######## fact_host_seq ########
### src/rtl/fact_host_seq.sv
// Initiator for the factorial engine go/done handshake: takes an operand over valid/ready,
// pulses go, waits for done (with a watchdog), and returns the result over valid/ready.
module fact_host_seq #(
  parameter int DATA_W  = 4,
  parameter int RES_W   = 32,
  parameter int TIMEOUT = 1023,
  parameter int TO_W    = 10,
  parameter int CNT_W   = 8
) (
  input  logic              clk,
  input  logic              rst,
  input  logic              req_valid,
  input  logic [DATA_W-1:0] req_n,
  output logic              req_ready,
  output logic              go,
  output logic [DATA_W-1:0] n_out,
  input  logic              done,
  input  logic [RES_W-1:0]  result_in,
  output logic              rsp_valid,
  output logic [RES_W-1:0]  rsp_data,
  output logic              rsp_timeout,
  input  logic              rsp_ready,
  output logic              busy,
  output logic [CNT_W-1:0]  op_count
);

  typedef enum logic [1:0] {IDLE, ISSUE, WAIT, RESP} state_t;

  localparam logic [TO_W-1:0] WD_LAST = TO_W'(TIMEOUT - 1);

  state_t          state, state_nxt;
  logic [TO_W-1:0] wd;
  logic            wd_exp;

  assign wd_exp = (wd == WD_LAST);

  // Handshake outputs decode from state only, so no input reaches an output combinationally.
  always_comb begin
    state_nxt = state;
    req_ready = 1'b0;
    go        = 1'b0;
    rsp_valid = 1'b0;
    busy      = 1'b1;
    case (state)
      IDLE: begin
        req_ready = 1'b1;
        busy      = 1'b0;
        if (req_valid) state_nxt = ISSUE;
      end
      ISSUE: begin
        go        = 1'b1;
        state_nxt = WAIT;
      end
      WAIT: begin
        if (done || wd_exp) state_nxt = RESP;
      end
      RESP: begin
        rsp_valid = 1'b1;
        if (rsp_ready) state_nxt = IDLE;
      end
      default: state_nxt = IDLE;
    endcase
  end

  always_ff @(posedge clk) begin
    if (rst) begin
      state       <= IDLE;
      n_out       <= '0;
      rsp_data    <= '0;
      rsp_timeout <= 1'b0;
      wd          <= '0;
      op_count    <= '0;
    end else begin
      state <= state_nxt;
      case (state)
        IDLE:  if (req_valid) n_out <= req_n;
        ISSUE: wd <= '0;
        WAIT: begin
          // done wins over a watchdog expiring in the same cycle
          if (done) begin
            rsp_data    <= result_in;
            rsp_timeout <= 1'b0;
          end else if (wd_exp) begin
            rsp_data    <= '0;
            rsp_timeout <= 1'b1;
          end else begin
            wd <= wd + TO_W'(1);
          end
        end
        RESP: if (rsp_ready && !rsp_timeout) op_count <= op_count + CNT_W'(1);
        default: ;
      endcase
    end
  end

endmodule
### config.mk
export PLATFORM = sky130hd
export DESIGN_NAME = fact_host_seq
export DESIGN_NICKNAME = d
export VERILOG_FILES = /design/src/rtl/fact_host_seq.sv
export SDC_FILE = /design/constraint.sdc
export NUM_CORES = 1
export LEC_CHECK = 0
export CAP_MARGIN = 20
export CORE_UTILIZATION = 46
export CTS_CLUSTER_DIAMETER = 100
export CTS_CLUSTER_SIZE = 8
export DETAILED_ROUTE_END_ITERATION = 8
export GPL_TIMING_DRIVEN = 1
export PLACE_DENSITY = 0.85
export SKIP_CTS_REPAIR_TIMING = 1
export SYNTH_ARGS = -nofsm -noshare
export SYNTH_HDL_FRONTEND = slang
export SYNTH_SLANG_ARGS = --single-unit
### constraint.sdc
create_clock -name clk -period 3 [get_ports clk]
set_input_delay 0.3 -clock clk [delete_from_list [all_inputs] [get_ports clk]]
set_output_delay 0.3 -clock clk [all_outputs]
set_load 0.02 [all_outputs]
######## anc_fir_arbiter ########
===== config.mk =====
export PLATFORM = sky130hd
export DESIGN_NAME = anc_fir_arbiter
export DESIGN_NICKNAME = d
export VERILOG_FILES = /design/src/rtl/anc_arb_pkg.sv /design/src/rtl/anc_rr_arbiter.sv /design/src/rtl/anc_fir_arbiter.sv
export SDC_FILE = /design/constraint.sdc
export NUM_CORES = 1
export LEC_CHECK = 0
export ABC_AREA = 1
export CAP_MARGIN = 0
export CORE_ASPECT_RATIO = 1.4
export CORE_MARGIN = 2
export CORE_UTILIZATION = 30
export CTS_CLUSTER_DIAMETER = 120
export DETAILED_ROUTE_END_ITERATION = 6
export HOLD_SLACK_MARGIN = 0.12
export PLACE_DENSITY = 0.67
export SETUP_SLACK_MARGIN = 0.4
export SLEW_MARGIN = 20
export SYNTH_ARGS = -nofsm -noshare
export SYNTH_HDL_FRONTEND = slang
export SYNTH_SLANG_ARGS = --single-unit

===== constraint.sdc =====
create_clock -name clk -period 4.5 [get_ports clk]
set_input_delay 0.9 -clock clk [delete_from_list [all_inputs] [get_ports clk]]
set_output_delay 0.9 -clock clk [all_outputs]
set_load 0.01 [all_outputs]

===== src/rtl/anc_arb_pkg.sv =====
`default_nettype none
// +------------------------------------------------------------------------+
// | anc_arb_pkg                                                            |
// | Shared types and constants for the ANC FIR arbiter slice.              |
// | Revision: 1.0                                                          |
// +------------------------------------------------------------------------+
package anc_arb_pkg;

  localparam int ANC_NCH = 2;   // number of requesting channels
  localparam int ANC_DW  = 16;  // default sample / weight-adjust width

  typedef enum logic [1:0] {
    IDLE  = 2'd0,
    ISSUE = 2'd1,
    BUSY  = 2'd2,
    RESP  = 2'd3
  } arb_state_t;

  // Channel index to one-hot channel mask.
  function automatic logic [ANC_NCH-1:0] ch_onehot(input logic idx);
    return idx ? 2'b10 : 2'b01;
  endfunction

endpackage
`default_nettype wire


===== src/rtl/anc_rr_arbiter.sv =====
`default_nettype none
// +------------------------------------------------------------------------+
// | anc_rr_arbiter                                                         |
// | Combinational two-way round-robin pick.                                |
// | Revision: 1.0                                                          |
// | Ports:                                                                 |
// |   req_valid  in  2  per-channel request                                |
// |   last_grant in  1  channel served most recently                       |
// |   grant      out 2  one-hot grant (0 when nobody requests)             |
// |   grant_idx  out 1  granted channel index                              |
// +------------------------------------------------------------------------+
module anc_rr_arbiter
  import anc_arb_pkg::*;
(
  input  logic [ANC_NCH-1:0] req_valid,
  input  logic               last_grant,
  output logic [ANC_NCH-1:0] grant,
  output logic               grant_idx
);

  always_comb begin
    grant_idx = 1'b0;
    grant     = '0;
    if (&req_valid) begin
      // Contention: the channel not served last time wins.
      grant_idx = ~last_grant;
    end else begin
      grant_idx = req_valid[1];
    end
    if (|req_valid) begin
      grant = ch_onehot(grant_idx);
    end
  end

endmodule
`default_nettype wire


===== src/rtl/anc_fir_arbiter.sv =====
`default_nettype none
// +------------------------------------------------------------------------+
// | anc_fir_arbiter                                                        |
// | Shares one FIR datapath between two ANC requesters. Grants round-robin,|
// | launches the FIR with a one-cycle fir_go, waits for fir_done and hands |
// | the captured output sample back over a valid/ready handshake.          |
// | Revision: 1.0                                                          |
// | Optional feature: define ANC_ARB_WATCHDOG_EN to build the BUSY         |
// | watchdog (resp_err / timeout_flag); otherwise both are tied to 0.      |
// | Ports:                                                                 |
// |   clk, rst (async, active-high)                                        |
// |   req_valid/req_ready [2], req_x/req_a/req_wadj [2*DW] packed by chan  |
// |   resp_valid [2], resp_ready [2], resp_sample [DW], resp_err           |
// |   fir_go, fir_x/fir_a/fir_wadj [DW], fir_done, fir_out_valid,          |
// |   fir_out_sample [DW]                                                  |
// |   busy, timeout_flag                                                   |
// +------------------------------------------------------------------------+
module anc_fir_arbiter
  import anc_arb_pkg::*;
#(
  parameter int DW        = ANC_DW,
  parameter int WD_CYCLES = 1024
) (
  input  logic                  clk,
  input  logic                  rst,
  input  logic [ANC_NCH-1:0]    req_valid,
  output logic [ANC_NCH-1:0]    req_ready,
  input  logic [ANC_NCH*DW-1:0] req_x,
  input  logic [ANC_NCH*DW-1:0] req_a,
  input  logic [ANC_NCH*DW-1:0] req_wadj,
  output logic [ANC_NCH-1:0]    resp_valid,
  input  logic [ANC_NCH-1:0]    resp_ready,
  output logic [DW-1:0]         resp_sample,
  output logic                  resp_err,
  output logic                  fir_go,
  output logic [DW-1:0]         fir_x,
  output logic [DW-1:0]         fir_a,
  output logic [DW-1:0]         fir_wadj,
  input  logic                  fir_done,
  input  logic                  fir_out_valid,
  input  logic [DW-1:0]         fir_out_sample,
  output logic                  busy,
  output logic                  timeout_flag
);

  arb_state_t           state;
  logic                 g;           // channel of the job in flight
  logic                 last_grant;
  logic [ANC_NCH-1:0]   grant;
  logic                 grant_idx;
  logic                 accept;
  logic                 wd_expire;

  anc_rr_arbiter u_rr (
    .req_valid  (req_valid),
    .last_grant (last_grant),
    .grant      (grant),
    .grant_idx  (grant_idx)
  );

  // Held low while rst is asserted so every output reads 0 during reset.
  assign req_ready = (state == IDLE && !rst) ? grant : '0;
  assign accept    = |(req_valid & req_ready);

  always_ff @(posedge clk or posedge rst) begin
    if (rst) begin
      state       <= IDLE;
      g           <= 1'b0;
      last_grant  <= 1'b1;  // channel 0 wins the first contention
      fir_go      <= 1'b0;
      fir_x       <= '0;
      fir_a       <= '0;
      fir_wadj    <= '0;
      resp_sample <= '0;
      resp_valid  <= '0;
      busy        <= 1'b0;
    end else begin
      fir_go <= 1'b0;
      case (state)
        IDLE: begin
          if (accept) begin
            g           <= grant_idx;
            fir_x       <= grant_idx ? req_x[2*DW-1:DW]    : req_x[DW-1:0];
            fir_a       <= grant_idx ? req_a[2*DW-1:DW]    : req_a[DW-1:0];
            fir_wadj    <= grant_idx ? req_wadj[2*DW-1:DW] : req_wadj[DW-1:0];
            fir_go      <= 1'b1;
            resp_sample <= '0;   // result register starts clean for each job
            busy        <= 1'b1;
            state       <= ISSUE;
          end
        end
        ISSUE: state <= BUSY;
        BUSY: begin
          // Last strobe wins, including one coincident with fir_done.
          if (fir_out_valid) resp_sample <= fir_out_sample;
          if (fir_done) begin
            resp_valid <= ch_onehot(g);
            state      <= RESP;
          end else if (wd_expire) begin
            resp_sample <= '0;
            resp_valid  <= ch_onehot(g);
            state       <= RESP;
          end
        end
        RESP: begin
          if (resp_ready[g]) begin
            resp_valid <= '0;
            last_grant <= g;
            busy       <= 1'b0;
            state      <= IDLE;
          end
        end
        default: state <= IDLE;
      endcase
    end
  end

`ifdef ANC_ARB_WATCHDOG_EN
  localparam int WDW = $clog2(WD_CYCLES) + 1;

  logic [WDW-1:0] wd_cnt;
  logic           err_q;
  logic           tmo_q;

  // Expires on the WD_CYCLES-th BUSY cycle; a coincident fir_done wins.
  assign wd_expire = (state == BUSY) && !fir_done &&
                     (wd_cnt == WDW'(WD_CYCLES - 1));

  always_ff @(posedge clk or posedge rst) begin
    if (rst) begin
      wd_cnt <= '0;
      err_q  <= 1'b0;
      tmo_q  <= 1'b0;
    end else begin
      if (state == ISSUE)     wd_cnt <= '0;
      else if (state == BUSY) wd_cnt <= wd_cnt + 1'b1;
      if (wd_expire) begin
        err_q <= 1'b1;
        tmo_q <= 1'b1;
      end else if (state == RESP && resp_ready[g]) begin
        err_q <= 1'b0;
      end
    end
  end

  assign resp_err     = err_q;
  assign timeout_flag = tmo_q;
`else
  assign wd_expire    = 1'b0;
  assign resp_err     = 1'b0;
  assign timeout_flag = 1'b0;
`endif

endmodule
`default_nettype wire


######## fb_mem_arbiter_flat ########
$ cat src/rtl/fb_mem_arbiter_if.sv
// Bus bundle between the display/gfx front ends, the framebuffer arbiter and the SRAM controller.
// slave is the arbiter's view; master is the surrounding requesters plus memory.
interface fb_mem_arbiter_if #(
  parameter int unsigned ADDR_WIDTH = 10,
  parameter int unsigned DATA_WIDTH = 16
);

  // Display read request and read-data return
  logic                  disp_rd_valid;
  logic                  disp_rd_ready;
  logic [ADDR_WIDTH-1:0] disp_rd_addr;
  logic                  disp_rd_data_valid;
  logic [DATA_WIDTH-1:0] disp_rd_data;

  // Gfx write request
  logic                  gfx_wr_valid;
  logic                  gfx_wr_ready;
  logic [ADDR_WIDTH-1:0] gfx_wr_addr;
  logic [DATA_WIDTH-1:0] gfx_wr_data;

  // Memory command port and read return
  logic                  mem_cmd_valid;
  logic                  mem_cmd_ready;
  logic                  mem_cmd_we;
  logic [ADDR_WIDTH-1:0] mem_cmd_addr;
  logic [DATA_WIDTH-1:0] mem_cmd_wdata;
  logic                  mem_rd_valid;
  logic [DATA_WIDTH-1:0] mem_rd_data;

  modport slave (
    input  disp_rd_valid, disp_rd_addr,
    output disp_rd_ready, disp_rd_data_valid, disp_rd_data,
    input  gfx_wr_valid, gfx_wr_addr, gfx_wr_data,
    output gfx_wr_ready,
    output mem_cmd_valid, mem_cmd_we, mem_cmd_addr, mem_cmd_wdata,
    input  mem_cmd_ready, mem_rd_valid, mem_rd_data
  );

  modport master (
    output disp_rd_valid, disp_rd_addr,
    input  disp_rd_ready, disp_rd_data_valid, disp_rd_data,
    output gfx_wr_valid, gfx_wr_addr, gfx_wr_data,
    input  gfx_wr_ready,
    input  mem_cmd_valid, mem_cmd_we, mem_cmd_addr, mem_cmd_wdata,
    output mem_cmd_ready, mem_rd_valid, mem_rd_data
  );

endinterface

$ cat src/rtl/fb_mem_arbiter.sv
// Framebuffer memory arbiter: display reads have priority, a read-streak limit lets the gfx writer
// through, and idle turnaround cycles are inserted on read/write direction changes.
module fb_mem_arbiter #(
  parameter int unsigned ADDR_WIDTH        = 10,
  parameter int unsigned DATA_WIDTH        = 16,
  parameter int unsigned MAX_RD_STREAK     = 8,
  parameter int unsigned TURNAROUND_CYCLES = 1
) (
  input logic          clk,
  input logic          reset,
  fb_mem_arbiter_if.slave bus
);

  localparam int unsigned STREAK_W = 8;
  localparam int unsigned TURN_W   = 3;

  typedef enum logic [1:0] {
    IDLE  = 2'd0,
    ISSUE = 2'd1,
    TURN  = 2'd2
  } state_e;

  typedef enum logic {
    DIR_RD = 1'b0,
    DIR_WR = 1'b1
  } dir_e;

  state_e                state_q, state_d;
  logic                  cmd_valid_q, cmd_valid_d;
  logic                  cmd_we_q, cmd_we_d;
  logic [ADDR_WIDTH-1:0] cmd_addr_q, cmd_addr_d;
  logic [DATA_WIDTH-1:0] cmd_wdata_q, cmd_wdata_d;
  logic [STREAK_W-1:0]   rd_streak_q, rd_streak_d;
  logic [TURN_W-1:0]     turn_cnt_q, turn_cnt_d;
  dir_e                  last_dir_q, last_dir_d;
  dir_e                  target_q, target_d;

  logic slot_free_c;
  logic write_wins_c;
  logic rd_ready_c;
  logic wr_ready_c;
  logic load_rd_c;
  logic load_wr_c;

  assign slot_free_c  = !cmd_valid_q || bus.mem_cmd_ready;
  assign write_wins_c = bus.gfx_wr_valid &&
                        (!bus.disp_rd_valid || (rd_streak_q >= STREAK_W'(MAX_RD_STREAK)));

  // State and command-slot registers
  always_ff @(posedge clk or posedge reset) begin
    if (reset) begin
      state_q     <= IDLE;
      cmd_valid_q <= 1'b0;
      cmd_we_q    <= 1'b0;
      cmd_addr_q  <= '0;
      cmd_wdata_q <= '0;
      rd_streak_q <= '0;
      turn_cnt_q  <= '0;
      last_dir_q  <= DIR_RD;
      target_q    <= DIR_RD;
    end else begin
      state_q     <= state_d;
      cmd_valid_q <= cmd_valid_d;
      cmd_we_q    <= cmd_we_d;
      cmd_addr_q  <= cmd_addr_d;
      cmd_wdata_q <= cmd_wdata_d;
      rd_streak_q <= rd_streak_d;
      turn_cnt_q  <= turn_cnt_d;
      last_dir_q  <= last_dir_d;
      target_q    <= target_d;
    end
  end

  // Arbitration, turnaround sequencing and slot loading
  always_comb begin
    state_d     = state_q;
    cmd_valid_d = cmd_valid_q;
    cmd_we_d    = cmd_we_q;
    cmd_addr_d  = cmd_addr_q;
    cmd_wdata_d = cmd_wdata_q;
    rd_streak_d = rd_streak_q;
    turn_cnt_d  = turn_cnt_q;
    last_dir_d  = last_dir_q;
    target_d    = target_q;
    rd_ready_c  = 1'b0;
    wr_ready_c  = 1'b0;
    load_rd_c   = 1'b0;
    load_wr_c   = 1'b0;

    // A consumed or empty slot goes idle unless reloaded below
    if (slot_free_c) begin
      cmd_valid_d = 1'b0;
    end

    if (!reset) begin
      case (state_q)
        TURN: begin
          if (turn_cnt_q > TURN_W'(1)) begin
            turn_cnt_d = turn_cnt_q - TURN_W'(1);
          end else begin
            turn_cnt_d = '0;
            state_d    = IDLE;
            if ((target_q == DIR_WR) && bus.gfx_wr_valid) begin
              load_wr_c = 1'b1;
            end else if ((target_q == DIR_RD) && bus.disp_rd_valid) begin
              load_rd_c = 1'b1;
            end
          end
        end
        IDLE, ISSUE: begin
          if (slot_free_c) begin
            state_d = IDLE;
            if (write_wins_c) begin
              if ((last_dir_q == DIR_WR) || (TURNAROUND_CYCLES == 0)) begin
                load_wr_c = 1'b1;
              end else begin
                state_d    = TURN;
                turn_cnt_d = TURN_W'(TURNAROUND_CYCLES);
                target_d   = DIR_WR;
              end
            end else if (bus.disp_rd_valid) begin
              if ((last_dir_q == DIR_RD) || (TURNAROUND_CYCLES == 0)) begin
                load_rd_c = 1'b1;
              end else begin
                state_d    = TURN;
                turn_cnt_d = TURN_W'(TURNAROUND_CYCLES);
                target_d   = DIR_RD;
              end
            end
          end
        end
        default: begin
          state_d = IDLE;
        end
      endcase

      if (load_wr_c) begin
        state_d     = ISSUE;
        cmd_valid_d = 1'b1;
        cmd_we_d    = 1'b1;
        cmd_addr_d  = bus.gfx_wr_addr;
        cmd_wdata_d = bus.gfx_wr_data;
        rd_streak_d = '0;
        last_dir_d  = DIR_WR;
        wr_ready_c  = 1'b1;
      end

      if (load_rd_c) begin
        state_d     = ISSUE;
        cmd_valid_d = 1'b1;
        cmd_we_d    = 1'b0;
        cmd_addr_d  = bus.disp_rd_addr;
        cmd_wdata_d = '0;
        last_dir_d  = DIR_RD;
        rd_ready_c  = 1'b1;
        if (rd_streak_q != {STREAK_W{1'b1}}) begin
          rd_streak_d = rd_streak_q + STREAK_W'(1);
        end
      end
    end
  end

  assign bus.mem_cmd_valid = cmd_valid_q;
  assign bus.mem_cmd_we    = cmd_we_q;
  assign bus.mem_cmd_addr  = cmd_addr_q;
  assign bus.mem_cmd_wdata = cmd_wdata_q;
  assign bus.disp_rd_ready = rd_ready_c;
  assign bus.gfx_wr_ready  = wr_ready_c;

  // Read data needs no tagging since only the display issues reads
  assign bus.disp_rd_data_valid = bus.mem_rd_valid && !reset;
  assign bus.disp_rd_data       = reset ? '0 : bus.mem_rd_data;

endmodule

$ cat src/flat_wrapper.sv
// flat-port wrapper written by rule: the top's interface ports become plain ports
module fb_mem_arbiter_flat 
#(
  parameter int unsigned ADDR_WIDTH        = 10,
  parameter int unsigned DATA_WIDTH        = 16,
  parameter int unsigned MAX_RD_STREAK     = 8,
  parameter int unsigned TURNAROUND_CYCLES = 1
)
  (clk, reset, bus_disp_rd_valid, bus_disp_rd_addr, bus_disp_rd_ready, bus_disp_rd_data_valid, bus_disp_rd_data, bus_gfx_wr_valid, bus_gfx_wr_addr, bus_gfx_wr_data, bus_gfx_wr_ready, bus_mem_cmd_valid, bus_mem_cmd_we, bus_mem_cmd_addr, bus_mem_cmd_wdata, bus_mem_cmd_ready, bus_mem_rd_valid, bus_mem_rd_data);
  fb_mem_arbiter_if #(.ADDR_WIDTH(ADDR_WIDTH), .DATA_WIDTH(DATA_WIDTH)) bus_i ();
  input logic clk;
  input logic reset;
  input wire logic [$bits(bus_i.disp_rd_valid)-1:0] bus_disp_rd_valid;
  input wire logic [$bits(bus_i.disp_rd_addr)-1:0] bus_disp_rd_addr;
  output wire logic [$bits(bus_i.disp_rd_ready)-1:0] bus_disp_rd_ready;
  output wire logic [$bits(bus_i.disp_rd_data_valid)-1:0] bus_disp_rd_data_valid;
  output wire logic [$bits(bus_i.disp_rd_data)-1:0] bus_disp_rd_data;
  input wire logic [$bits(bus_i.gfx_wr_valid)-1:0] bus_gfx_wr_valid;
  input wire logic [$bits(bus_i.gfx_wr_addr)-1:0] bus_gfx_wr_addr;
  input wire logic [$bits(bus_i.gfx_wr_data)-1:0] bus_gfx_wr_data;
  output wire logic [$bits(bus_i.gfx_wr_ready)-1:0] bus_gfx_wr_ready;
  output wire logic [$bits(bus_i.mem_cmd_valid)-1:0] bus_mem_cmd_valid;
  output wire logic [$bits(bus_i.mem_cmd_we)-1:0] bus_mem_cmd_we;
  output wire logic [$bits(bus_i.mem_cmd_addr)-1:0] bus_mem_cmd_addr;
  output wire logic [$bits(bus_i.mem_cmd_wdata)-1:0] bus_mem_cmd_wdata;
  input wire logic [$bits(bus_i.mem_cmd_ready)-1:0] bus_mem_cmd_ready;
  input wire logic [$bits(bus_i.mem_rd_valid)-1:0] bus_mem_rd_valid;
  input wire logic [$bits(bus_i.mem_rd_data)-1:0] bus_mem_rd_data;
  assign bus_i.disp_rd_valid = bus_disp_rd_valid;
  assign bus_i.disp_rd_addr = bus_disp_rd_addr;
  assign bus_disp_rd_ready = bus_i.disp_rd_ready;
  assign bus_disp_rd_data_valid = bus_i.disp_rd_data_valid;
  assign bus_disp_rd_data = bus_i.disp_rd_data;
  assign bus_i.gfx_wr_valid = bus_gfx_wr_valid;
  assign bus_i.gfx_wr_addr = bus_gfx_wr_addr;
  assign bus_i.gfx_wr_data = bus_gfx_wr_data;
  assign bus_gfx_wr_ready = bus_i.gfx_wr_ready;
  assign bus_mem_cmd_valid = bus_i.mem_cmd_valid;
  assign bus_mem_cmd_we = bus_i.mem_cmd_we;
  assign bus_mem_cmd_addr = bus_i.mem_cmd_addr;
  assign bus_mem_cmd_wdata = bus_i.mem_cmd_wdata;
  assign bus_i.mem_cmd_ready = bus_mem_cmd_ready;
  assign bus_i.mem_rd_valid = bus_mem_rd_valid;
  assign bus_i.mem_rd_data = bus_mem_rd_data;
  fb_mem_arbiter #(.ADDR_WIDTH(ADDR_WIDTH), .DATA_WIDTH(DATA_WIDTH), .MAX_RD_STREAK(MAX_RD_STREAK), .TURNAROUND_CYCLES(TURNAROUND_CYCLES)) u_core (.clk(clk), .reset(reset), .bus(bus_i));
endmodule
$ cat config.mk
export PLATFORM = sky130hd
export DESIGN_NAME = fb_mem_arbiter_flat
export DESIGN_NICKNAME = d
export VERILOG_FILES = /design/src/rtl/fb_mem_arbiter_if.sv /design/src/rtl/fb_mem_arbiter.sv /design/src/flat_wrapper.sv
export SDC_FILE = /design/constraint.sdc
export NUM_CORES = 1
export LEC_CHECK = 0
export CELL_PAD_IN_SITES_DETAIL_PLACEMENT = 1
export CELL_PAD_IN_SITES_GLOBAL_PLACEMENT = 1
export CORE_ASPECT_RATIO = 1.1
export CORE_UTILIZATION = 30
export DETAILED_ROUTE_END_ITERATION = 10
export GPL_ROUTABILITY_DRIVEN = 1
export PLACE_DENSITY_LB_ADDON = 0.2
export SYNTH_ARGS = -nofsm -noshare
export SYNTH_HDL_FRONTEND = slang
export SYNTH_SLANG_ARGS = --single-unit
$ cat constraint.sdc
create_clock -name clk -period 3.2 [get_ports clk]
set_input_delay 0.64 -clock clk [delete_from_list [all_inputs] [get_ports clk]]
set_output_delay 0.64 -clock clk [all_outputs]
set_load 0.02 [all_outputs]
######## tetris_vga_render ########
===== config.mk =====
export PLATFORM = sky130hd
export DESIGN_NAME = tetris_vga_render
export DESIGN_NICKNAME = d
export VERILOG_FILES = /design/src/rtl/tetris_vga_render.sv
export SDC_FILE = /design/constraint.sdc
export NUM_CORES = 1
export LEC_CHECK = 0
export CAP_MARGIN = 15
export CORE_MARGIN = 2
export CORE_UTILIZATION = 28
export CTS_CLUSTER_DIAMETER = 80
export CTS_CLUSTER_SIZE = 20
export DETAILED_ROUTE_END_ITERATION = 8
export GPL_TIMING_DRIVEN = 0
export PLACE_DENSITY = 0.45
export SETUP_SLACK_MARGIN = 0.1
export SYNTH_ARGS = -nofsm -noshare
export SYNTH_HDL_FRONTEND = slang
export SYNTH_SLANG_ARGS = --single-unit

===== constraint.sdc =====
create_clock -name clk -period 9.93 [get_ports clk]
set_clock_uncertainty 0.1 [all_clocks]
set_input_delay 1.4895 -clock clk [delete_from_list [all_inputs] [get_ports clk]]
set_output_delay 1.4895 -clock clk [all_outputs]
set_load 0.005 [all_outputs]

===== src/rtl/tetris_vga_render.sv =====
// Tetris board renderer: VGA timing, bordered board with overlaid planes from a per-frame grid snapshot.
// One pixel of latency from counters to registered sync/colour; outputs change only on pix_en.
module tetris_vga_render #(
  parameter int                   COLS          = 10,
  parameter int                   ROWS          = 20,
  parameter int                   CELL_LOG2     = 4,
  parameter int                   PLANES        = 2,
  parameter logic [8*PLANES-1:0]  PLANE_COLORS  = 16'h671F,
  parameter logic [7:0]           COLOR_OVERLAP = 8'hE0,
  parameter logic [7:0]           COLOR_BORDER  = 8'hFF,
  parameter logic [7:0]           COLOR_BG      = 8'h00,
  parameter int                   BOARD_X       = 240,
  parameter int                   BOARD_Y       = 80,
  parameter int                   BORDER        = 16,
  parameter int                   PIX_DIV       = 4,
  parameter int                   H_ACTIVE      = 640,
  parameter int                   H_FRONT       = 16,
  parameter int                   H_SYNC        = 96,
  parameter int                   H_BACK        = 48,
  parameter int                   V_ACTIVE      = 480,
  parameter int                   V_FRONT       = 10,
  parameter int                   V_SYNC        = 2,
  parameter int                   V_BACK        = 33
) (
  input  logic                        clk,
  input  logic                        reset,
  input  logic [PLANES*ROWS*COLS-1:0] grid,
  output logic                        HSync,
  output logic                        VSync,
  output logic [2:0]                  R,
  output logic [2:0]                  G,
  output logic [1:0]                  B,
  output logic                        frame_tick
);

  localparam int H_TOTAL = H_ACTIVE + H_FRONT + H_SYNC + H_BACK;
  localparam int V_TOTAL = V_ACTIVE + V_FRONT + V_SYNC + V_BACK;
  localparam int HW      = $clog2(H_TOTAL);
  localparam int VW      = $clog2(V_TOTAL);
  localparam int DW      = (PIX_DIV > 1) ? $clog2(PIX_DIV) : 1;
  localparam int RC      = ROWS * COLS;

  localparam logic [DW-1:0] DIV_LAST = DW'(PIX_DIV - 1);
  localparam logic [HW-1:0] H_LAST   = HW'(H_TOTAL - 1);
  localparam logic [HW-1:0] H_ACT    = HW'(H_ACTIVE);
  localparam logic [HW-1:0] HS_LO    = HW'(H_ACTIVE + H_FRONT);
  localparam logic [HW-1:0] HS_HI    = HW'(H_ACTIVE + H_FRONT + H_SYNC);
  localparam logic [VW-1:0] V_LAST   = VW'(V_TOTAL - 1);
  localparam logic [VW-1:0] V_ACT    = VW'(V_ACTIVE);
  localparam logic [VW-1:0] VS_LO    = VW'(V_ACTIVE + V_FRONT);
  localparam logic [VW-1:0] VS_HI    = VW'(V_ACTIVE + V_FRONT + V_SYNC);

  // Region arithmetic is done at 32 bits so no parameter combination can wrap.
  localparam logic [31:0] BX_LO  = 32'(BOARD_X);
  localparam logic [31:0] BX_HI  = 32'(BOARD_X + COLS * (2 ** CELL_LOG2));
  localparam logic [31:0] BY_LO  = 32'(BOARD_Y);
  localparam logic [31:0] BY_HI  = 32'(BOARD_Y + ROWS * (2 ** CELL_LOG2));
  localparam logic [31:0] BORD   = 32'(BORDER);
  localparam logic [31:0] ROWS_L = 32'(ROWS);
  localparam logic [31:0] COLS_L = 32'(COLS);
  localparam logic [RC-1:0] ONE  = RC'(1);

  logic [DW-1:0]          r_div;
  logic [HW-1:0]          r_h;
  logic [VW-1:0]          r_v;
  logic                   r_hs;
  logic                   r_vs;
  logic [7:0]             r_rgb;
  logic                   r_tick;
  logic [PLANES*RC-1:0]   r_snap;

  logic                   w_pix_en;
  logic                   w_cap;
  logic                   w_active;
  logic [31:0]            w_x;
  logic [31:0]            w_y;
  logic                   w_board;
  logic                   w_frame;
  logic [31:0]            w_col;
  logic [31:0]            w_row;
  logic [31:0]            w_bit;
  logic [PLANES-1:0]      w_hit;
  logic [2:0]             w_cnt;
  logic [7:0]             w_or;
  logic [7:0]             w_color;

  assign w_pix_en = (r_div == DIV_LAST);
  assign w_cap    = w_pix_en && (r_h == '0) && (r_v == V_ACT);
  assign w_active = (r_h < H_ACT) && (r_v < V_ACT);
  assign w_x      = 32'(r_h);
  assign w_y      = 32'(r_v);

  assign w_board = (w_x >= BX_LO) && (w_x < BX_HI) && (w_y >= BY_LO) && (w_y < BY_HI);
  // Border test adds BORDER on the low side instead of subtracting, so a board at the screen edge never underflows.
  assign w_frame = ((w_x + BORD) >= BX_LO) && (w_x < BX_HI + BORD) &&
                   ((w_y + BORD) >= BY_LO) && (w_y < BY_HI + BORD) && !w_board;

  assign w_col = (w_x - BX_LO) >> CELL_LOG2;
  assign w_row = (w_y - BY_LO) >> CELL_LOG2;
  assign w_bit = (ROWS_L - w_row) * COLS_L - 32'd1 - w_col;

  always_comb begin
    w_hit = '0;
    w_cnt = 3'd0;
    w_or  = 8'h00;
    for (int p = 0; p < PLANES; p++) begin
      w_hit[p] = |((r_snap[p*RC +: RC] >> w_bit) & ONE);
      if (w_hit[p]) begin
        w_cnt = w_cnt + 3'd1;
        w_or  = w_or | PLANE_COLORS[8*p +: 8];
      end
    end
  end

  always_comb begin
    w_color = 8'h00;
    if (w_active) begin
      if (w_board) begin
        if (w_cnt == 3'd0)      w_color = COLOR_BG;
        else if (w_cnt == 3'd1) w_color = w_or;
        else                    w_color = COLOR_OVERLAP;
      end else if (w_frame) begin
        w_color = COLOR_BORDER;
      end else begin
        w_color = COLOR_BG;
      end
    end
  end

  always_ff @(posedge clk) begin
    if (reset) begin
      r_div  <= '0;
      r_h    <= '0;
      r_v    <= '0;
      r_hs   <= 1'b1;
      r_vs   <= 1'b1;
      r_rgb  <= 8'h00;
      r_tick <= 1'b0;
      r_snap <= '0;
    end else begin
      r_tick <= w_cap;
      if (w_pix_en) begin
        r_div <= '0;
        r_hs  <= !((r_h >= HS_LO) && (r_h < HS_HI));
        r_vs  <= !((r_v >= VS_LO) && (r_v < VS_HI));
        r_rgb <= w_color;
        if (r_h == H_LAST) begin
          r_h <= '0;
          r_v <= (r_v == V_LAST) ? '0 : r_v + VW'(1);
        end else begin
          r_h <= r_h + HW'(1);
        end
        if (w_cap) r_snap <= grid;
      end else begin
        r_div <= r_div + DW'(1);
      end
    end
  end

  assign HSync      = r_hs;
  assign VSync      = r_vs;
  assign R          = r_rgb[7:5];
  assign G          = r_rgb[4:2];
  assign B          = r_rgb[1:0];
  assign frame_tick = r_tick;

endmodule


Fig. 1: anc_fir_arbiter, placement view
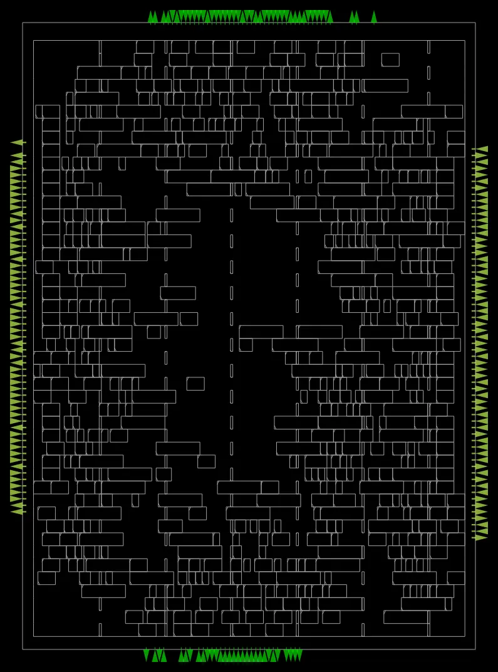
post-route insts no fill: 740
tap cells: 144
Util after Layout: 50.6%
Fill cells: 1,092

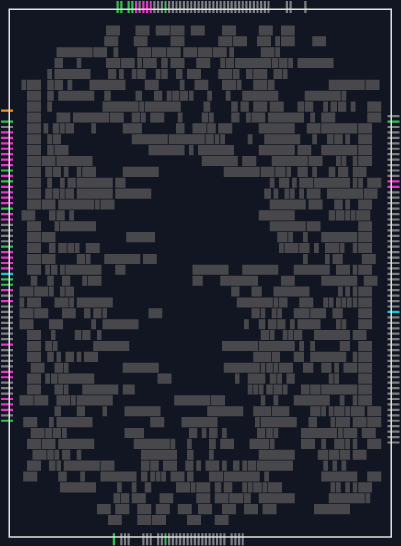
Fig. 2. Pin placement (anc_fir_arbiter).
(4 px per um) Pins as bars across the die edge, other pins in gray.
Key: magenta = req_a [pins 32, direction input, edge 26 west, 4 north, 2 east]; orange = resp_err [pins 1, direction output, edge west]; cyan = req_valid [pins 2, direction input, edge 1 east, 1 west]; green = fir_a [pins 16, direction output, edge 8 west, 5 north, 2 south, 1 east]
die height: 132 um
IO buf count: 189

==> results_dict.tcl, anc_fir_arbiter <==
# implementation run metrics
set metrics [dict create \
    yosysMostFrequentCell "nand2_1" \
    dr_wl_met2_um 5180 \
    seq-power_mw 1.15 \
    area_leaders "dfrtp_1 51%, nand2_1 12%, a31oi_1 8.6%, nand3_1 7.3%, nor2_1 5.5%" \
    core_area_sq_mm 0.0113 \
    tns_ps 0 \
    postCtsHoldBufs 0 \
    synth.top_cell.area_share_pct 50.9 \
    max_freq_ghz 0.277 \
    critPathArrivalTime_ps 2720 \
    final_common_cell "clkdlybuf4s50_1" \
    antenna_found_initial 0 \
    critPathLaunchType "input pin" \
    cts.reportedPaths.clkPinSlew_ps 50 \
    firstDrtPassIters 4 \
    min_period_ps 3620 \
    synth_stat.cells 418 \
    crit_buf_inv 2 \
    status "finished clean" \
    postCtsSetupRepairBufs 0 \
    grt_max_degree 73 \
]
anc_fir_arbiter: sequential cells by signal, summed over array words and instances (netlist names):
signal,cells
busy,1
fir_go,1
fir_wadj,16
resp_sample,16
g,1
last_grant,1
fir_x,16
fir_a,16
resp_valid,2
state,2
anc_fir_arbiter: final cells by class:
class                   instances  area, sq um  share of cell area [%]
clock buffers                  12          267                    4.64
clock inverters                 4         26.3                   0.458
inverters                      10         37.5                   0.654
multi-input cells             303         1480                    25.8
flip-flops and latches         72         1800                    31.4
well taps                     144          180                    3.14
repair buffers                195         1940                    33.9
anc_fir_arbiter: final timing paths:
kind                       slack, ps                        start                           to
hold reg to reg                  470  resp_sample[15]$_DFFE_PP0P_  resp_sample[15]$_DFFE_PP0P_
setup reg to reg                2210         state[0]$_DFFE_PP0P_   resp_sample[4]$_DFFE_PP0P_
setup / recovery                 880                 req_valid[0]                 req_ready[0]
min in group asynchronous       1270                          rst   resp_sample[5]$_DFFE_PP0P_
hold / removal                   470  resp_sample[15]$_DFFE_PP0P_  resp_sample[15]$_DFFE_PP0P_
max in group asynchronous       2640                          rst     fir_wadj[12]$_DFFE_PP0P_
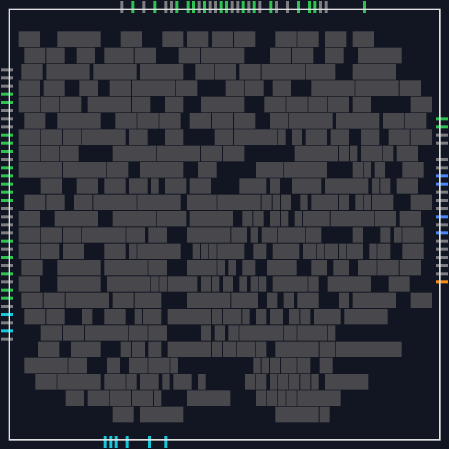
Fig. 3. Pin placement (fact_host_seq).
(6 px per um) Pins as bars across the die edge, other pins in gray.
Key: green = rsp_data [pins 32, direction output, edge 15 north, 15 west, 2 east]; cyan = op_count [pins 8, direction output, edge 6 south, 2 west]; blue = req_n [pins 4, direction input, edge east]; orange = go [pins 1, direction output, edge east]
All pins by edge: 34 west, 30 north, 20 east, 6 south.
die height: 71.5 um
IO buf count: 89
die width: 71.5 um

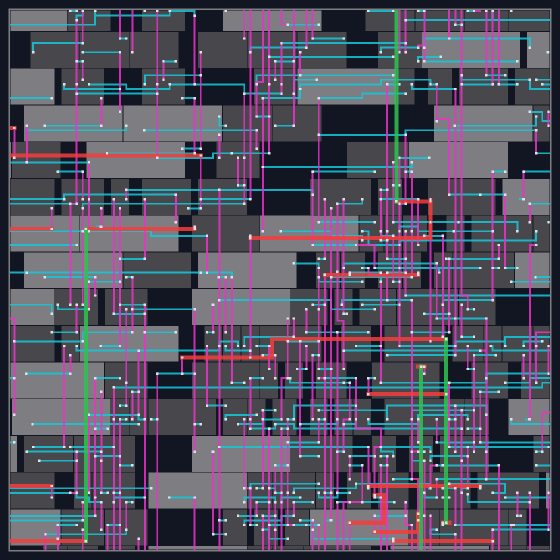
Fig. 4. A small window of the routed layout (fact_host_seq).
Window x 16 to 56, y 16 to 56 um. Cells in gray, sequential cells in the stronger gray; small squares are vias.
Key: magenta = met2; green = met4; red = met3; cyan = met1
Sequential cells in the window: 22. Most frequent: dfxtp_1 (22), clkdlybuf4s50_1 (18), nor2_1 (13). 134 logic cells have their middle in the window. Netlist names of flops here include rsp_data (10), wd (5), op_count (4).

==> results_dict.tcl, fact_host_seq <==
# implementation run metrics
set metrics [dict create \
    power.density_mw_per_mm2 630 \
    lay_top_cells "89 x clkdlybuf4s50_1, 57 x dfxtp_1, 32 x a22o_1" \
    mux_share_pct 0.450 \
    status "finished clean" \
    viasPerCell 5.38 \
    clock_sinks 57 \
    drive_above_1_share_pct 7.26 \
    cts_tree "yes" \
    synth_area_sq_mm 0.00222 \
    grtUsageTotal_pct 21.7 \
    h-tree-depth 3 \
    p_int_mw 1.47 \
    max_freq_ghz 0.476 \
    comb_power_share_pct 26.5 \
    routedWlPerCell_um 14.3 \
    critPathLaunchType "flip-flop" \
    fp_nets 272 \
    numCtsBuffers 9 \
    drt-total-wl_um 5290 \
    worstSkewPairLatency_ps 330 \
    cts.reportedPaths.clkPinSlew_ps 60 \
    drtAntennaViolNets 0 \
    firstDrtPassIters 5 \
    slew_headroom_pct 57.6 \
    grt_most_used_layer "met2" \
]
==> fact_host_seq: path summary, 6_finish.rpt <==
| path | from | end | slack (ps) | cells after the start |
|---|---|---|---|---|
| max | state[0]$_SDFFE_PP0P_ | busy | 900 | 4 |
| min | n_out[2]$_SDFFE_PP0P_ | n_out[2]$_SDFFE_PP0P_ | 460 | 2 |
| max reg2reg | state[0]$_SDFFE_PP0P_ | wd[3]$_SDFFE_PP0P_ | 1100 | 6 |
| min reg2reg | n_out[2]$_SDFFE_PP0P_ | n_out[2]$_SDFFE_PP0P_ | 460 | 2 |
==> fact_host_seq: layout make-up <==
cell class | count | area [sq um] | area share, %
multi-input combinational | 145 | 973 | 29.4
clock buffer | 10 | 138 | 4.16
inverter | 9 | 33.8 | 1.02
sequential | 57 | 1140 | 34.5
clock inverter | 4 | 45.0 | 1.36
timing repair buffer | 92 | 913 | 27.6
tap | 52 | 65.1 | 1.97
==> fact_host_seq: state kept, by name, summed over array words and instances, names as in the netlist <==
name	count
rsp_data	32
state	2
n_out	4
op_count	8
wd	10
rsp_timeout	1
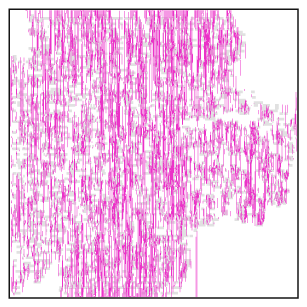
Fig. 5. M2 wires (tetris_vga_render).
(1 px per um) Cells faint in the background.
The wires run mostly vertical. 3,110 nets have wire on it. The longest straight run is 105 um. The layer holds 50% of the routed length. The layer carries 42.6 mm of wire.

==> results_dict.tcl, tetris_vga_render <==
# implementation run metrics
set metrics [dict create \
    setup_viol 0 \
    tns_ps 0 \
    hold_path_end "r_div[0]$_SDFF_PP0_" \
    viasPerCell 4.91 \
    critPathMaxFanout 8 \
    fin_hold_ws_ps 336 \
    wirelength_met1_um 35300 \
    vdd_ir_drop_max_v 0.000125 \
    crit_buf_inv 3 \
    cts-root-buf "clkbuf_16" \
    postCtsHoldBufs 0 \
    fill_cells 8244 \
    antenna_found_initial 37 \
    synth_stat.cells 2708 \
    drc 0 \
    cp-end-kind "flip-flop" \
    slew_headroom_pct 20.1 \
    r2r_start "r_v[4]$_SDFFE_PP0P_" \
    status "finished clean" \
    slowest_stage "o41ai_1" \
    dp_slack_ps 1330 \
    nNonClkInverters 40 \
    postCtsSetupRepairBufs 0 \
    firstDrtPassIters 5 \
    flop_area_sq_mm 0.00859 \
    nClkBuffers 35 \
    power.density_mw_per_mm2 116 \
]
-- tetris_vga_render: kinds of logic (layout without fill, tap and decap cells) --
kind of cell	Yosys count	in the layout	synth area share (%)
muxes	140	140	13.0
DFF	429	429	38.2
and+or+nand+nor	1090	1090	19.9
AOI/OAI and AO/OA	635	635	15.7
buffers and inverters	239	710	4.61
xor gates and xnor gates	71	71	2.77
adders and majority gates	104	104	5.86
other	0	8	0
-- tetris_vga_render: metal layers --
metal	track usage, %	vias up
li1	-	10293
met1	24.3	9865
met2	36.3	463
met3	4.84	138
met4	5.40	56
met5	0	-
-- tetris_vga_render: flip-flops by register name, summed over array words and instances (netlist names) --
register	flops
r_snap	400
r_h	10
r_v	10
r_rgb	4
r_div	2
HSync	1
VSync	1
frame_tick	1
-- tetris_vga_render: per-stage QoR --
stage / util (%) / instances / total power, mW
after floorplan: - / 2708 / 1.79
after global placement: 35.2 / 4169 / 1.98
after detailed placement: 35.3 / 4173 / 1.98
after CTS: 36.7 / 4228 / 3.43
after global routing: 36.7 / 4231 / 3.50
final: 36.7 / 4237 / 3.38
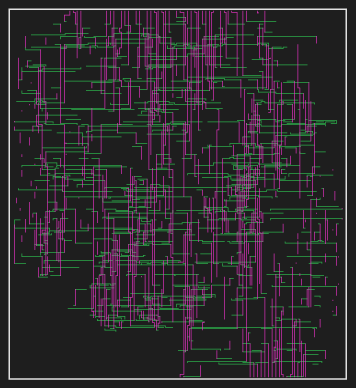
Fig. 6. Routed metal, one color a layer (fb_mem_arbiter_flat).
(4 px per um) Only two layers are drawn.
Key: magenta = met2 [wire length 3,330 um]; green = met1 [wire length 2,840 um]

==> results_dict.tcl, fb_mem_arbiter_flat <==
# implementation run metrics
set metrics [dict create \
    cts-root-buf "clkbuf_8" \
    yosys_warnings 0 \
    dp_slack_ps -77.2 \
    pg_clk_uw 363 \
    io_buffers 104 \
    largest_register_ffs 16 \
    grt_pass1_wl_um 10900 \
    buffers 122 \
    drtIter0Drc 68 \
    pg_comb_mw 1.54 \
    sh_comb_area_pct 30.1 \
    violations "design-rule violations" \
    drive_above_1_share_pct 12.4 \
    tns_ps 0 \
    crit_type "flip-flop to primary output" \
    status "finished with violations" \
    cpMostUsedCell "inv_1" \
    drc 11 \
    seq_share_pct 29.7 \
    comb_power_share_pct 53.6 \
    ys_seq_share_pct 47.5 \
]
## fb_mem_arbiter_flat: synth_stat cells (all sizes together), types with 2 or more instances
cell type / n
nand2b: 4
nor3: 7
nor2: 11
o21ai: 6
a22o: 16
a221o: 12
a21oi: 5
nand4: 2
nand3: 5
nor4: 2
mux2: 3
nor2b: 17
clkbuf: 5
buf: 5
or2: 2
dfrtp: 42
nand2: 13
and4: 2
o31ai: 2
a211o: 2
and3: 12
ha: 5
a31o: 2
o22ai: 2
inv: 10
## fb_mem_arbiter_flat: layer usage
layer / track usage [%] / routed length (um) / vias to the layer above
met4: 4.89 / 62 / 0
met5: 0 / 0 / -
met1: 21.4 / 2840 / 1047
met3: 3.69 / 371 / 5
met2: 31.5 / 3330 / 69
li1: - / - / 1017
## fb_mem_arbiter_flat: metrics by stage
| stage | power, mW | cells | hold WS [ps] | area [sq um] |
|---|---|---|---|---|
| 6_report | 2.88 | 415 | 509 | 3540 |
| 5_1_grt | 3.07 | 415 | 533 | 3540 |
| 4_1_cts | 2.91 | 415 | 512 | 3540 |
| 3_5_place_dp | 2.54 | 407 | 487 | 3450 |
| 3_3_place_gp | 2.49 | 407 | 483 | 3450 |
| 2_1_floorplan | 1.82 | 210 | 481 | 2210 |

######## snake_dir_decoder_flat ########
$ cat src/rtl/snake_dir_decoder_if.sv
`default_nettype none
// ============================================================================
//  Module      : snake_dir_decoder_if
//  Description : Scan-code input, direction-command output and status bundle
//                between the PS/2 receiver / game logic and the
//                snake_dir_decoder.
//  Revision    : 1.0 - initial release
// ============================================================================
interface snake_dir_decoder_if #(
  parameter int FIFO_DEPTH = 4
);
  localparam int c_CNT_W = $clog2(FIFO_DEPTH) + 1;

  logic [7:0]         codeIn;
  logic               codeValid;
  logic               dirReady;
  logic [1:0]         dirOut;
  logic               dirValid;
  logic [c_CNT_W-1:0] fifoCount;
  logic               overflow;
  logic [15:0]        dispCode;

  // Producer side: supplies scan codes and the consumer's ready.
  modport master (
    output codeIn, codeValid, dirReady,
    input  dirOut, dirValid, fifoCount, overflow, dispCode
  );

  // Decoder side.
  modport slave (
    input  codeIn, codeValid, dirReady,
    output dirOut, dirValid, fifoCount, overflow, dispCode
  );
endinterface
`default_nettype wire

$ cat src/rtl/snake_dir_decoder.sv
`default_nettype none
// ============================================================================
//  Module      : snake_dir_decoder
//  Description : Decodes PS/2 scan-code bytes (E0/F0 prefixes) into snake
//                direction commands, suppresses typematic repeats and queues
//                the commands in a first-word-fall-through FIFO.
//                Optional macro SNAKE_REVERSE_BLOCK_EN: refuse a command that
//                is the exact reverse of the last queued direction.
//  Revision    : 1.0 - initial release
// ============================================================================
module snake_dir_decoder #(
  parameter int FIFO_DEPTH     = 4,        // power of two, 2..16
  parameter int TIMEOUT_CYCLES = 2000000   // idle cycles before a prefix is abandoned
) (
  input wire                 clk100MHz,
  input wire                 resetN,
  snake_dir_decoder_if.slave bus
);

  localparam int c_PTR_W = $clog2(FIFO_DEPTH);
  localparam int c_CNT_W = c_PTR_W + 1;
  localparam int c_TO_W  = $clog2(TIMEOUT_CYCLES);

  localparam logic [7:0] c_CODE_EXT = 8'hE0;
  localparam logic [7:0] c_CODE_BRK = 8'hF0;

  localparam logic [1:0] c_DIR_UP    = 2'b00;
  localparam logic [1:0] c_DIR_RIGHT = 2'b01;
  localparam logic [1:0] c_DIR_DOWN  = 2'b10;
  localparam logic [1:0] c_DIR_LEFT  = 2'b11;

  typedef enum logic [1:0] {
    S_IDLE    = 2'd0,
    S_EXT     = 2'd1,
    S_BRK     = 2'd2,
    S_EXT_BRK = 2'd3
  } state_t;

  // Prefix tracking
  state_t              r_state;
  logic [c_TO_W-1:0]   r_timeout;

  // Held key and display
  logic                r_held_valid;
  logic [8:0]          r_held_key;
  logic [15:0]         r_disp;

  // Command FIFO
  logic [1:0]          r_mem [FIFO_DEPTH];
  logic [c_PTR_W-1:0]  r_wr_ptr;
  logic [c_PTR_W-1:0]  r_rd_ptr;
  logic [c_CNT_W-1:0]  r_count;
  logic                r_overflow;

  // Decode results for the byte presented this cycle
  logic                w_make;
  logic                w_brk;
  logic                w_ext;
  logic [8:0]          w_key;
  logic                w_mapped;
  logic [1:0]          w_dir;
  logic                w_repeat;
  logic                w_new_make;
  logic                w_block;
  logic                w_push_req;
  logic                w_full;
  logic                w_empty;
  logic                w_pop;
  logic                w_push;
  logic                w_drop;

  // Classify the incoming byte as a completed make, a completed break, or a prefix.
  always_comb begin
    w_make = 1'b0;
    w_brk  = 1'b0;
    w_ext  = 1'b0;
    if (bus.codeValid) begin
      case (r_state)
        S_IDLE: begin
          if (bus.codeIn != c_CODE_EXT && bus.codeIn != c_CODE_BRK) begin
            w_make = 1'b1;
          end
        end
        S_EXT: begin
          if (bus.codeIn != c_CODE_EXT && bus.codeIn != c_CODE_BRK) begin
            w_make = 1'b1;
            w_ext  = 1'b1;
          end
        end
        S_BRK: begin
          w_brk = 1'b1;
        end
        default: begin
          w_brk = 1'b1;
          w_ext = 1'b1;
        end
      endcase
    end
  end

  assign w_key = {w_ext, bus.codeIn};

  // Arrow keys (extended) and WASD map onto the four snake directions.
  always_comb begin
    w_mapped = 1'b1;
    w_dir    = c_DIR_UP;
    case (w_key)
      {1'b1, 8'h75}, {1'b0, 8'h1D}: w_dir = c_DIR_UP;
      {1'b1, 8'h74}, {1'b0, 8'h23}: w_dir = c_DIR_RIGHT;
      {1'b1, 8'h72}, {1'b0, 8'h1B}: w_dir = c_DIR_DOWN;
      {1'b1, 8'h6B}, {1'b0, 8'h1C}: w_dir = c_DIR_LEFT;
      default:                      w_mapped = 1'b0;
    endcase
  end

  assign w_repeat   = r_held_valid && (r_held_key == w_key);
  assign w_new_make = w_make && w_mapped && !w_repeat;

`ifdef SNAKE_REVERSE_BLOCK_EN
  logic       r_last_valid;
  logic [1:0] r_last_dir;

  // Remember the last direction that entered the queue so its reverse can be refused.
  always_ff @(posedge clk100MHz or negedge resetN) begin
    if (!resetN) begin
      r_last_valid <= 1'b0;
      r_last_dir   <= c_DIR_UP;
    end else if (w_push) begin
      r_last_valid <= 1'b1;
      r_last_dir   <= w_dir;
    end
  end

  assign w_block = r_last_valid && (w_dir == (r_last_dir ^ 2'b10));
`else
  assign w_block = 1'b0;
`endif

  assign w_push_req = w_new_make && !w_block;
  assign w_full     = (r_count == c_CNT_W'(FIFO_DEPTH));
  assign w_empty    = (r_count == '0);
  assign w_pop      = !w_empty && bus.dirReady;
  // A pop in the same cycle frees the slot, so a full FIFO can still accept.
  assign w_push     = w_push_req && (!w_full || w_pop);
  assign w_drop     = w_push_req && w_full && !w_pop;

  // Prefix state machine with idle timeout that abandons a dangling E0/F0.
  always_ff @(posedge clk100MHz or negedge resetN) begin
    if (!resetN) begin
      r_state   <= S_IDLE;
      r_timeout <= '0;
    end else if (bus.codeValid) begin
      r_timeout <= '0;
      case (r_state)
        S_IDLE: begin
          if (bus.codeIn == c_CODE_EXT) begin
            r_state <= S_EXT;
          end else if (bus.codeIn == c_CODE_BRK) begin
            r_state <= S_BRK;
          end
        end
        S_EXT: begin
          if (bus.codeIn == c_CODE_BRK) begin
            r_state <= S_EXT_BRK;
          end else if (bus.codeIn != c_CODE_EXT) begin
            r_state <= S_IDLE;
          end
        end
        default: r_state <= S_IDLE;
      endcase
    end else if (r_state != S_IDLE) begin
      if (r_timeout == c_TO_W'(TIMEOUT_CYCLES - 1)) begin
        r_state   <= S_IDLE;
        r_timeout <= '0;
      end else begin
        r_timeout <= r_timeout + c_TO_W'(1);
      end
    end
  end

  // Track the held key for repeat suppression and latch the last accepted make for display.
  always_ff @(posedge clk100MHz or negedge resetN) begin
    if (!resetN) begin
      r_held_valid <= 1'b0;
      r_held_key   <= '0;
      r_disp       <= '0;
    end else if (w_new_make) begin
      r_held_valid <= 1'b1;
      r_held_key   <= w_key;
      r_disp       <= {(w_ext ? c_CODE_EXT : 8'h00), bus.codeIn};
    end else if (w_brk && w_repeat) begin
      r_held_valid <= 1'b0;
    end
  end

  // Command FIFO storage, pointers, occupancy and the overflow pulse.
  always_ff @(posedge clk100MHz or negedge resetN) begin
    if (!resetN) begin
      for (int i = 0; i < FIFO_DEPTH; i++) begin
        r_mem[i] <= c_DIR_UP;
      end
      r_wr_ptr   <= '0;
      r_rd_ptr   <= '0;
      r_count    <= '0;
      r_overflow <= 1'b0;
    end else begin
      r_overflow <= w_drop;
      if (w_push) begin
        r_mem[r_wr_ptr] <= w_dir;
        r_wr_ptr        <= r_wr_ptr + c_PTR_W'(1);
      end
      if (w_pop) begin
        r_rd_ptr <= r_rd_ptr + c_PTR_W'(1);
      end
      if (w_push && !w_pop) begin
        r_count <= r_count + c_CNT_W'(1);
      end else if (w_pop && !w_push) begin
        r_count <= r_count - c_CNT_W'(1);
      end
    end
  end

  assign bus.dirOut    = r_mem[r_rd_ptr];
  assign bus.dirValid  = !w_empty;
  assign bus.fifoCount = r_count;
  assign bus.overflow  = r_overflow;
  assign bus.dispCode  = r_disp;

endmodule
`default_nettype wire

$ cat src/flat_wrapper.sv
// flat-port wrapper written by rule: the top's interface ports become plain ports
module snake_dir_decoder_flat 
#(
  parameter int FIFO_DEPTH     = 4,                              
  parameter int TIMEOUT_CYCLES = 2000000                                              
)
  (clk100MHz, resetN, bus_codeIn, bus_codeValid, bus_dirReady, bus_dirOut, bus_dirValid, bus_fifoCount, bus_overflow, bus_dispCode);
  snake_dir_decoder_if #(.FIFO_DEPTH(FIFO_DEPTH)) bus_i ();
  input wire clk100MHz;
  input wire resetN;
  input wire logic [$bits(bus_i.codeIn)-1:0] bus_codeIn;
  input wire logic [$bits(bus_i.codeValid)-1:0] bus_codeValid;
  input wire logic [$bits(bus_i.dirReady)-1:0] bus_dirReady;
  output wire logic [$bits(bus_i.dirOut)-1:0] bus_dirOut;
  output wire logic [$bits(bus_i.dirValid)-1:0] bus_dirValid;
  output wire logic [$bits(bus_i.fifoCount)-1:0] bus_fifoCount;
  output wire logic [$bits(bus_i.overflow)-1:0] bus_overflow;
  output wire logic [$bits(bus_i.dispCode)-1:0] bus_dispCode;
  assign bus_i.codeIn = bus_codeIn;
  assign bus_i.codeValid = bus_codeValid;
  assign bus_i.dirReady = bus_dirReady;
  assign bus_dirOut = bus_i.dirOut;
  assign bus_dirValid = bus_i.dirValid;
  assign bus_fifoCount = bus_i.fifoCount;
  assign bus_overflow = bus_i.overflow;
  assign bus_dispCode = bus_i.dispCode;
  snake_dir_decoder #(.FIFO_DEPTH(FIFO_DEPTH), .TIMEOUT_CYCLES(TIMEOUT_CYCLES)) u_core (.clk100MHz(clk100MHz), .resetN(resetN), .bus(bus_i));
endmodule
$ cat config.mk
export PLATFORM = sky130hd
export DESIGN_NAME = snake_dir_decoder_flat
export DESIGN_NICKNAME = d
export VERILOG_FILES = /design/src/rtl/snake_dir_decoder_if.sv /design/src/rtl/snake_dir_decoder.sv /design/src/flat_wrapper.sv
export SDC_FILE = /design/constraint.sdc
export NUM_CORES = 1
export LEC_CHECK = 0
export CAP_MARGIN = 20
export CORE_AREA = 3 3 83 70
export CTS_CLUSTER_DIAMETER = 60
export DETAILED_ROUTE_END_ITERATION = 16
export DIE_AREA = 0 0 86 73
export PLACE_DENSITY = 0.82
export SLEW_MARGIN = 20
export SYNTH_ARGS = -nofsm -noshare
export SYNTH_HDL_FRONTEND = slang
export SYNTH_SLANG_ARGS = --single-unit
$ cat constraint.sdc
create_clock -name clk100MHz -period 4.83 [get_ports clk100MHz]
set_input_delay 0.483 -clock clk100MHz [delete_from_list [all_inputs] [get_ports clk100MHz]]
set_output_delay 0.483 -clock clk100MHz [all_outputs]
set_load 0.05 [all_outputs]
######## wb_spi_controller ########
===== config.mk =====
export PLATFORM = sky130hd
export DESIGN_NAME = wb_spi_controller
export DESIGN_NICKNAME = d
export VERILOG_FILES = /design/src/rtl/wb_spi_pkg.sv /design/src/rtl/spi_ctrl_tick.sv /design/src/rtl/wb_spi_controller.sv
export SDC_FILE = /design/constraint.sdc
export NUM_CORES = 1
export LEC_CHECK = 0
export CAP_MARGIN = 10
export CORE_ASPECT_RATIO = 1.75
export CORE_UTILIZATION = 40
export DETAILED_ROUTE_END_ITERATION = 8
export PLACE_DENSITY = 0.64
export SETUP_SLACK_MARGIN = 0.02
export SYNTH_ARGS = -nofsm -noshare
export SYNTH_HDL_FRONTEND = slang
export SYNTH_SLANG_ARGS = --single-unit

===== constraint.sdc =====
create_clock -name clk -period 4.06 [get_ports clk]
set_input_delay 1.218 -clock clk [delete_from_list [all_inputs] [get_ports clk]]
set_output_delay 1.218 -clock clk [all_outputs]
set_load 0.02 [all_outputs]

===== src/rtl/wb_spi_pkg.sv =====
// Shared constants and types for the Wishbone SPI controller.
package wb_spi_pkg;

    // Register map
    localparam logic [1:0] REG_DATA = 2'd0;
    localparam logic [1:0] REG_STAT = 2'd1;
    localparam logic [1:0] REG_CTRL = 2'd2;

    // STAT bit positions
    localparam int STAT_BUSY     = 0;
    localparam int STAT_RX_VALID = 1;
    localparam int STAT_OVERRUN  = 2;

    // CTRL bit positions
    localparam int CTRL_CS_HOLD  = 0;

    typedef enum logic [2:0] {
        IDLE,
        SETUP,
        HIGH,
        LOW,
        DONE
    } spi_state_t;

    // One bus access as seen by the register file
    typedef struct packed {
        logic       we;
        logic [1:0] adr;
        logic [7:0] dat;
    } wb_req_t;

endpackage


===== src/rtl/spi_ctrl_tick.sv =====
// SCK half-period divider: tick marks the last clk cycle of each FSM state.
// Held at reload while restart is high so every state lasts exactly pClkDiv cycles.
module spi_ctrl_tick #(
    parameter int unsigned pClkDiv = 2
) (
    input  logic clk,
    input  logic rst_n,
    input  logic restart,
    output logic tick
);

    localparam logic [7:0] RELOAD = 8'(pClkDiv - 1);

    logic [7:0] cnt_q;

    assign tick = ~restart && (cnt_q == 8'd0);

    // Down-counter; reloads on restart and on every tick (i.e. every state change)
    always_ff @(posedge clk or negedge rst_n) begin
        if (!rst_n)                cnt_q <= RELOAD;
        else if (restart || tick)  cnt_q <= RELOAD;
        else                       cnt_q <= cnt_q - 8'd1;
    end

endmodule


===== src/rtl/wb_spi_controller.sv =====
// Wishbone-attached SPI controller, mode 0, MSB first, one byte per DATA write.
// Bus accesses take effect on the same edge that raises wb_ack.
module wb_spi_controller
    import wb_spi_pkg::*;
#(
    parameter int unsigned pClkDiv = 2
) (
    input  logic       clk,
    input  logic       rst_n,
    input  logic       wb_stb,
    input  logic       wb_we,
    input  logic [1:0] wb_adr,
    input  logic [7:0] wb_dat_i,
    output logic [7:0] wb_dat_o,
    output logic       wb_ack,
    output logic       spi_sck,
    output logic       spi_csn,
    output logic       spi_sdo,
    input  logic       spi_sdi
);

    wb_req_t    req;
    logic       access;
    logic       data_wr, data_rd, stat_rd, ctrl_wr;
    logic       busy, start, tick, idle;
    logic       done_exit, enter_high, enter_low;
    spi_state_t state_q, state_d;
    logic [2:0] bit_cnt_q;
    logic [7:0] shifter_q, rx_q, rdata;
    logic       rx_valid_q, overrun_q, cs_hold_q;

    assign req     = '{we: wb_we, adr: wb_adr, dat: wb_dat_i};
    assign access  = wb_stb & ~wb_ack;
    assign data_wr = access &  req.we & (req.adr == REG_DATA);
    assign data_rd = access & ~req.we & (req.adr == REG_DATA);
    assign stat_rd = access & ~req.we & (req.adr == REG_STAT);
    assign ctrl_wr = access &  req.we & (req.adr == REG_CTRL);

    assign idle  = (state_q == IDLE);
    assign busy  = ~idle;
    assign start = data_wr & idle;

    spi_ctrl_tick #(.pClkDiv(pClkDiv)) u_tick (
        .clk     (clk),
        .rst_n   (rst_n),
        .restart (idle),
        .tick    (tick)
    );

    // FSM state register
    always_ff @(posedge clk or negedge rst_n) begin
        if (!rst_n) state_q <= IDLE;
        else        state_q <= state_d;
    end

    // Next state plus one-cycle strobes marking state entries/exit
    always_comb begin
        state_d    = state_q;
        enter_high = 1'b0;
        enter_low  = 1'b0;
        done_exit  = 1'b0;
        case (state_q)
            IDLE:  if (start) state_d = SETUP;
            SETUP: if (tick) begin state_d = HIGH; enter_high = 1'b1; end
            HIGH:  if (tick) begin state_d = LOW;  enter_low  = 1'b1; end
            LOW:   if (tick) begin
                       if (bit_cnt_q == 3'd7) state_d = DONE;
                       else begin state_d = HIGH; enter_high = 1'b1; end
                   end
            DONE:  if (tick) begin state_d = IDLE; done_exit = 1'b1; end
            default: state_d = IDLE;
        endcase
    end

    // Bit counter: counts completed LOW phases, wraps 7->0 at the end of a byte
    always_ff @(posedge clk or negedge rst_n) begin
        if (!rst_n)                              bit_cnt_q <= 3'd0;
        else if (start)                          bit_cnt_q <= 3'd0;
        else if (state_q == LOW && tick)         bit_cnt_q <= bit_cnt_q + 3'd1;
    end

    // Shifter: loads TX byte, then takes sdi into the LSB on each rising SCK
    always_ff @(posedge clk or negedge rst_n) begin
        if (!rst_n)          shifter_q <= 8'h00;
        else if (start)      shifter_q <= req.dat;
        else if (enter_high) shifter_q <= {shifter_q[6:0], spi_sdi};
    end

    // SPI pins; sdo changes only on falling SCK so it is stable around each rise
    always_ff @(posedge clk or negedge rst_n) begin
        if (!rst_n) begin
            spi_sck <= 1'b0;
            spi_sdo <= 1'b0;
            spi_csn <= 1'b1;
        end else begin
            spi_sck <= (state_d == HIGH);
            if (start)
                spi_sdo <= req.dat[7];
            else if (enter_low && bit_cnt_q != 3'd7)
                spi_sdo <= shifter_q[7];
            // csn drops on start; rises at byte end or once cs_hold is cleared while idle
            if (start)
                spi_csn <= 1'b0;
            else if ((done_exit || idle) && !cs_hold_q)
                spi_csn <= 1'b1;
        end
    end

    // RX byte and status flags
    always_ff @(posedge clk or negedge rst_n) begin
        if (!rst_n) begin
            rx_q       <= 8'h00;
            rx_valid_q <= 1'b0;
            overrun_q  <= 1'b0;
        end else begin
            if (done_exit) rx_q <= shifter_q;
            // a DATA read in the update cycle consumes the new byte
            if (data_rd)        rx_valid_q <= 1'b0;
            else if (done_exit) rx_valid_q <= 1'b1;
            // a new overrun beats a concurrent STAT read clear
            if (data_wr && busy) overrun_q <= 1'b1;
            else if (stat_rd)    overrun_q <= 1'b0;
        end
    end

    // CTRL register
    always_ff @(posedge clk or negedge rst_n) begin
        if (!rst_n)       cs_hold_q <= 1'b0;
        else if (ctrl_wr) cs_hold_q <= req.dat[CTRL_CS_HOLD];
    end

    // Read mux; DATA forwards the byte being captured this cycle
    always_comb begin
        rdata = 8'h00;
        case (req.adr)
            REG_DATA: rdata = done_exit ? shifter_q : rx_q;
            REG_STAT: begin
                rdata[STAT_BUSY]     = busy;
                rdata[STAT_RX_VALID] = rx_valid_q;
                rdata[STAT_OVERRUN]  = overrun_q;
            end
            REG_CTRL: rdata[CTRL_CS_HOLD] = cs_hold_q;
            default:  rdata = 8'h00;
        endcase
    end

    // Ack one cycle after an unacked strobe; read data only alongside ack
    always_ff @(posedge clk or negedge rst_n) begin
        if (!rst_n) begin
            wb_ack   <= 1'b0;
            wb_dat_o <= 8'h00;
        end else begin
            wb_ack   <= access;
            wb_dat_o <= (access && !req.we) ? rdata : 8'h00;
        end
    end

endmodule


######## mouse_master_sm ########
==> src/rtl/mouse_pkg.sv <==
// mouse_pkg: shared definitions for the PS/2 mouse master sequencer.
//   - state_t : master FSM states with fixed 4-bit codes (shown on debug LEDs)
//   - command / response byte constants exchanged with the mouse
//   - receiver error-code constants and a byte acceptance helper
package mouse_pkg;

    typedef enum logic [3:0] {
        ST_INIT          = 4'd0,
        ST_SEND_RESET    = 4'd1,
        ST_WAIT_SENT_RST = 4'd2,
        ST_WAIT_ACK_RST  = 4'd3,
        ST_WAIT_SELFTEST = 4'd4,
        ST_WAIT_ID       = 4'd5,
        ST_SEND_ENABLE   = 4'd6,
        ST_WAIT_SENT_EN  = 4'd7,
        ST_WAIT_ACK_EN   = 4'd8,
        ST_READ_B1       = 4'd9,
        ST_READ_B2       = 4'd10,
        ST_READ_B3       = 4'd11,
        ST_PUBLISH       = 4'd12
    } state_t;

    localparam logic [7:0] CMD_RESET    = 8'hFF;
    localparam logic [7:0] CMD_ENABLE   = 8'hF4;
    localparam logic [7:0] RSP_ACK      = 8'hFA;
    localparam logic [7:0] RSP_SELFTEST = 8'hAA;
    localparam logic [7:0] RSP_ID       = 8'h00;

    localparam logic [1:0] ERR_NONE   = 2'b00;
    localparam logic [1:0] ERR_PARITY = 2'b01;
    localparam logic [1:0] ERR_STOP   = 2'b10;

    // A received byte is usable only when the receiver flagged no framing/parity error.
    function automatic logic byte_clean(input logic [1:0] err);
        return (err == ERR_NONE);
    endfunction

    // Clean byte that also equals the response the sequencer is waiting for.
    function automatic logic rsp_match(input logic [1:0] err,
                                       input logic [7:0] data,
                                       input logic [7:0] expected);
        return byte_clean(err) && (data == expected);
    endfunction

endpackage

==> src/rtl/mouse_timeout_counter.sv <==
// mouse_timeout_counter: shared delay / timeout counter.
//   clk, rst : clock and asynchronous active-high reset
//   clear    : synchronous clear to zero (has priority over enable)
//   enable   : count up by one per cycle
//   limit    : number of cycles the window lasts
//   expired  : high while the count sits at limit-1 (last cycle of the window)
module mouse_timeout_counter #(
    parameter int W = 26
) (
    input  logic         clk,
    input  logic         rst,
    input  logic         clear,
    input  logic         enable,
    input  logic [W-1:0] limit,
    output logic         expired
);

    localparam logic [W-1:0] ONE = {{(W-1){1'b0}}, 1'b1};

    logic [W-1:0] count_r;

    // Counter register: clear wins, otherwise count while enabled, else hold.
    always_ff @(posedge clk or posedge rst) begin
        if (rst) begin
            count_r <= {W{1'b0}};
        end else if (clear) begin
            count_r <= {W{1'b0}};
        end else if (enable) begin
            count_r <= count_r + ONE;
        end else begin
            count_r <= count_r;
        end
    end

    assign expired = (count_r == (limit - ONE));

endmodule

==> src/rtl/mouse_master_sm.sv <==
// mouse_master_sm: PS/2 mouse initialisation and stream-mode packet sequencer.
//   CLK, RESET              : clock, asynchronous active-high reset
//   SEND_BYTE, BYTE_TO_SEND : one-cycle command request and its byte (to transmitter)
//   BYTE_SENT               : transmitter completion pulse
//   READ_ENABLE             : receiver enable
//   BYTE_READ, BYTE_ERROR_CODE, BYTE_READY : received byte, error flags, valid pulse
//   MOUSE_STATUS/DX/DY      : last complete 3-byte packet
//   SEND_INTERRUPT          : one-cycle pulse when a new packet is published
//   MASTER_STATE_CODE       : current FSM state for debug LEDs
module mouse_master_sm
    import mouse_pkg::*;
#(
    parameter int INIT_DELAY       = 5_000_000,
    parameter int TIMEOUT_CYCLES   = 100_000,
    parameter int SELFTEST_TIMEOUT = 50_000_000,
    parameter int CNT_W            = 26
) (
    input  logic       CLK,
    input  logic       RESET,
    output logic       SEND_BYTE,
    output logic [7:0] BYTE_TO_SEND,
    input  logic       BYTE_SENT,
    output logic       READ_ENABLE,
    input  logic [7:0] BYTE_READ,
    input  logic [1:0] BYTE_ERROR_CODE,
    input  logic       BYTE_READY,
    output logic [7:0] MOUSE_STATUS,
    output logic [7:0] MOUSE_DX,
    output logic [7:0] MOUSE_DY,
    output logic       SEND_INTERRUPT,
    output logic [3:0] MASTER_STATE_CODE
);

    state_t           state_r;
    state_t           next_state_s;
    logic [CNT_W-1:0] limit_s;
    logic             expired_s;
    logic             rx_en_s;
    logic [7:0]       status_sh_r;
    logic [7:0]       dx_sh_r;

    // READ_B1 has no timeout (the mouse may idle), so the counter is frozen there.
    mouse_timeout_counter #(.W(CNT_W)) u_timer (
        .clk     (CLK),
        .rst     (RESET),
        .clear   (next_state_s != state_r),
        .enable  (state_r != ST_READ_B1),
        .limit   (limit_s),
        .expired (expired_s)
    );

    // Window length for the state currently being timed.
    always_comb begin
        limit_s = CNT_W'(TIMEOUT_CYCLES);
        case (state_r)
            ST_INIT:          limit_s = CNT_W'(INIT_DELAY);
            ST_WAIT_SELFTEST: limit_s = CNT_W'(SELFTEST_TIMEOUT);
            ST_WAIT_ID:       limit_s = CNT_W'(SELFTEST_TIMEOUT);
            default:          limit_s = CNT_W'(TIMEOUT_CYCLES);
        endcase
    end

    // Next-state logic; a byte arriving in the same cycle as a timeout takes precedence.
    always_comb begin
        next_state_s = state_r;
        case (state_r)
            ST_INIT: begin
                if (expired_s) next_state_s = ST_SEND_RESET;
                else           next_state_s = state_r;
            end
            ST_SEND_RESET: next_state_s = ST_WAIT_SENT_RST;
            ST_WAIT_SENT_RST: begin
                if (BYTE_SENT)      next_state_s = ST_WAIT_ACK_RST;
                else if (expired_s) next_state_s = ST_SEND_RESET;
                else                next_state_s = state_r;
            end
            ST_WAIT_ACK_RST: begin
                if (BYTE_READY)     next_state_s = rsp_match(BYTE_ERROR_CODE, BYTE_READ, RSP_ACK)
                                                 ? ST_WAIT_SELFTEST : ST_SEND_RESET;
                else if (expired_s) next_state_s = ST_SEND_RESET;
                else                next_state_s = state_r;
            end
            ST_WAIT_SELFTEST: begin
                if (BYTE_READY)     next_state_s = rsp_match(BYTE_ERROR_CODE, BYTE_READ, RSP_SELFTEST)
                                                 ? ST_WAIT_ID : ST_SEND_RESET;
                else if (expired_s) next_state_s = ST_SEND_RESET;
                else                next_state_s = state_r;
            end
            ST_WAIT_ID: begin
                if (BYTE_READY)     next_state_s = rsp_match(BYTE_ERROR_CODE, BYTE_READ, RSP_ID)
                                                 ? ST_SEND_ENABLE : ST_SEND_RESET;
                else if (expired_s) next_state_s = ST_SEND_RESET;
                else                next_state_s = state_r;
            end
            ST_SEND_ENABLE: next_state_s = ST_WAIT_SENT_EN;
            ST_WAIT_SENT_EN: begin
                if (BYTE_SENT)      next_state_s = ST_WAIT_ACK_EN;
                else if (expired_s) next_state_s = ST_SEND_RESET;
                else                next_state_s = state_r;
            end
            ST_WAIT_ACK_EN: begin
                if (BYTE_READY)     next_state_s = rsp_match(BYTE_ERROR_CODE, BYTE_READ, RSP_ACK)
                                                 ? ST_READ_B1 : ST_SEND_RESET;
                else if (expired_s) next_state_s = ST_SEND_RESET;
                else                next_state_s = state_r;
            end
            ST_READ_B1: begin
                // Bit 3 is always set in a status byte; without it we are mid-packet, so resync.
                if (BYTE_READY && byte_clean(BYTE_ERROR_CODE) && BYTE_READ[3]) next_state_s = ST_READ_B2;
                else                                                           next_state_s = state_r;
            end
            ST_READ_B2: begin
                if (BYTE_READY)     next_state_s = byte_clean(BYTE_ERROR_CODE) ? ST_READ_B3 : ST_READ_B1;
                else if (expired_s) next_state_s = ST_READ_B1;
                else                next_state_s = state_r;
            end
            ST_READ_B3: begin
                if (BYTE_READY)     next_state_s = byte_clean(BYTE_ERROR_CODE) ? ST_PUBLISH : ST_READ_B1;
                else if (expired_s) next_state_s = ST_READ_B1;
                else                next_state_s = state_r;
            end
            ST_PUBLISH: next_state_s = ST_READ_B1;
            default:    next_state_s = ST_INIT;
        endcase
    end

    // Receiver is enabled in every state that can consume a byte.
    always_comb begin
        rx_en_s = 1'b0;
        case (next_state_s)
            ST_INIT, ST_SEND_RESET, ST_WAIT_SENT_RST,
            ST_SEND_ENABLE, ST_WAIT_SENT_EN: rx_en_s = 1'b0;
            default:                         rx_en_s = 1'b1;
        endcase
    end

    // State register.
    always_ff @(posedge CLK or posedge RESET) begin
        if (RESET) state_r <= ST_INIT;
        else       state_r <= next_state_s;
    end

    // Shadow registers for packet bytes 1 and 2; byte 3 goes straight to MOUSE_DY.
    always_ff @(posedge CLK or posedge RESET) begin
        if (RESET) begin
            status_sh_r <= 8'h00;
            dx_sh_r     <= 8'h00;
        end else begin
            if (state_r == ST_READ_B1 && next_state_s == ST_READ_B2) status_sh_r <= BYTE_READ;
            else                                                     status_sh_r <= status_sh_r;
            if (state_r == ST_READ_B2 && next_state_s == ST_READ_B3) dx_sh_r <= BYTE_READ;
            else                                                     dx_sh_r <= dx_sh_r;
        end
    end

    // Registered outputs decoded from the next state so they line up with the state they belong to;
    // the packet is published on the edge that enters PUBLISH, so data and interrupt appear together.
    always_ff @(posedge CLK or posedge RESET) begin
        if (RESET) begin
            SEND_BYTE      <= 1'b0;
            BYTE_TO_SEND   <= 8'h00;
            READ_ENABLE    <= 1'b0;
            SEND_INTERRUPT <= 1'b0;
            MOUSE_STATUS   <= 8'h00;
            MOUSE_DX       <= 8'h00;
            MOUSE_DY       <= 8'h00;
        end else begin
            SEND_BYTE      <= (next_state_s == ST_SEND_RESET) || (next_state_s == ST_SEND_ENABLE);
            READ_ENABLE    <= rx_en_s;
            SEND_INTERRUPT <= (next_state_s == ST_PUBLISH);
            if (next_state_s == ST_SEND_RESET)       BYTE_TO_SEND <= CMD_RESET;
            else if (next_state_s == ST_SEND_ENABLE) BYTE_TO_SEND <= CMD_ENABLE;
            else                                     BYTE_TO_SEND <= BYTE_TO_SEND;
            if (next_state_s == ST_PUBLISH) begin
                MOUSE_STATUS <= status_sh_r;
                MOUSE_DX     <= dx_sh_r;
                MOUSE_DY     <= BYTE_READ;
            end else begin
                MOUSE_STATUS <= MOUSE_STATUS;
                MOUSE_DX     <= MOUSE_DX;
                MOUSE_DY     <= MOUSE_DY;
            end
        end
    end

    assign MASTER_STATE_CODE = state_r;

endmodule

==> config.mk <==
export PLATFORM = sky130hd
export DESIGN_NAME = mouse_master_sm
export DESIGN_NICKNAME = d
export VERILOG_FILES = /design/src/rtl/mouse_pkg.sv /design/src/rtl/mouse_timeout_counter.sv /design/src/rtl/mouse_master_sm.sv
export SDC_FILE = /design/constraint.sdc
export NUM_CORES = 1
export LEC_CHECK = 0
export CAP_MARGIN = 20
export CORE_MARGIN = 4
export CORE_UTILIZATION = 50
export CTS_BUF_LIST = sky130_fd_sc_hd__clkbuf_2 sky130_fd_sc_hd__clkbuf_4 sky130_fd_sc_hd__clkbuf_8
export DETAILED_ROUTE_END_ITERATION = 12
export GPL_ROUTABILITY_DRIVEN = 0
export PLACE_DENSITY = 0.72
export RECOVER_POWER = 50
export SETUP_SLACK_MARGIN = 0.4
export SYNTH_ARGS = -nofsm -noshare
export SYNTH_HDL_FRONTEND = slang
export SYNTH_SLANG_ARGS = --single-unit
==> constraint.sdc <==
create_clock -name CLK -period 3.1 [get_ports CLK]
set_input_delay 0.62 -clock CLK [delete_from_list [all_inputs] [get_ports CLK]]
set_output_delay 0.62 -clock CLK [all_outputs]
set_load 0.05 [all_outputs]

==> layout pictures side by side <==
Placement view.
Plate I
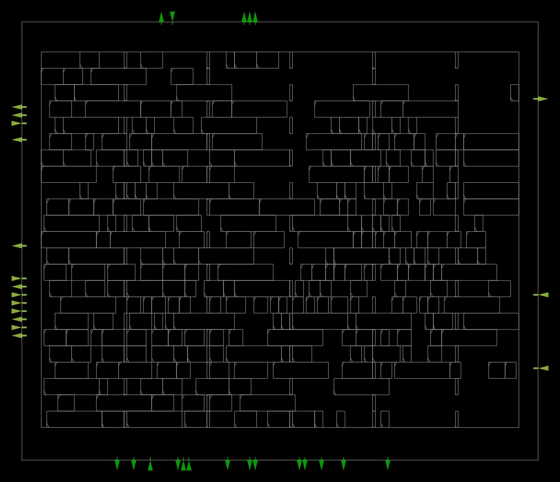
Plate II
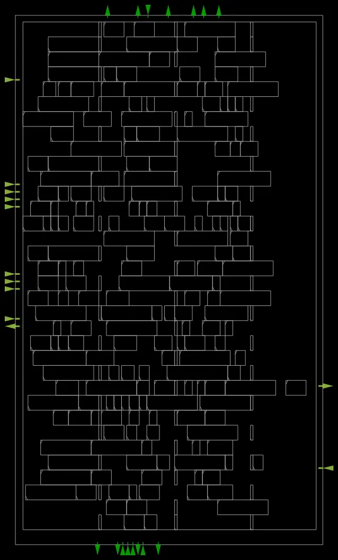
Plate III
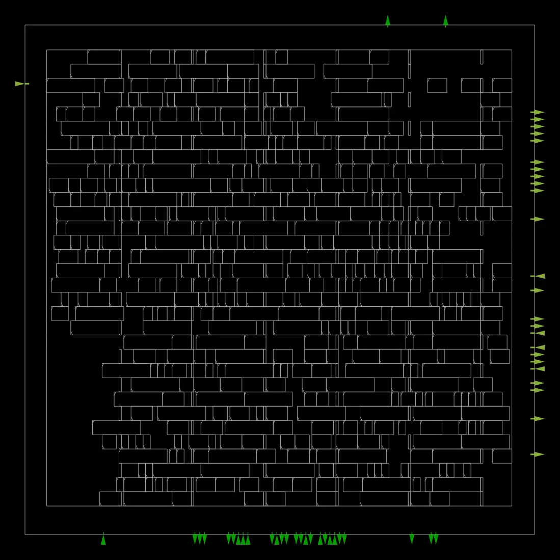
wb_spi_controller -> Plate II
mouse_master_sm -> Plate III
snake_dir_decoder_flat -> Plate I

Fig. 7: mouse_master_sm, routed metal, one color a layer
(4 px per um) Only two layers are drawn.
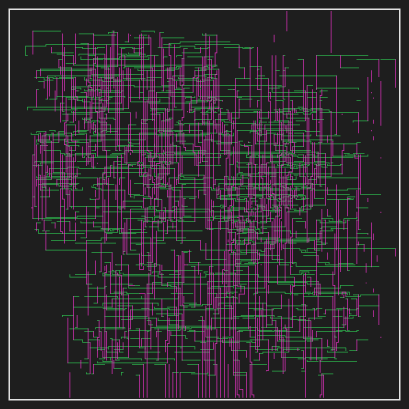
Key: green = met1 [wire length 4,390 um]; magenta = met2 [wire length 4,990 um]
wire length per cell: 17.0 um
Routed WL: 10,100 um

==> results_dict.tcl, mouse_master_sm <==
# implementation run metrics
set metrics [dict create \
    cp-endpoint "READ_ENABLE$_DFF_PP0_" \
    cts_tree "yes" \
    logic_area_sq_mm 0.00219 \
    drv_cap 1 \
    drtIter0Drc 195 \
    cts-root-buf "clkbuf_8" \
    synth_area_leader_cell "dfrtp_1" \
    dominant_cells "combinational gates" \
    ys_ff 75 \
    fin_hold_ws_ps 468 \
    numCtsBuffers 9 \
    violations "max-capacitance violations, max-slew violations" \
    status "finished with violations" \
    slew_violations 38 \
    slowest_stage "or4_4" \
]
[mouse_master_sm: what timing repair did]
action                                  in CTS  in global routing
resized                                     14                 27
endpoints found under the setup margin      30                 32
gates cloned                                 2                  1
pin swaps                                    7                 10
buffers inserted                             7                  2
[mouse_master_sm: per-stage QoR]
step	util, %	setup slack (ps)	power (mW)	TNS (ps)	instance area (sq um)
floorplan	-	157	2.55	0	4050
finish	69.0	290	4.19	0	5330
CTS	66.8	283	4.10	0	5160
global placement	61.6	5.95	3.03	0	4760
global route	69.0	140	4.42	0	5330
detailed placement	61.6	-128	3.07	-2400	4760
[mouse_master_sm: flip-flops by register name, summed over array words and instances (netlist names)]
name,flops
BYTE_TO_SEND,2
MASTER_STATE_CODE,4
MOUSE_DX,8
MOUSE_DY,8
MOUSE_STATUS,8
READ_ENABLE,1
SEND_BYTE,1
SEND_INTERRUPT,1
dx_sh_r,8
status_sh_r,8
u_timer.count_r,26
[mouse_master_sm: report_power, final]
part           internal [mW]  total [mW]  leakage, nW  switching [mW]
Combinational          0.795        2.04         1.21            1.24
Clock                  0.472       0.853        0.112           0.380
Sequential              1.19        1.30         1.01           0.114
Total                   2.46        4.19         2.33            1.73
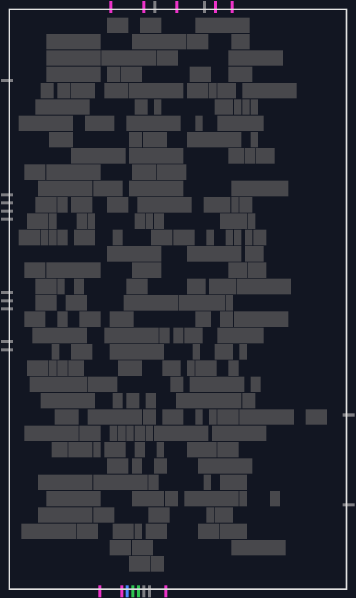
Fig. 8. Pin placement (wb_spi_controller).
(6 px per um) Pins as bars across the die edge, other pins in gray.
Key: magenta = wb_dat_o [pins 8, direction output, edge 5 north, 3 south]; blue = wb_we [pins 1, direction input, edge south]; green = wb_adr [pins 2, direction input, edge south]
die height: 96.4 um
die width: 55.9 um
IO buf count: 26

==> results_dict.tcl, wb_spi_controller <==
# implementation run metrics
set metrics [dict create \
    status "finished clean" \
    core_area_sq_mm 0.00493 \
    post-place-cells 248 \
    synth_area_leader_cell "dfrtp_1" \
    floorplan.core_util_pct 41.3 \
    final_nets 220 \
    syn2layout_area_growth_pct 20.6 \
    mux_share_pct 11.4 \
    warnings 27 \
    seq_share_pct 45.9 \
    worstSkewPairLatency_ps 290 \
    hold_violations 0 \
    max_freq_ghz 0.332 \
    buffer_area_share_pct 10.4 \
    drtIter0Drc 30 \
    postCtsHoldBufs 0 \
    wirelength_met1_um 1430 \
    firstDrtPassIters 4 \
    async_reset_ff_share_pct 100 \
    rows 34 \
    final_common_cell "dfrtp_1" \
]
==> wb_spi_controller: report_power, final <==
group          switching (mW)  total, mW  internal, mW
clock                   0.143      0.344         0.201
sequential              0.113      0.676         0.563
combinational           0.234      0.447         0.213
total                   0.490       1.47         0.977
==> wb_spi_controller: critical path: stages <==
cell and delay [ps]:
clkdlybuf4s50_1 460, nor4b_2 540, nand3_1 580, nor2_1 290, a21oi_1 60
==> wb_spi_controller: worst max-delay path by stage <==
stage | slack, ps | startpoint | to
after floorplan | 1650 | wb_adr[1] | shifter_q[0]$_DFFE_PN0P_
after global placement | 830 | wb_adr[1] | spi_sdo$_DFFE_PN0P_
after detailed placement | 750 | wb_adr[1] | shifter_q[7]$_DFFE_PN0P_
after CTS | 1070 | wb_adr[1] | shifter_q[7]$_DFFE_PN0P_
after global routing | 880 | wb_adr[1] | shifter_q[7]$_DFFE_PN0P_
final | 1040 | wb_adr[1] | shifter_q[7]$_DFFE_PN0P_
==> wb_spi_controller: kinds of logic after synthesis <==
kind of cell / count (synthesis)
buffers and inverters: 10
AND-OR/OR-AND: 23
flip-flops: 45
adder cells (fa/ha/maj): 4
multiplexers: 22
XOR/XNOR: 7
AND/OR/NAND/NOR: 62
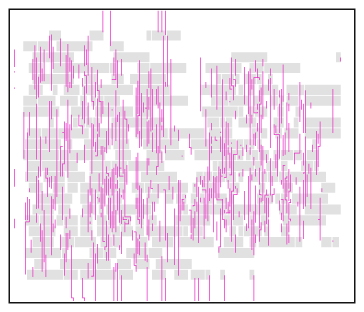
Fig. 9. M2 wires (snake_dir_decoder_flat).
(4 px per um) Cells faint in the background.
The wires run mostly vertical. 265 nets have wire on it. The layer carries 2,460 um of wire. The layer holds 48% of the routed length.
Routed WL: 5100 um
DR vias: 1,939

==> results_dict.tcl, snake_dir_decoder_flat <==
# implementation run metrics
set metrics [dict create \
    status "finished clean" \
    syn2layout_area_growth_pct 14.3 \
    grtUsageTotal_pct 18.0 \
    critPathMaxFanout 7 \
    synth_area_leader_cell "dfrtp_1" \
    dpl.hpwl_um 3750 \
    comb_power_share_pct 31.3 \
    io_buffers 29 \
    r2r_start "u_core.r_state[0]$_DFFE_PN0P_" \
    ys.flop_type "dfrtp_1" \
    min_period_over_period_pct 69.4 \
    die_h_um 73 \
    top_level_ports 35 \
    hold_violations 0 \
    firstDrtPassIters 4 \
    cts_tree "yes" \
    setup_viol 0 \
    power.density_mw_per_mm2 349 \
    fin_hold_ws_ps 272 \
]
## snake_dir_decoder_flat: cells in the mapped netlist (7+ instances only)
cell type  number
nor3_1          7
inv_1           9
mux2_2         12
dfrtp_1        49
nand3_1        16
nor2_1         25
xnor2_1        11
xor2_1         15
buf_4           7
o21ai_0        14
nand2_1        18
## snake_dir_decoder_flat: flip-flops by register name, indices dropped and copies added (netlist names)
register and count:
u_core.r_timeout 21, u_core.r_held_key 8, u_core.r_mem 8, u_core.bus.fifoCount 3, u_core.r_rd_ptr 2, u_core.r_state 2, u_core.r_wr_ptr 2, u_core.bus.dispCode 1
u_core.bus.overflow 1, u_core.r_held_valid 1
## snake_dir_decoder_flat: cell type report
type / count / area [sq um]
Clock buffer: 7 / 76.3
Clock inverter: 1 / 7.51
Fill cell: 417 / 1860
Inverter: 9 / 33.8
Multi-Input combinational cell: 192 / 1390
Sequential cell: 49 / 1230
Tap cell: 62 / 77.6
Timing Repair Buffer: 32 / 308
## snake_dir_decoder_flat: critical path, cell delays in order
cell and delay [ps]:
clkdlybuf4s50_1 590, and4bb_4 290, a41oi_4 310, mux2i_1 130, a311o_1 340, o21ba_1 220, nand2_1 120, inv_1 60
ha_1 220, inv_1 80, fa_1 410, mux2_2 270


## Gallery

A small window of the routed layout.
shot_01.png
Window x 28 to 68, y 46 to 86 um. Cells in gray, sequential cells in the stronger gray; small squares are vias.
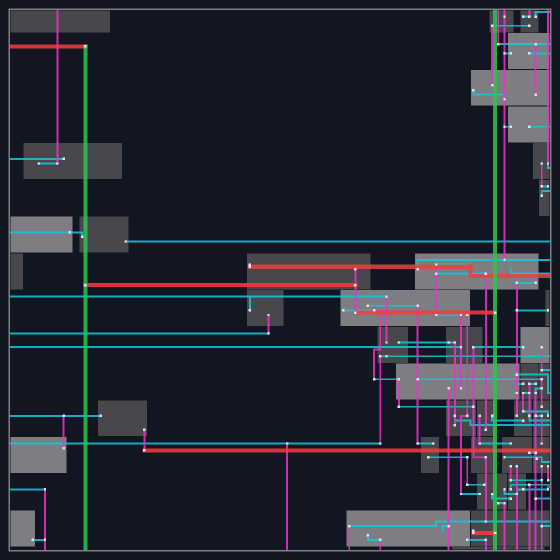
shot_02.png
Window x 23 to 63, y 16 to 56 um. Cells in gray, sequential cells in the stronger gray; small squares are vias.
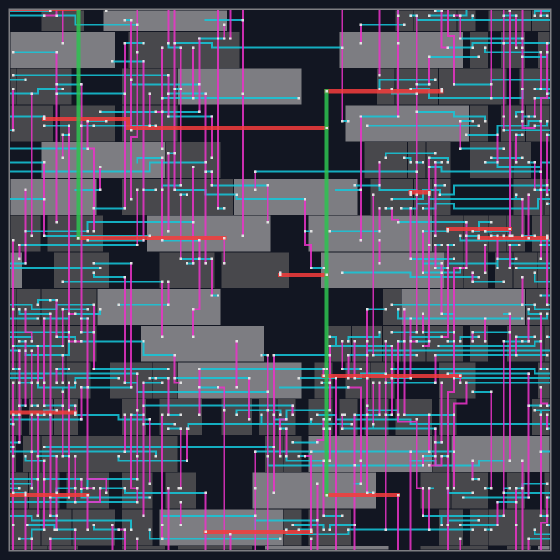
shot_03.png
Window x 29 to 69, y 29 to 69 um. Cells in gray, sequential cells in the stronger gray; small squares are vias.
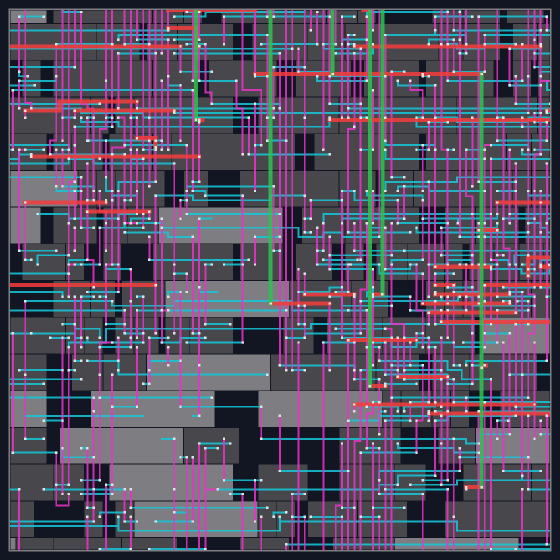
shot_04.png
Window x 124 to 164, y 124 to 164 um. Cells in gray, sequential cells in the stronger gray; small squares are vias.
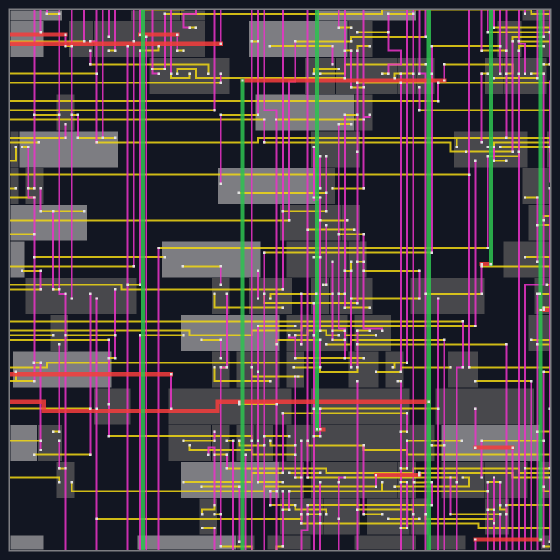
shot_05.png
Window x 22 to 62, y 26 to 66 um. Cells in gray, sequential cells in the stronger gray; small squares are vias.
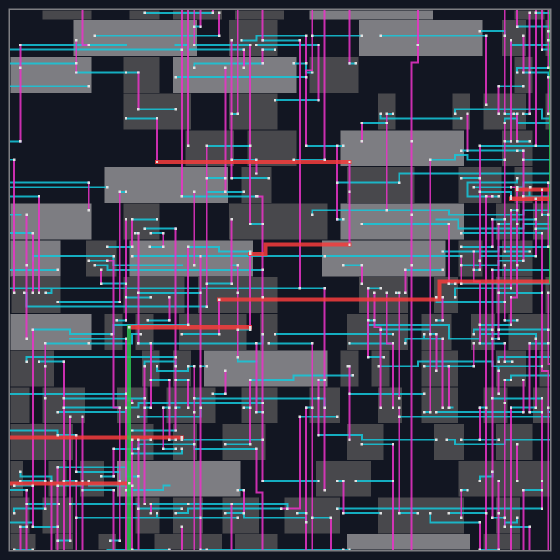
| from | picture |
|---|---|
| mouse_master_sm | shot_03.png |
| snake_dir_decoder_flat | shot_02.png |
| tetris_vga_render | shot_04.png |
| anc_fir_arbiter | shot_01.png |
| fb_mem_arbiter_flat | shot_05.png |

Key to shot_03.png:
Key: cyan = met1; magenta = met2; red = met3; green = met4
131 logic cells have their middle in the window. Netlist names of flops here include u_timer.count_r (5), MOUSE_DX (2), MOUSE_DY (2). Most frequent: nand2_1 (16), dfrtp_1 (11), nor2_1 (9). Sequential cells in the window: 11.


==> layout pictures side by side <==
Routed metal, one color a layer.
(a)
(4 px per um) Only two layers are drawn.
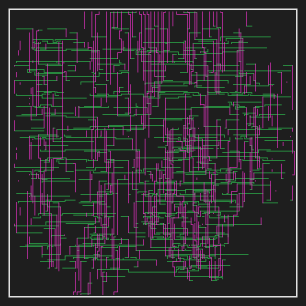
(b)
(4 px per um) Only two layers are drawn.
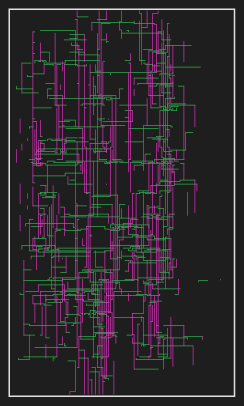
(c)
(3 px per um) Only two layers are drawn.
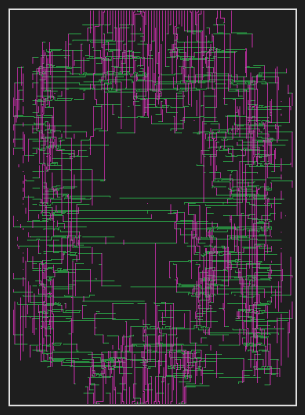
(d)
(4 px per um) Only two layers are drawn.
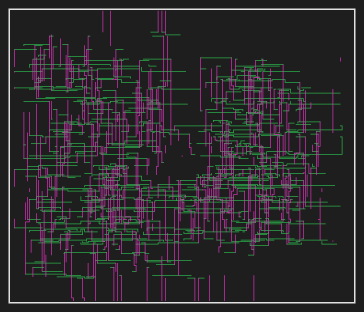
(e)
(1 px per um) Only two layers are drawn.
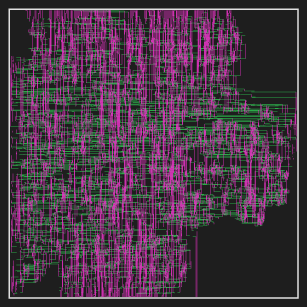
Of these, least wire: (b)
(e): tetris_vga_render
(b): wb_spi_controller
(c): anc_fir_arbiter
(d): snake_dir_decoder_flat
(a): fact_host_seq

Key to (a):
Key: magenta = met2 [wire length 2,430 um]; green = met1 [wire length 2,330 um]

Power figures rest on the tool's default switching activity, not on a simulated workload.
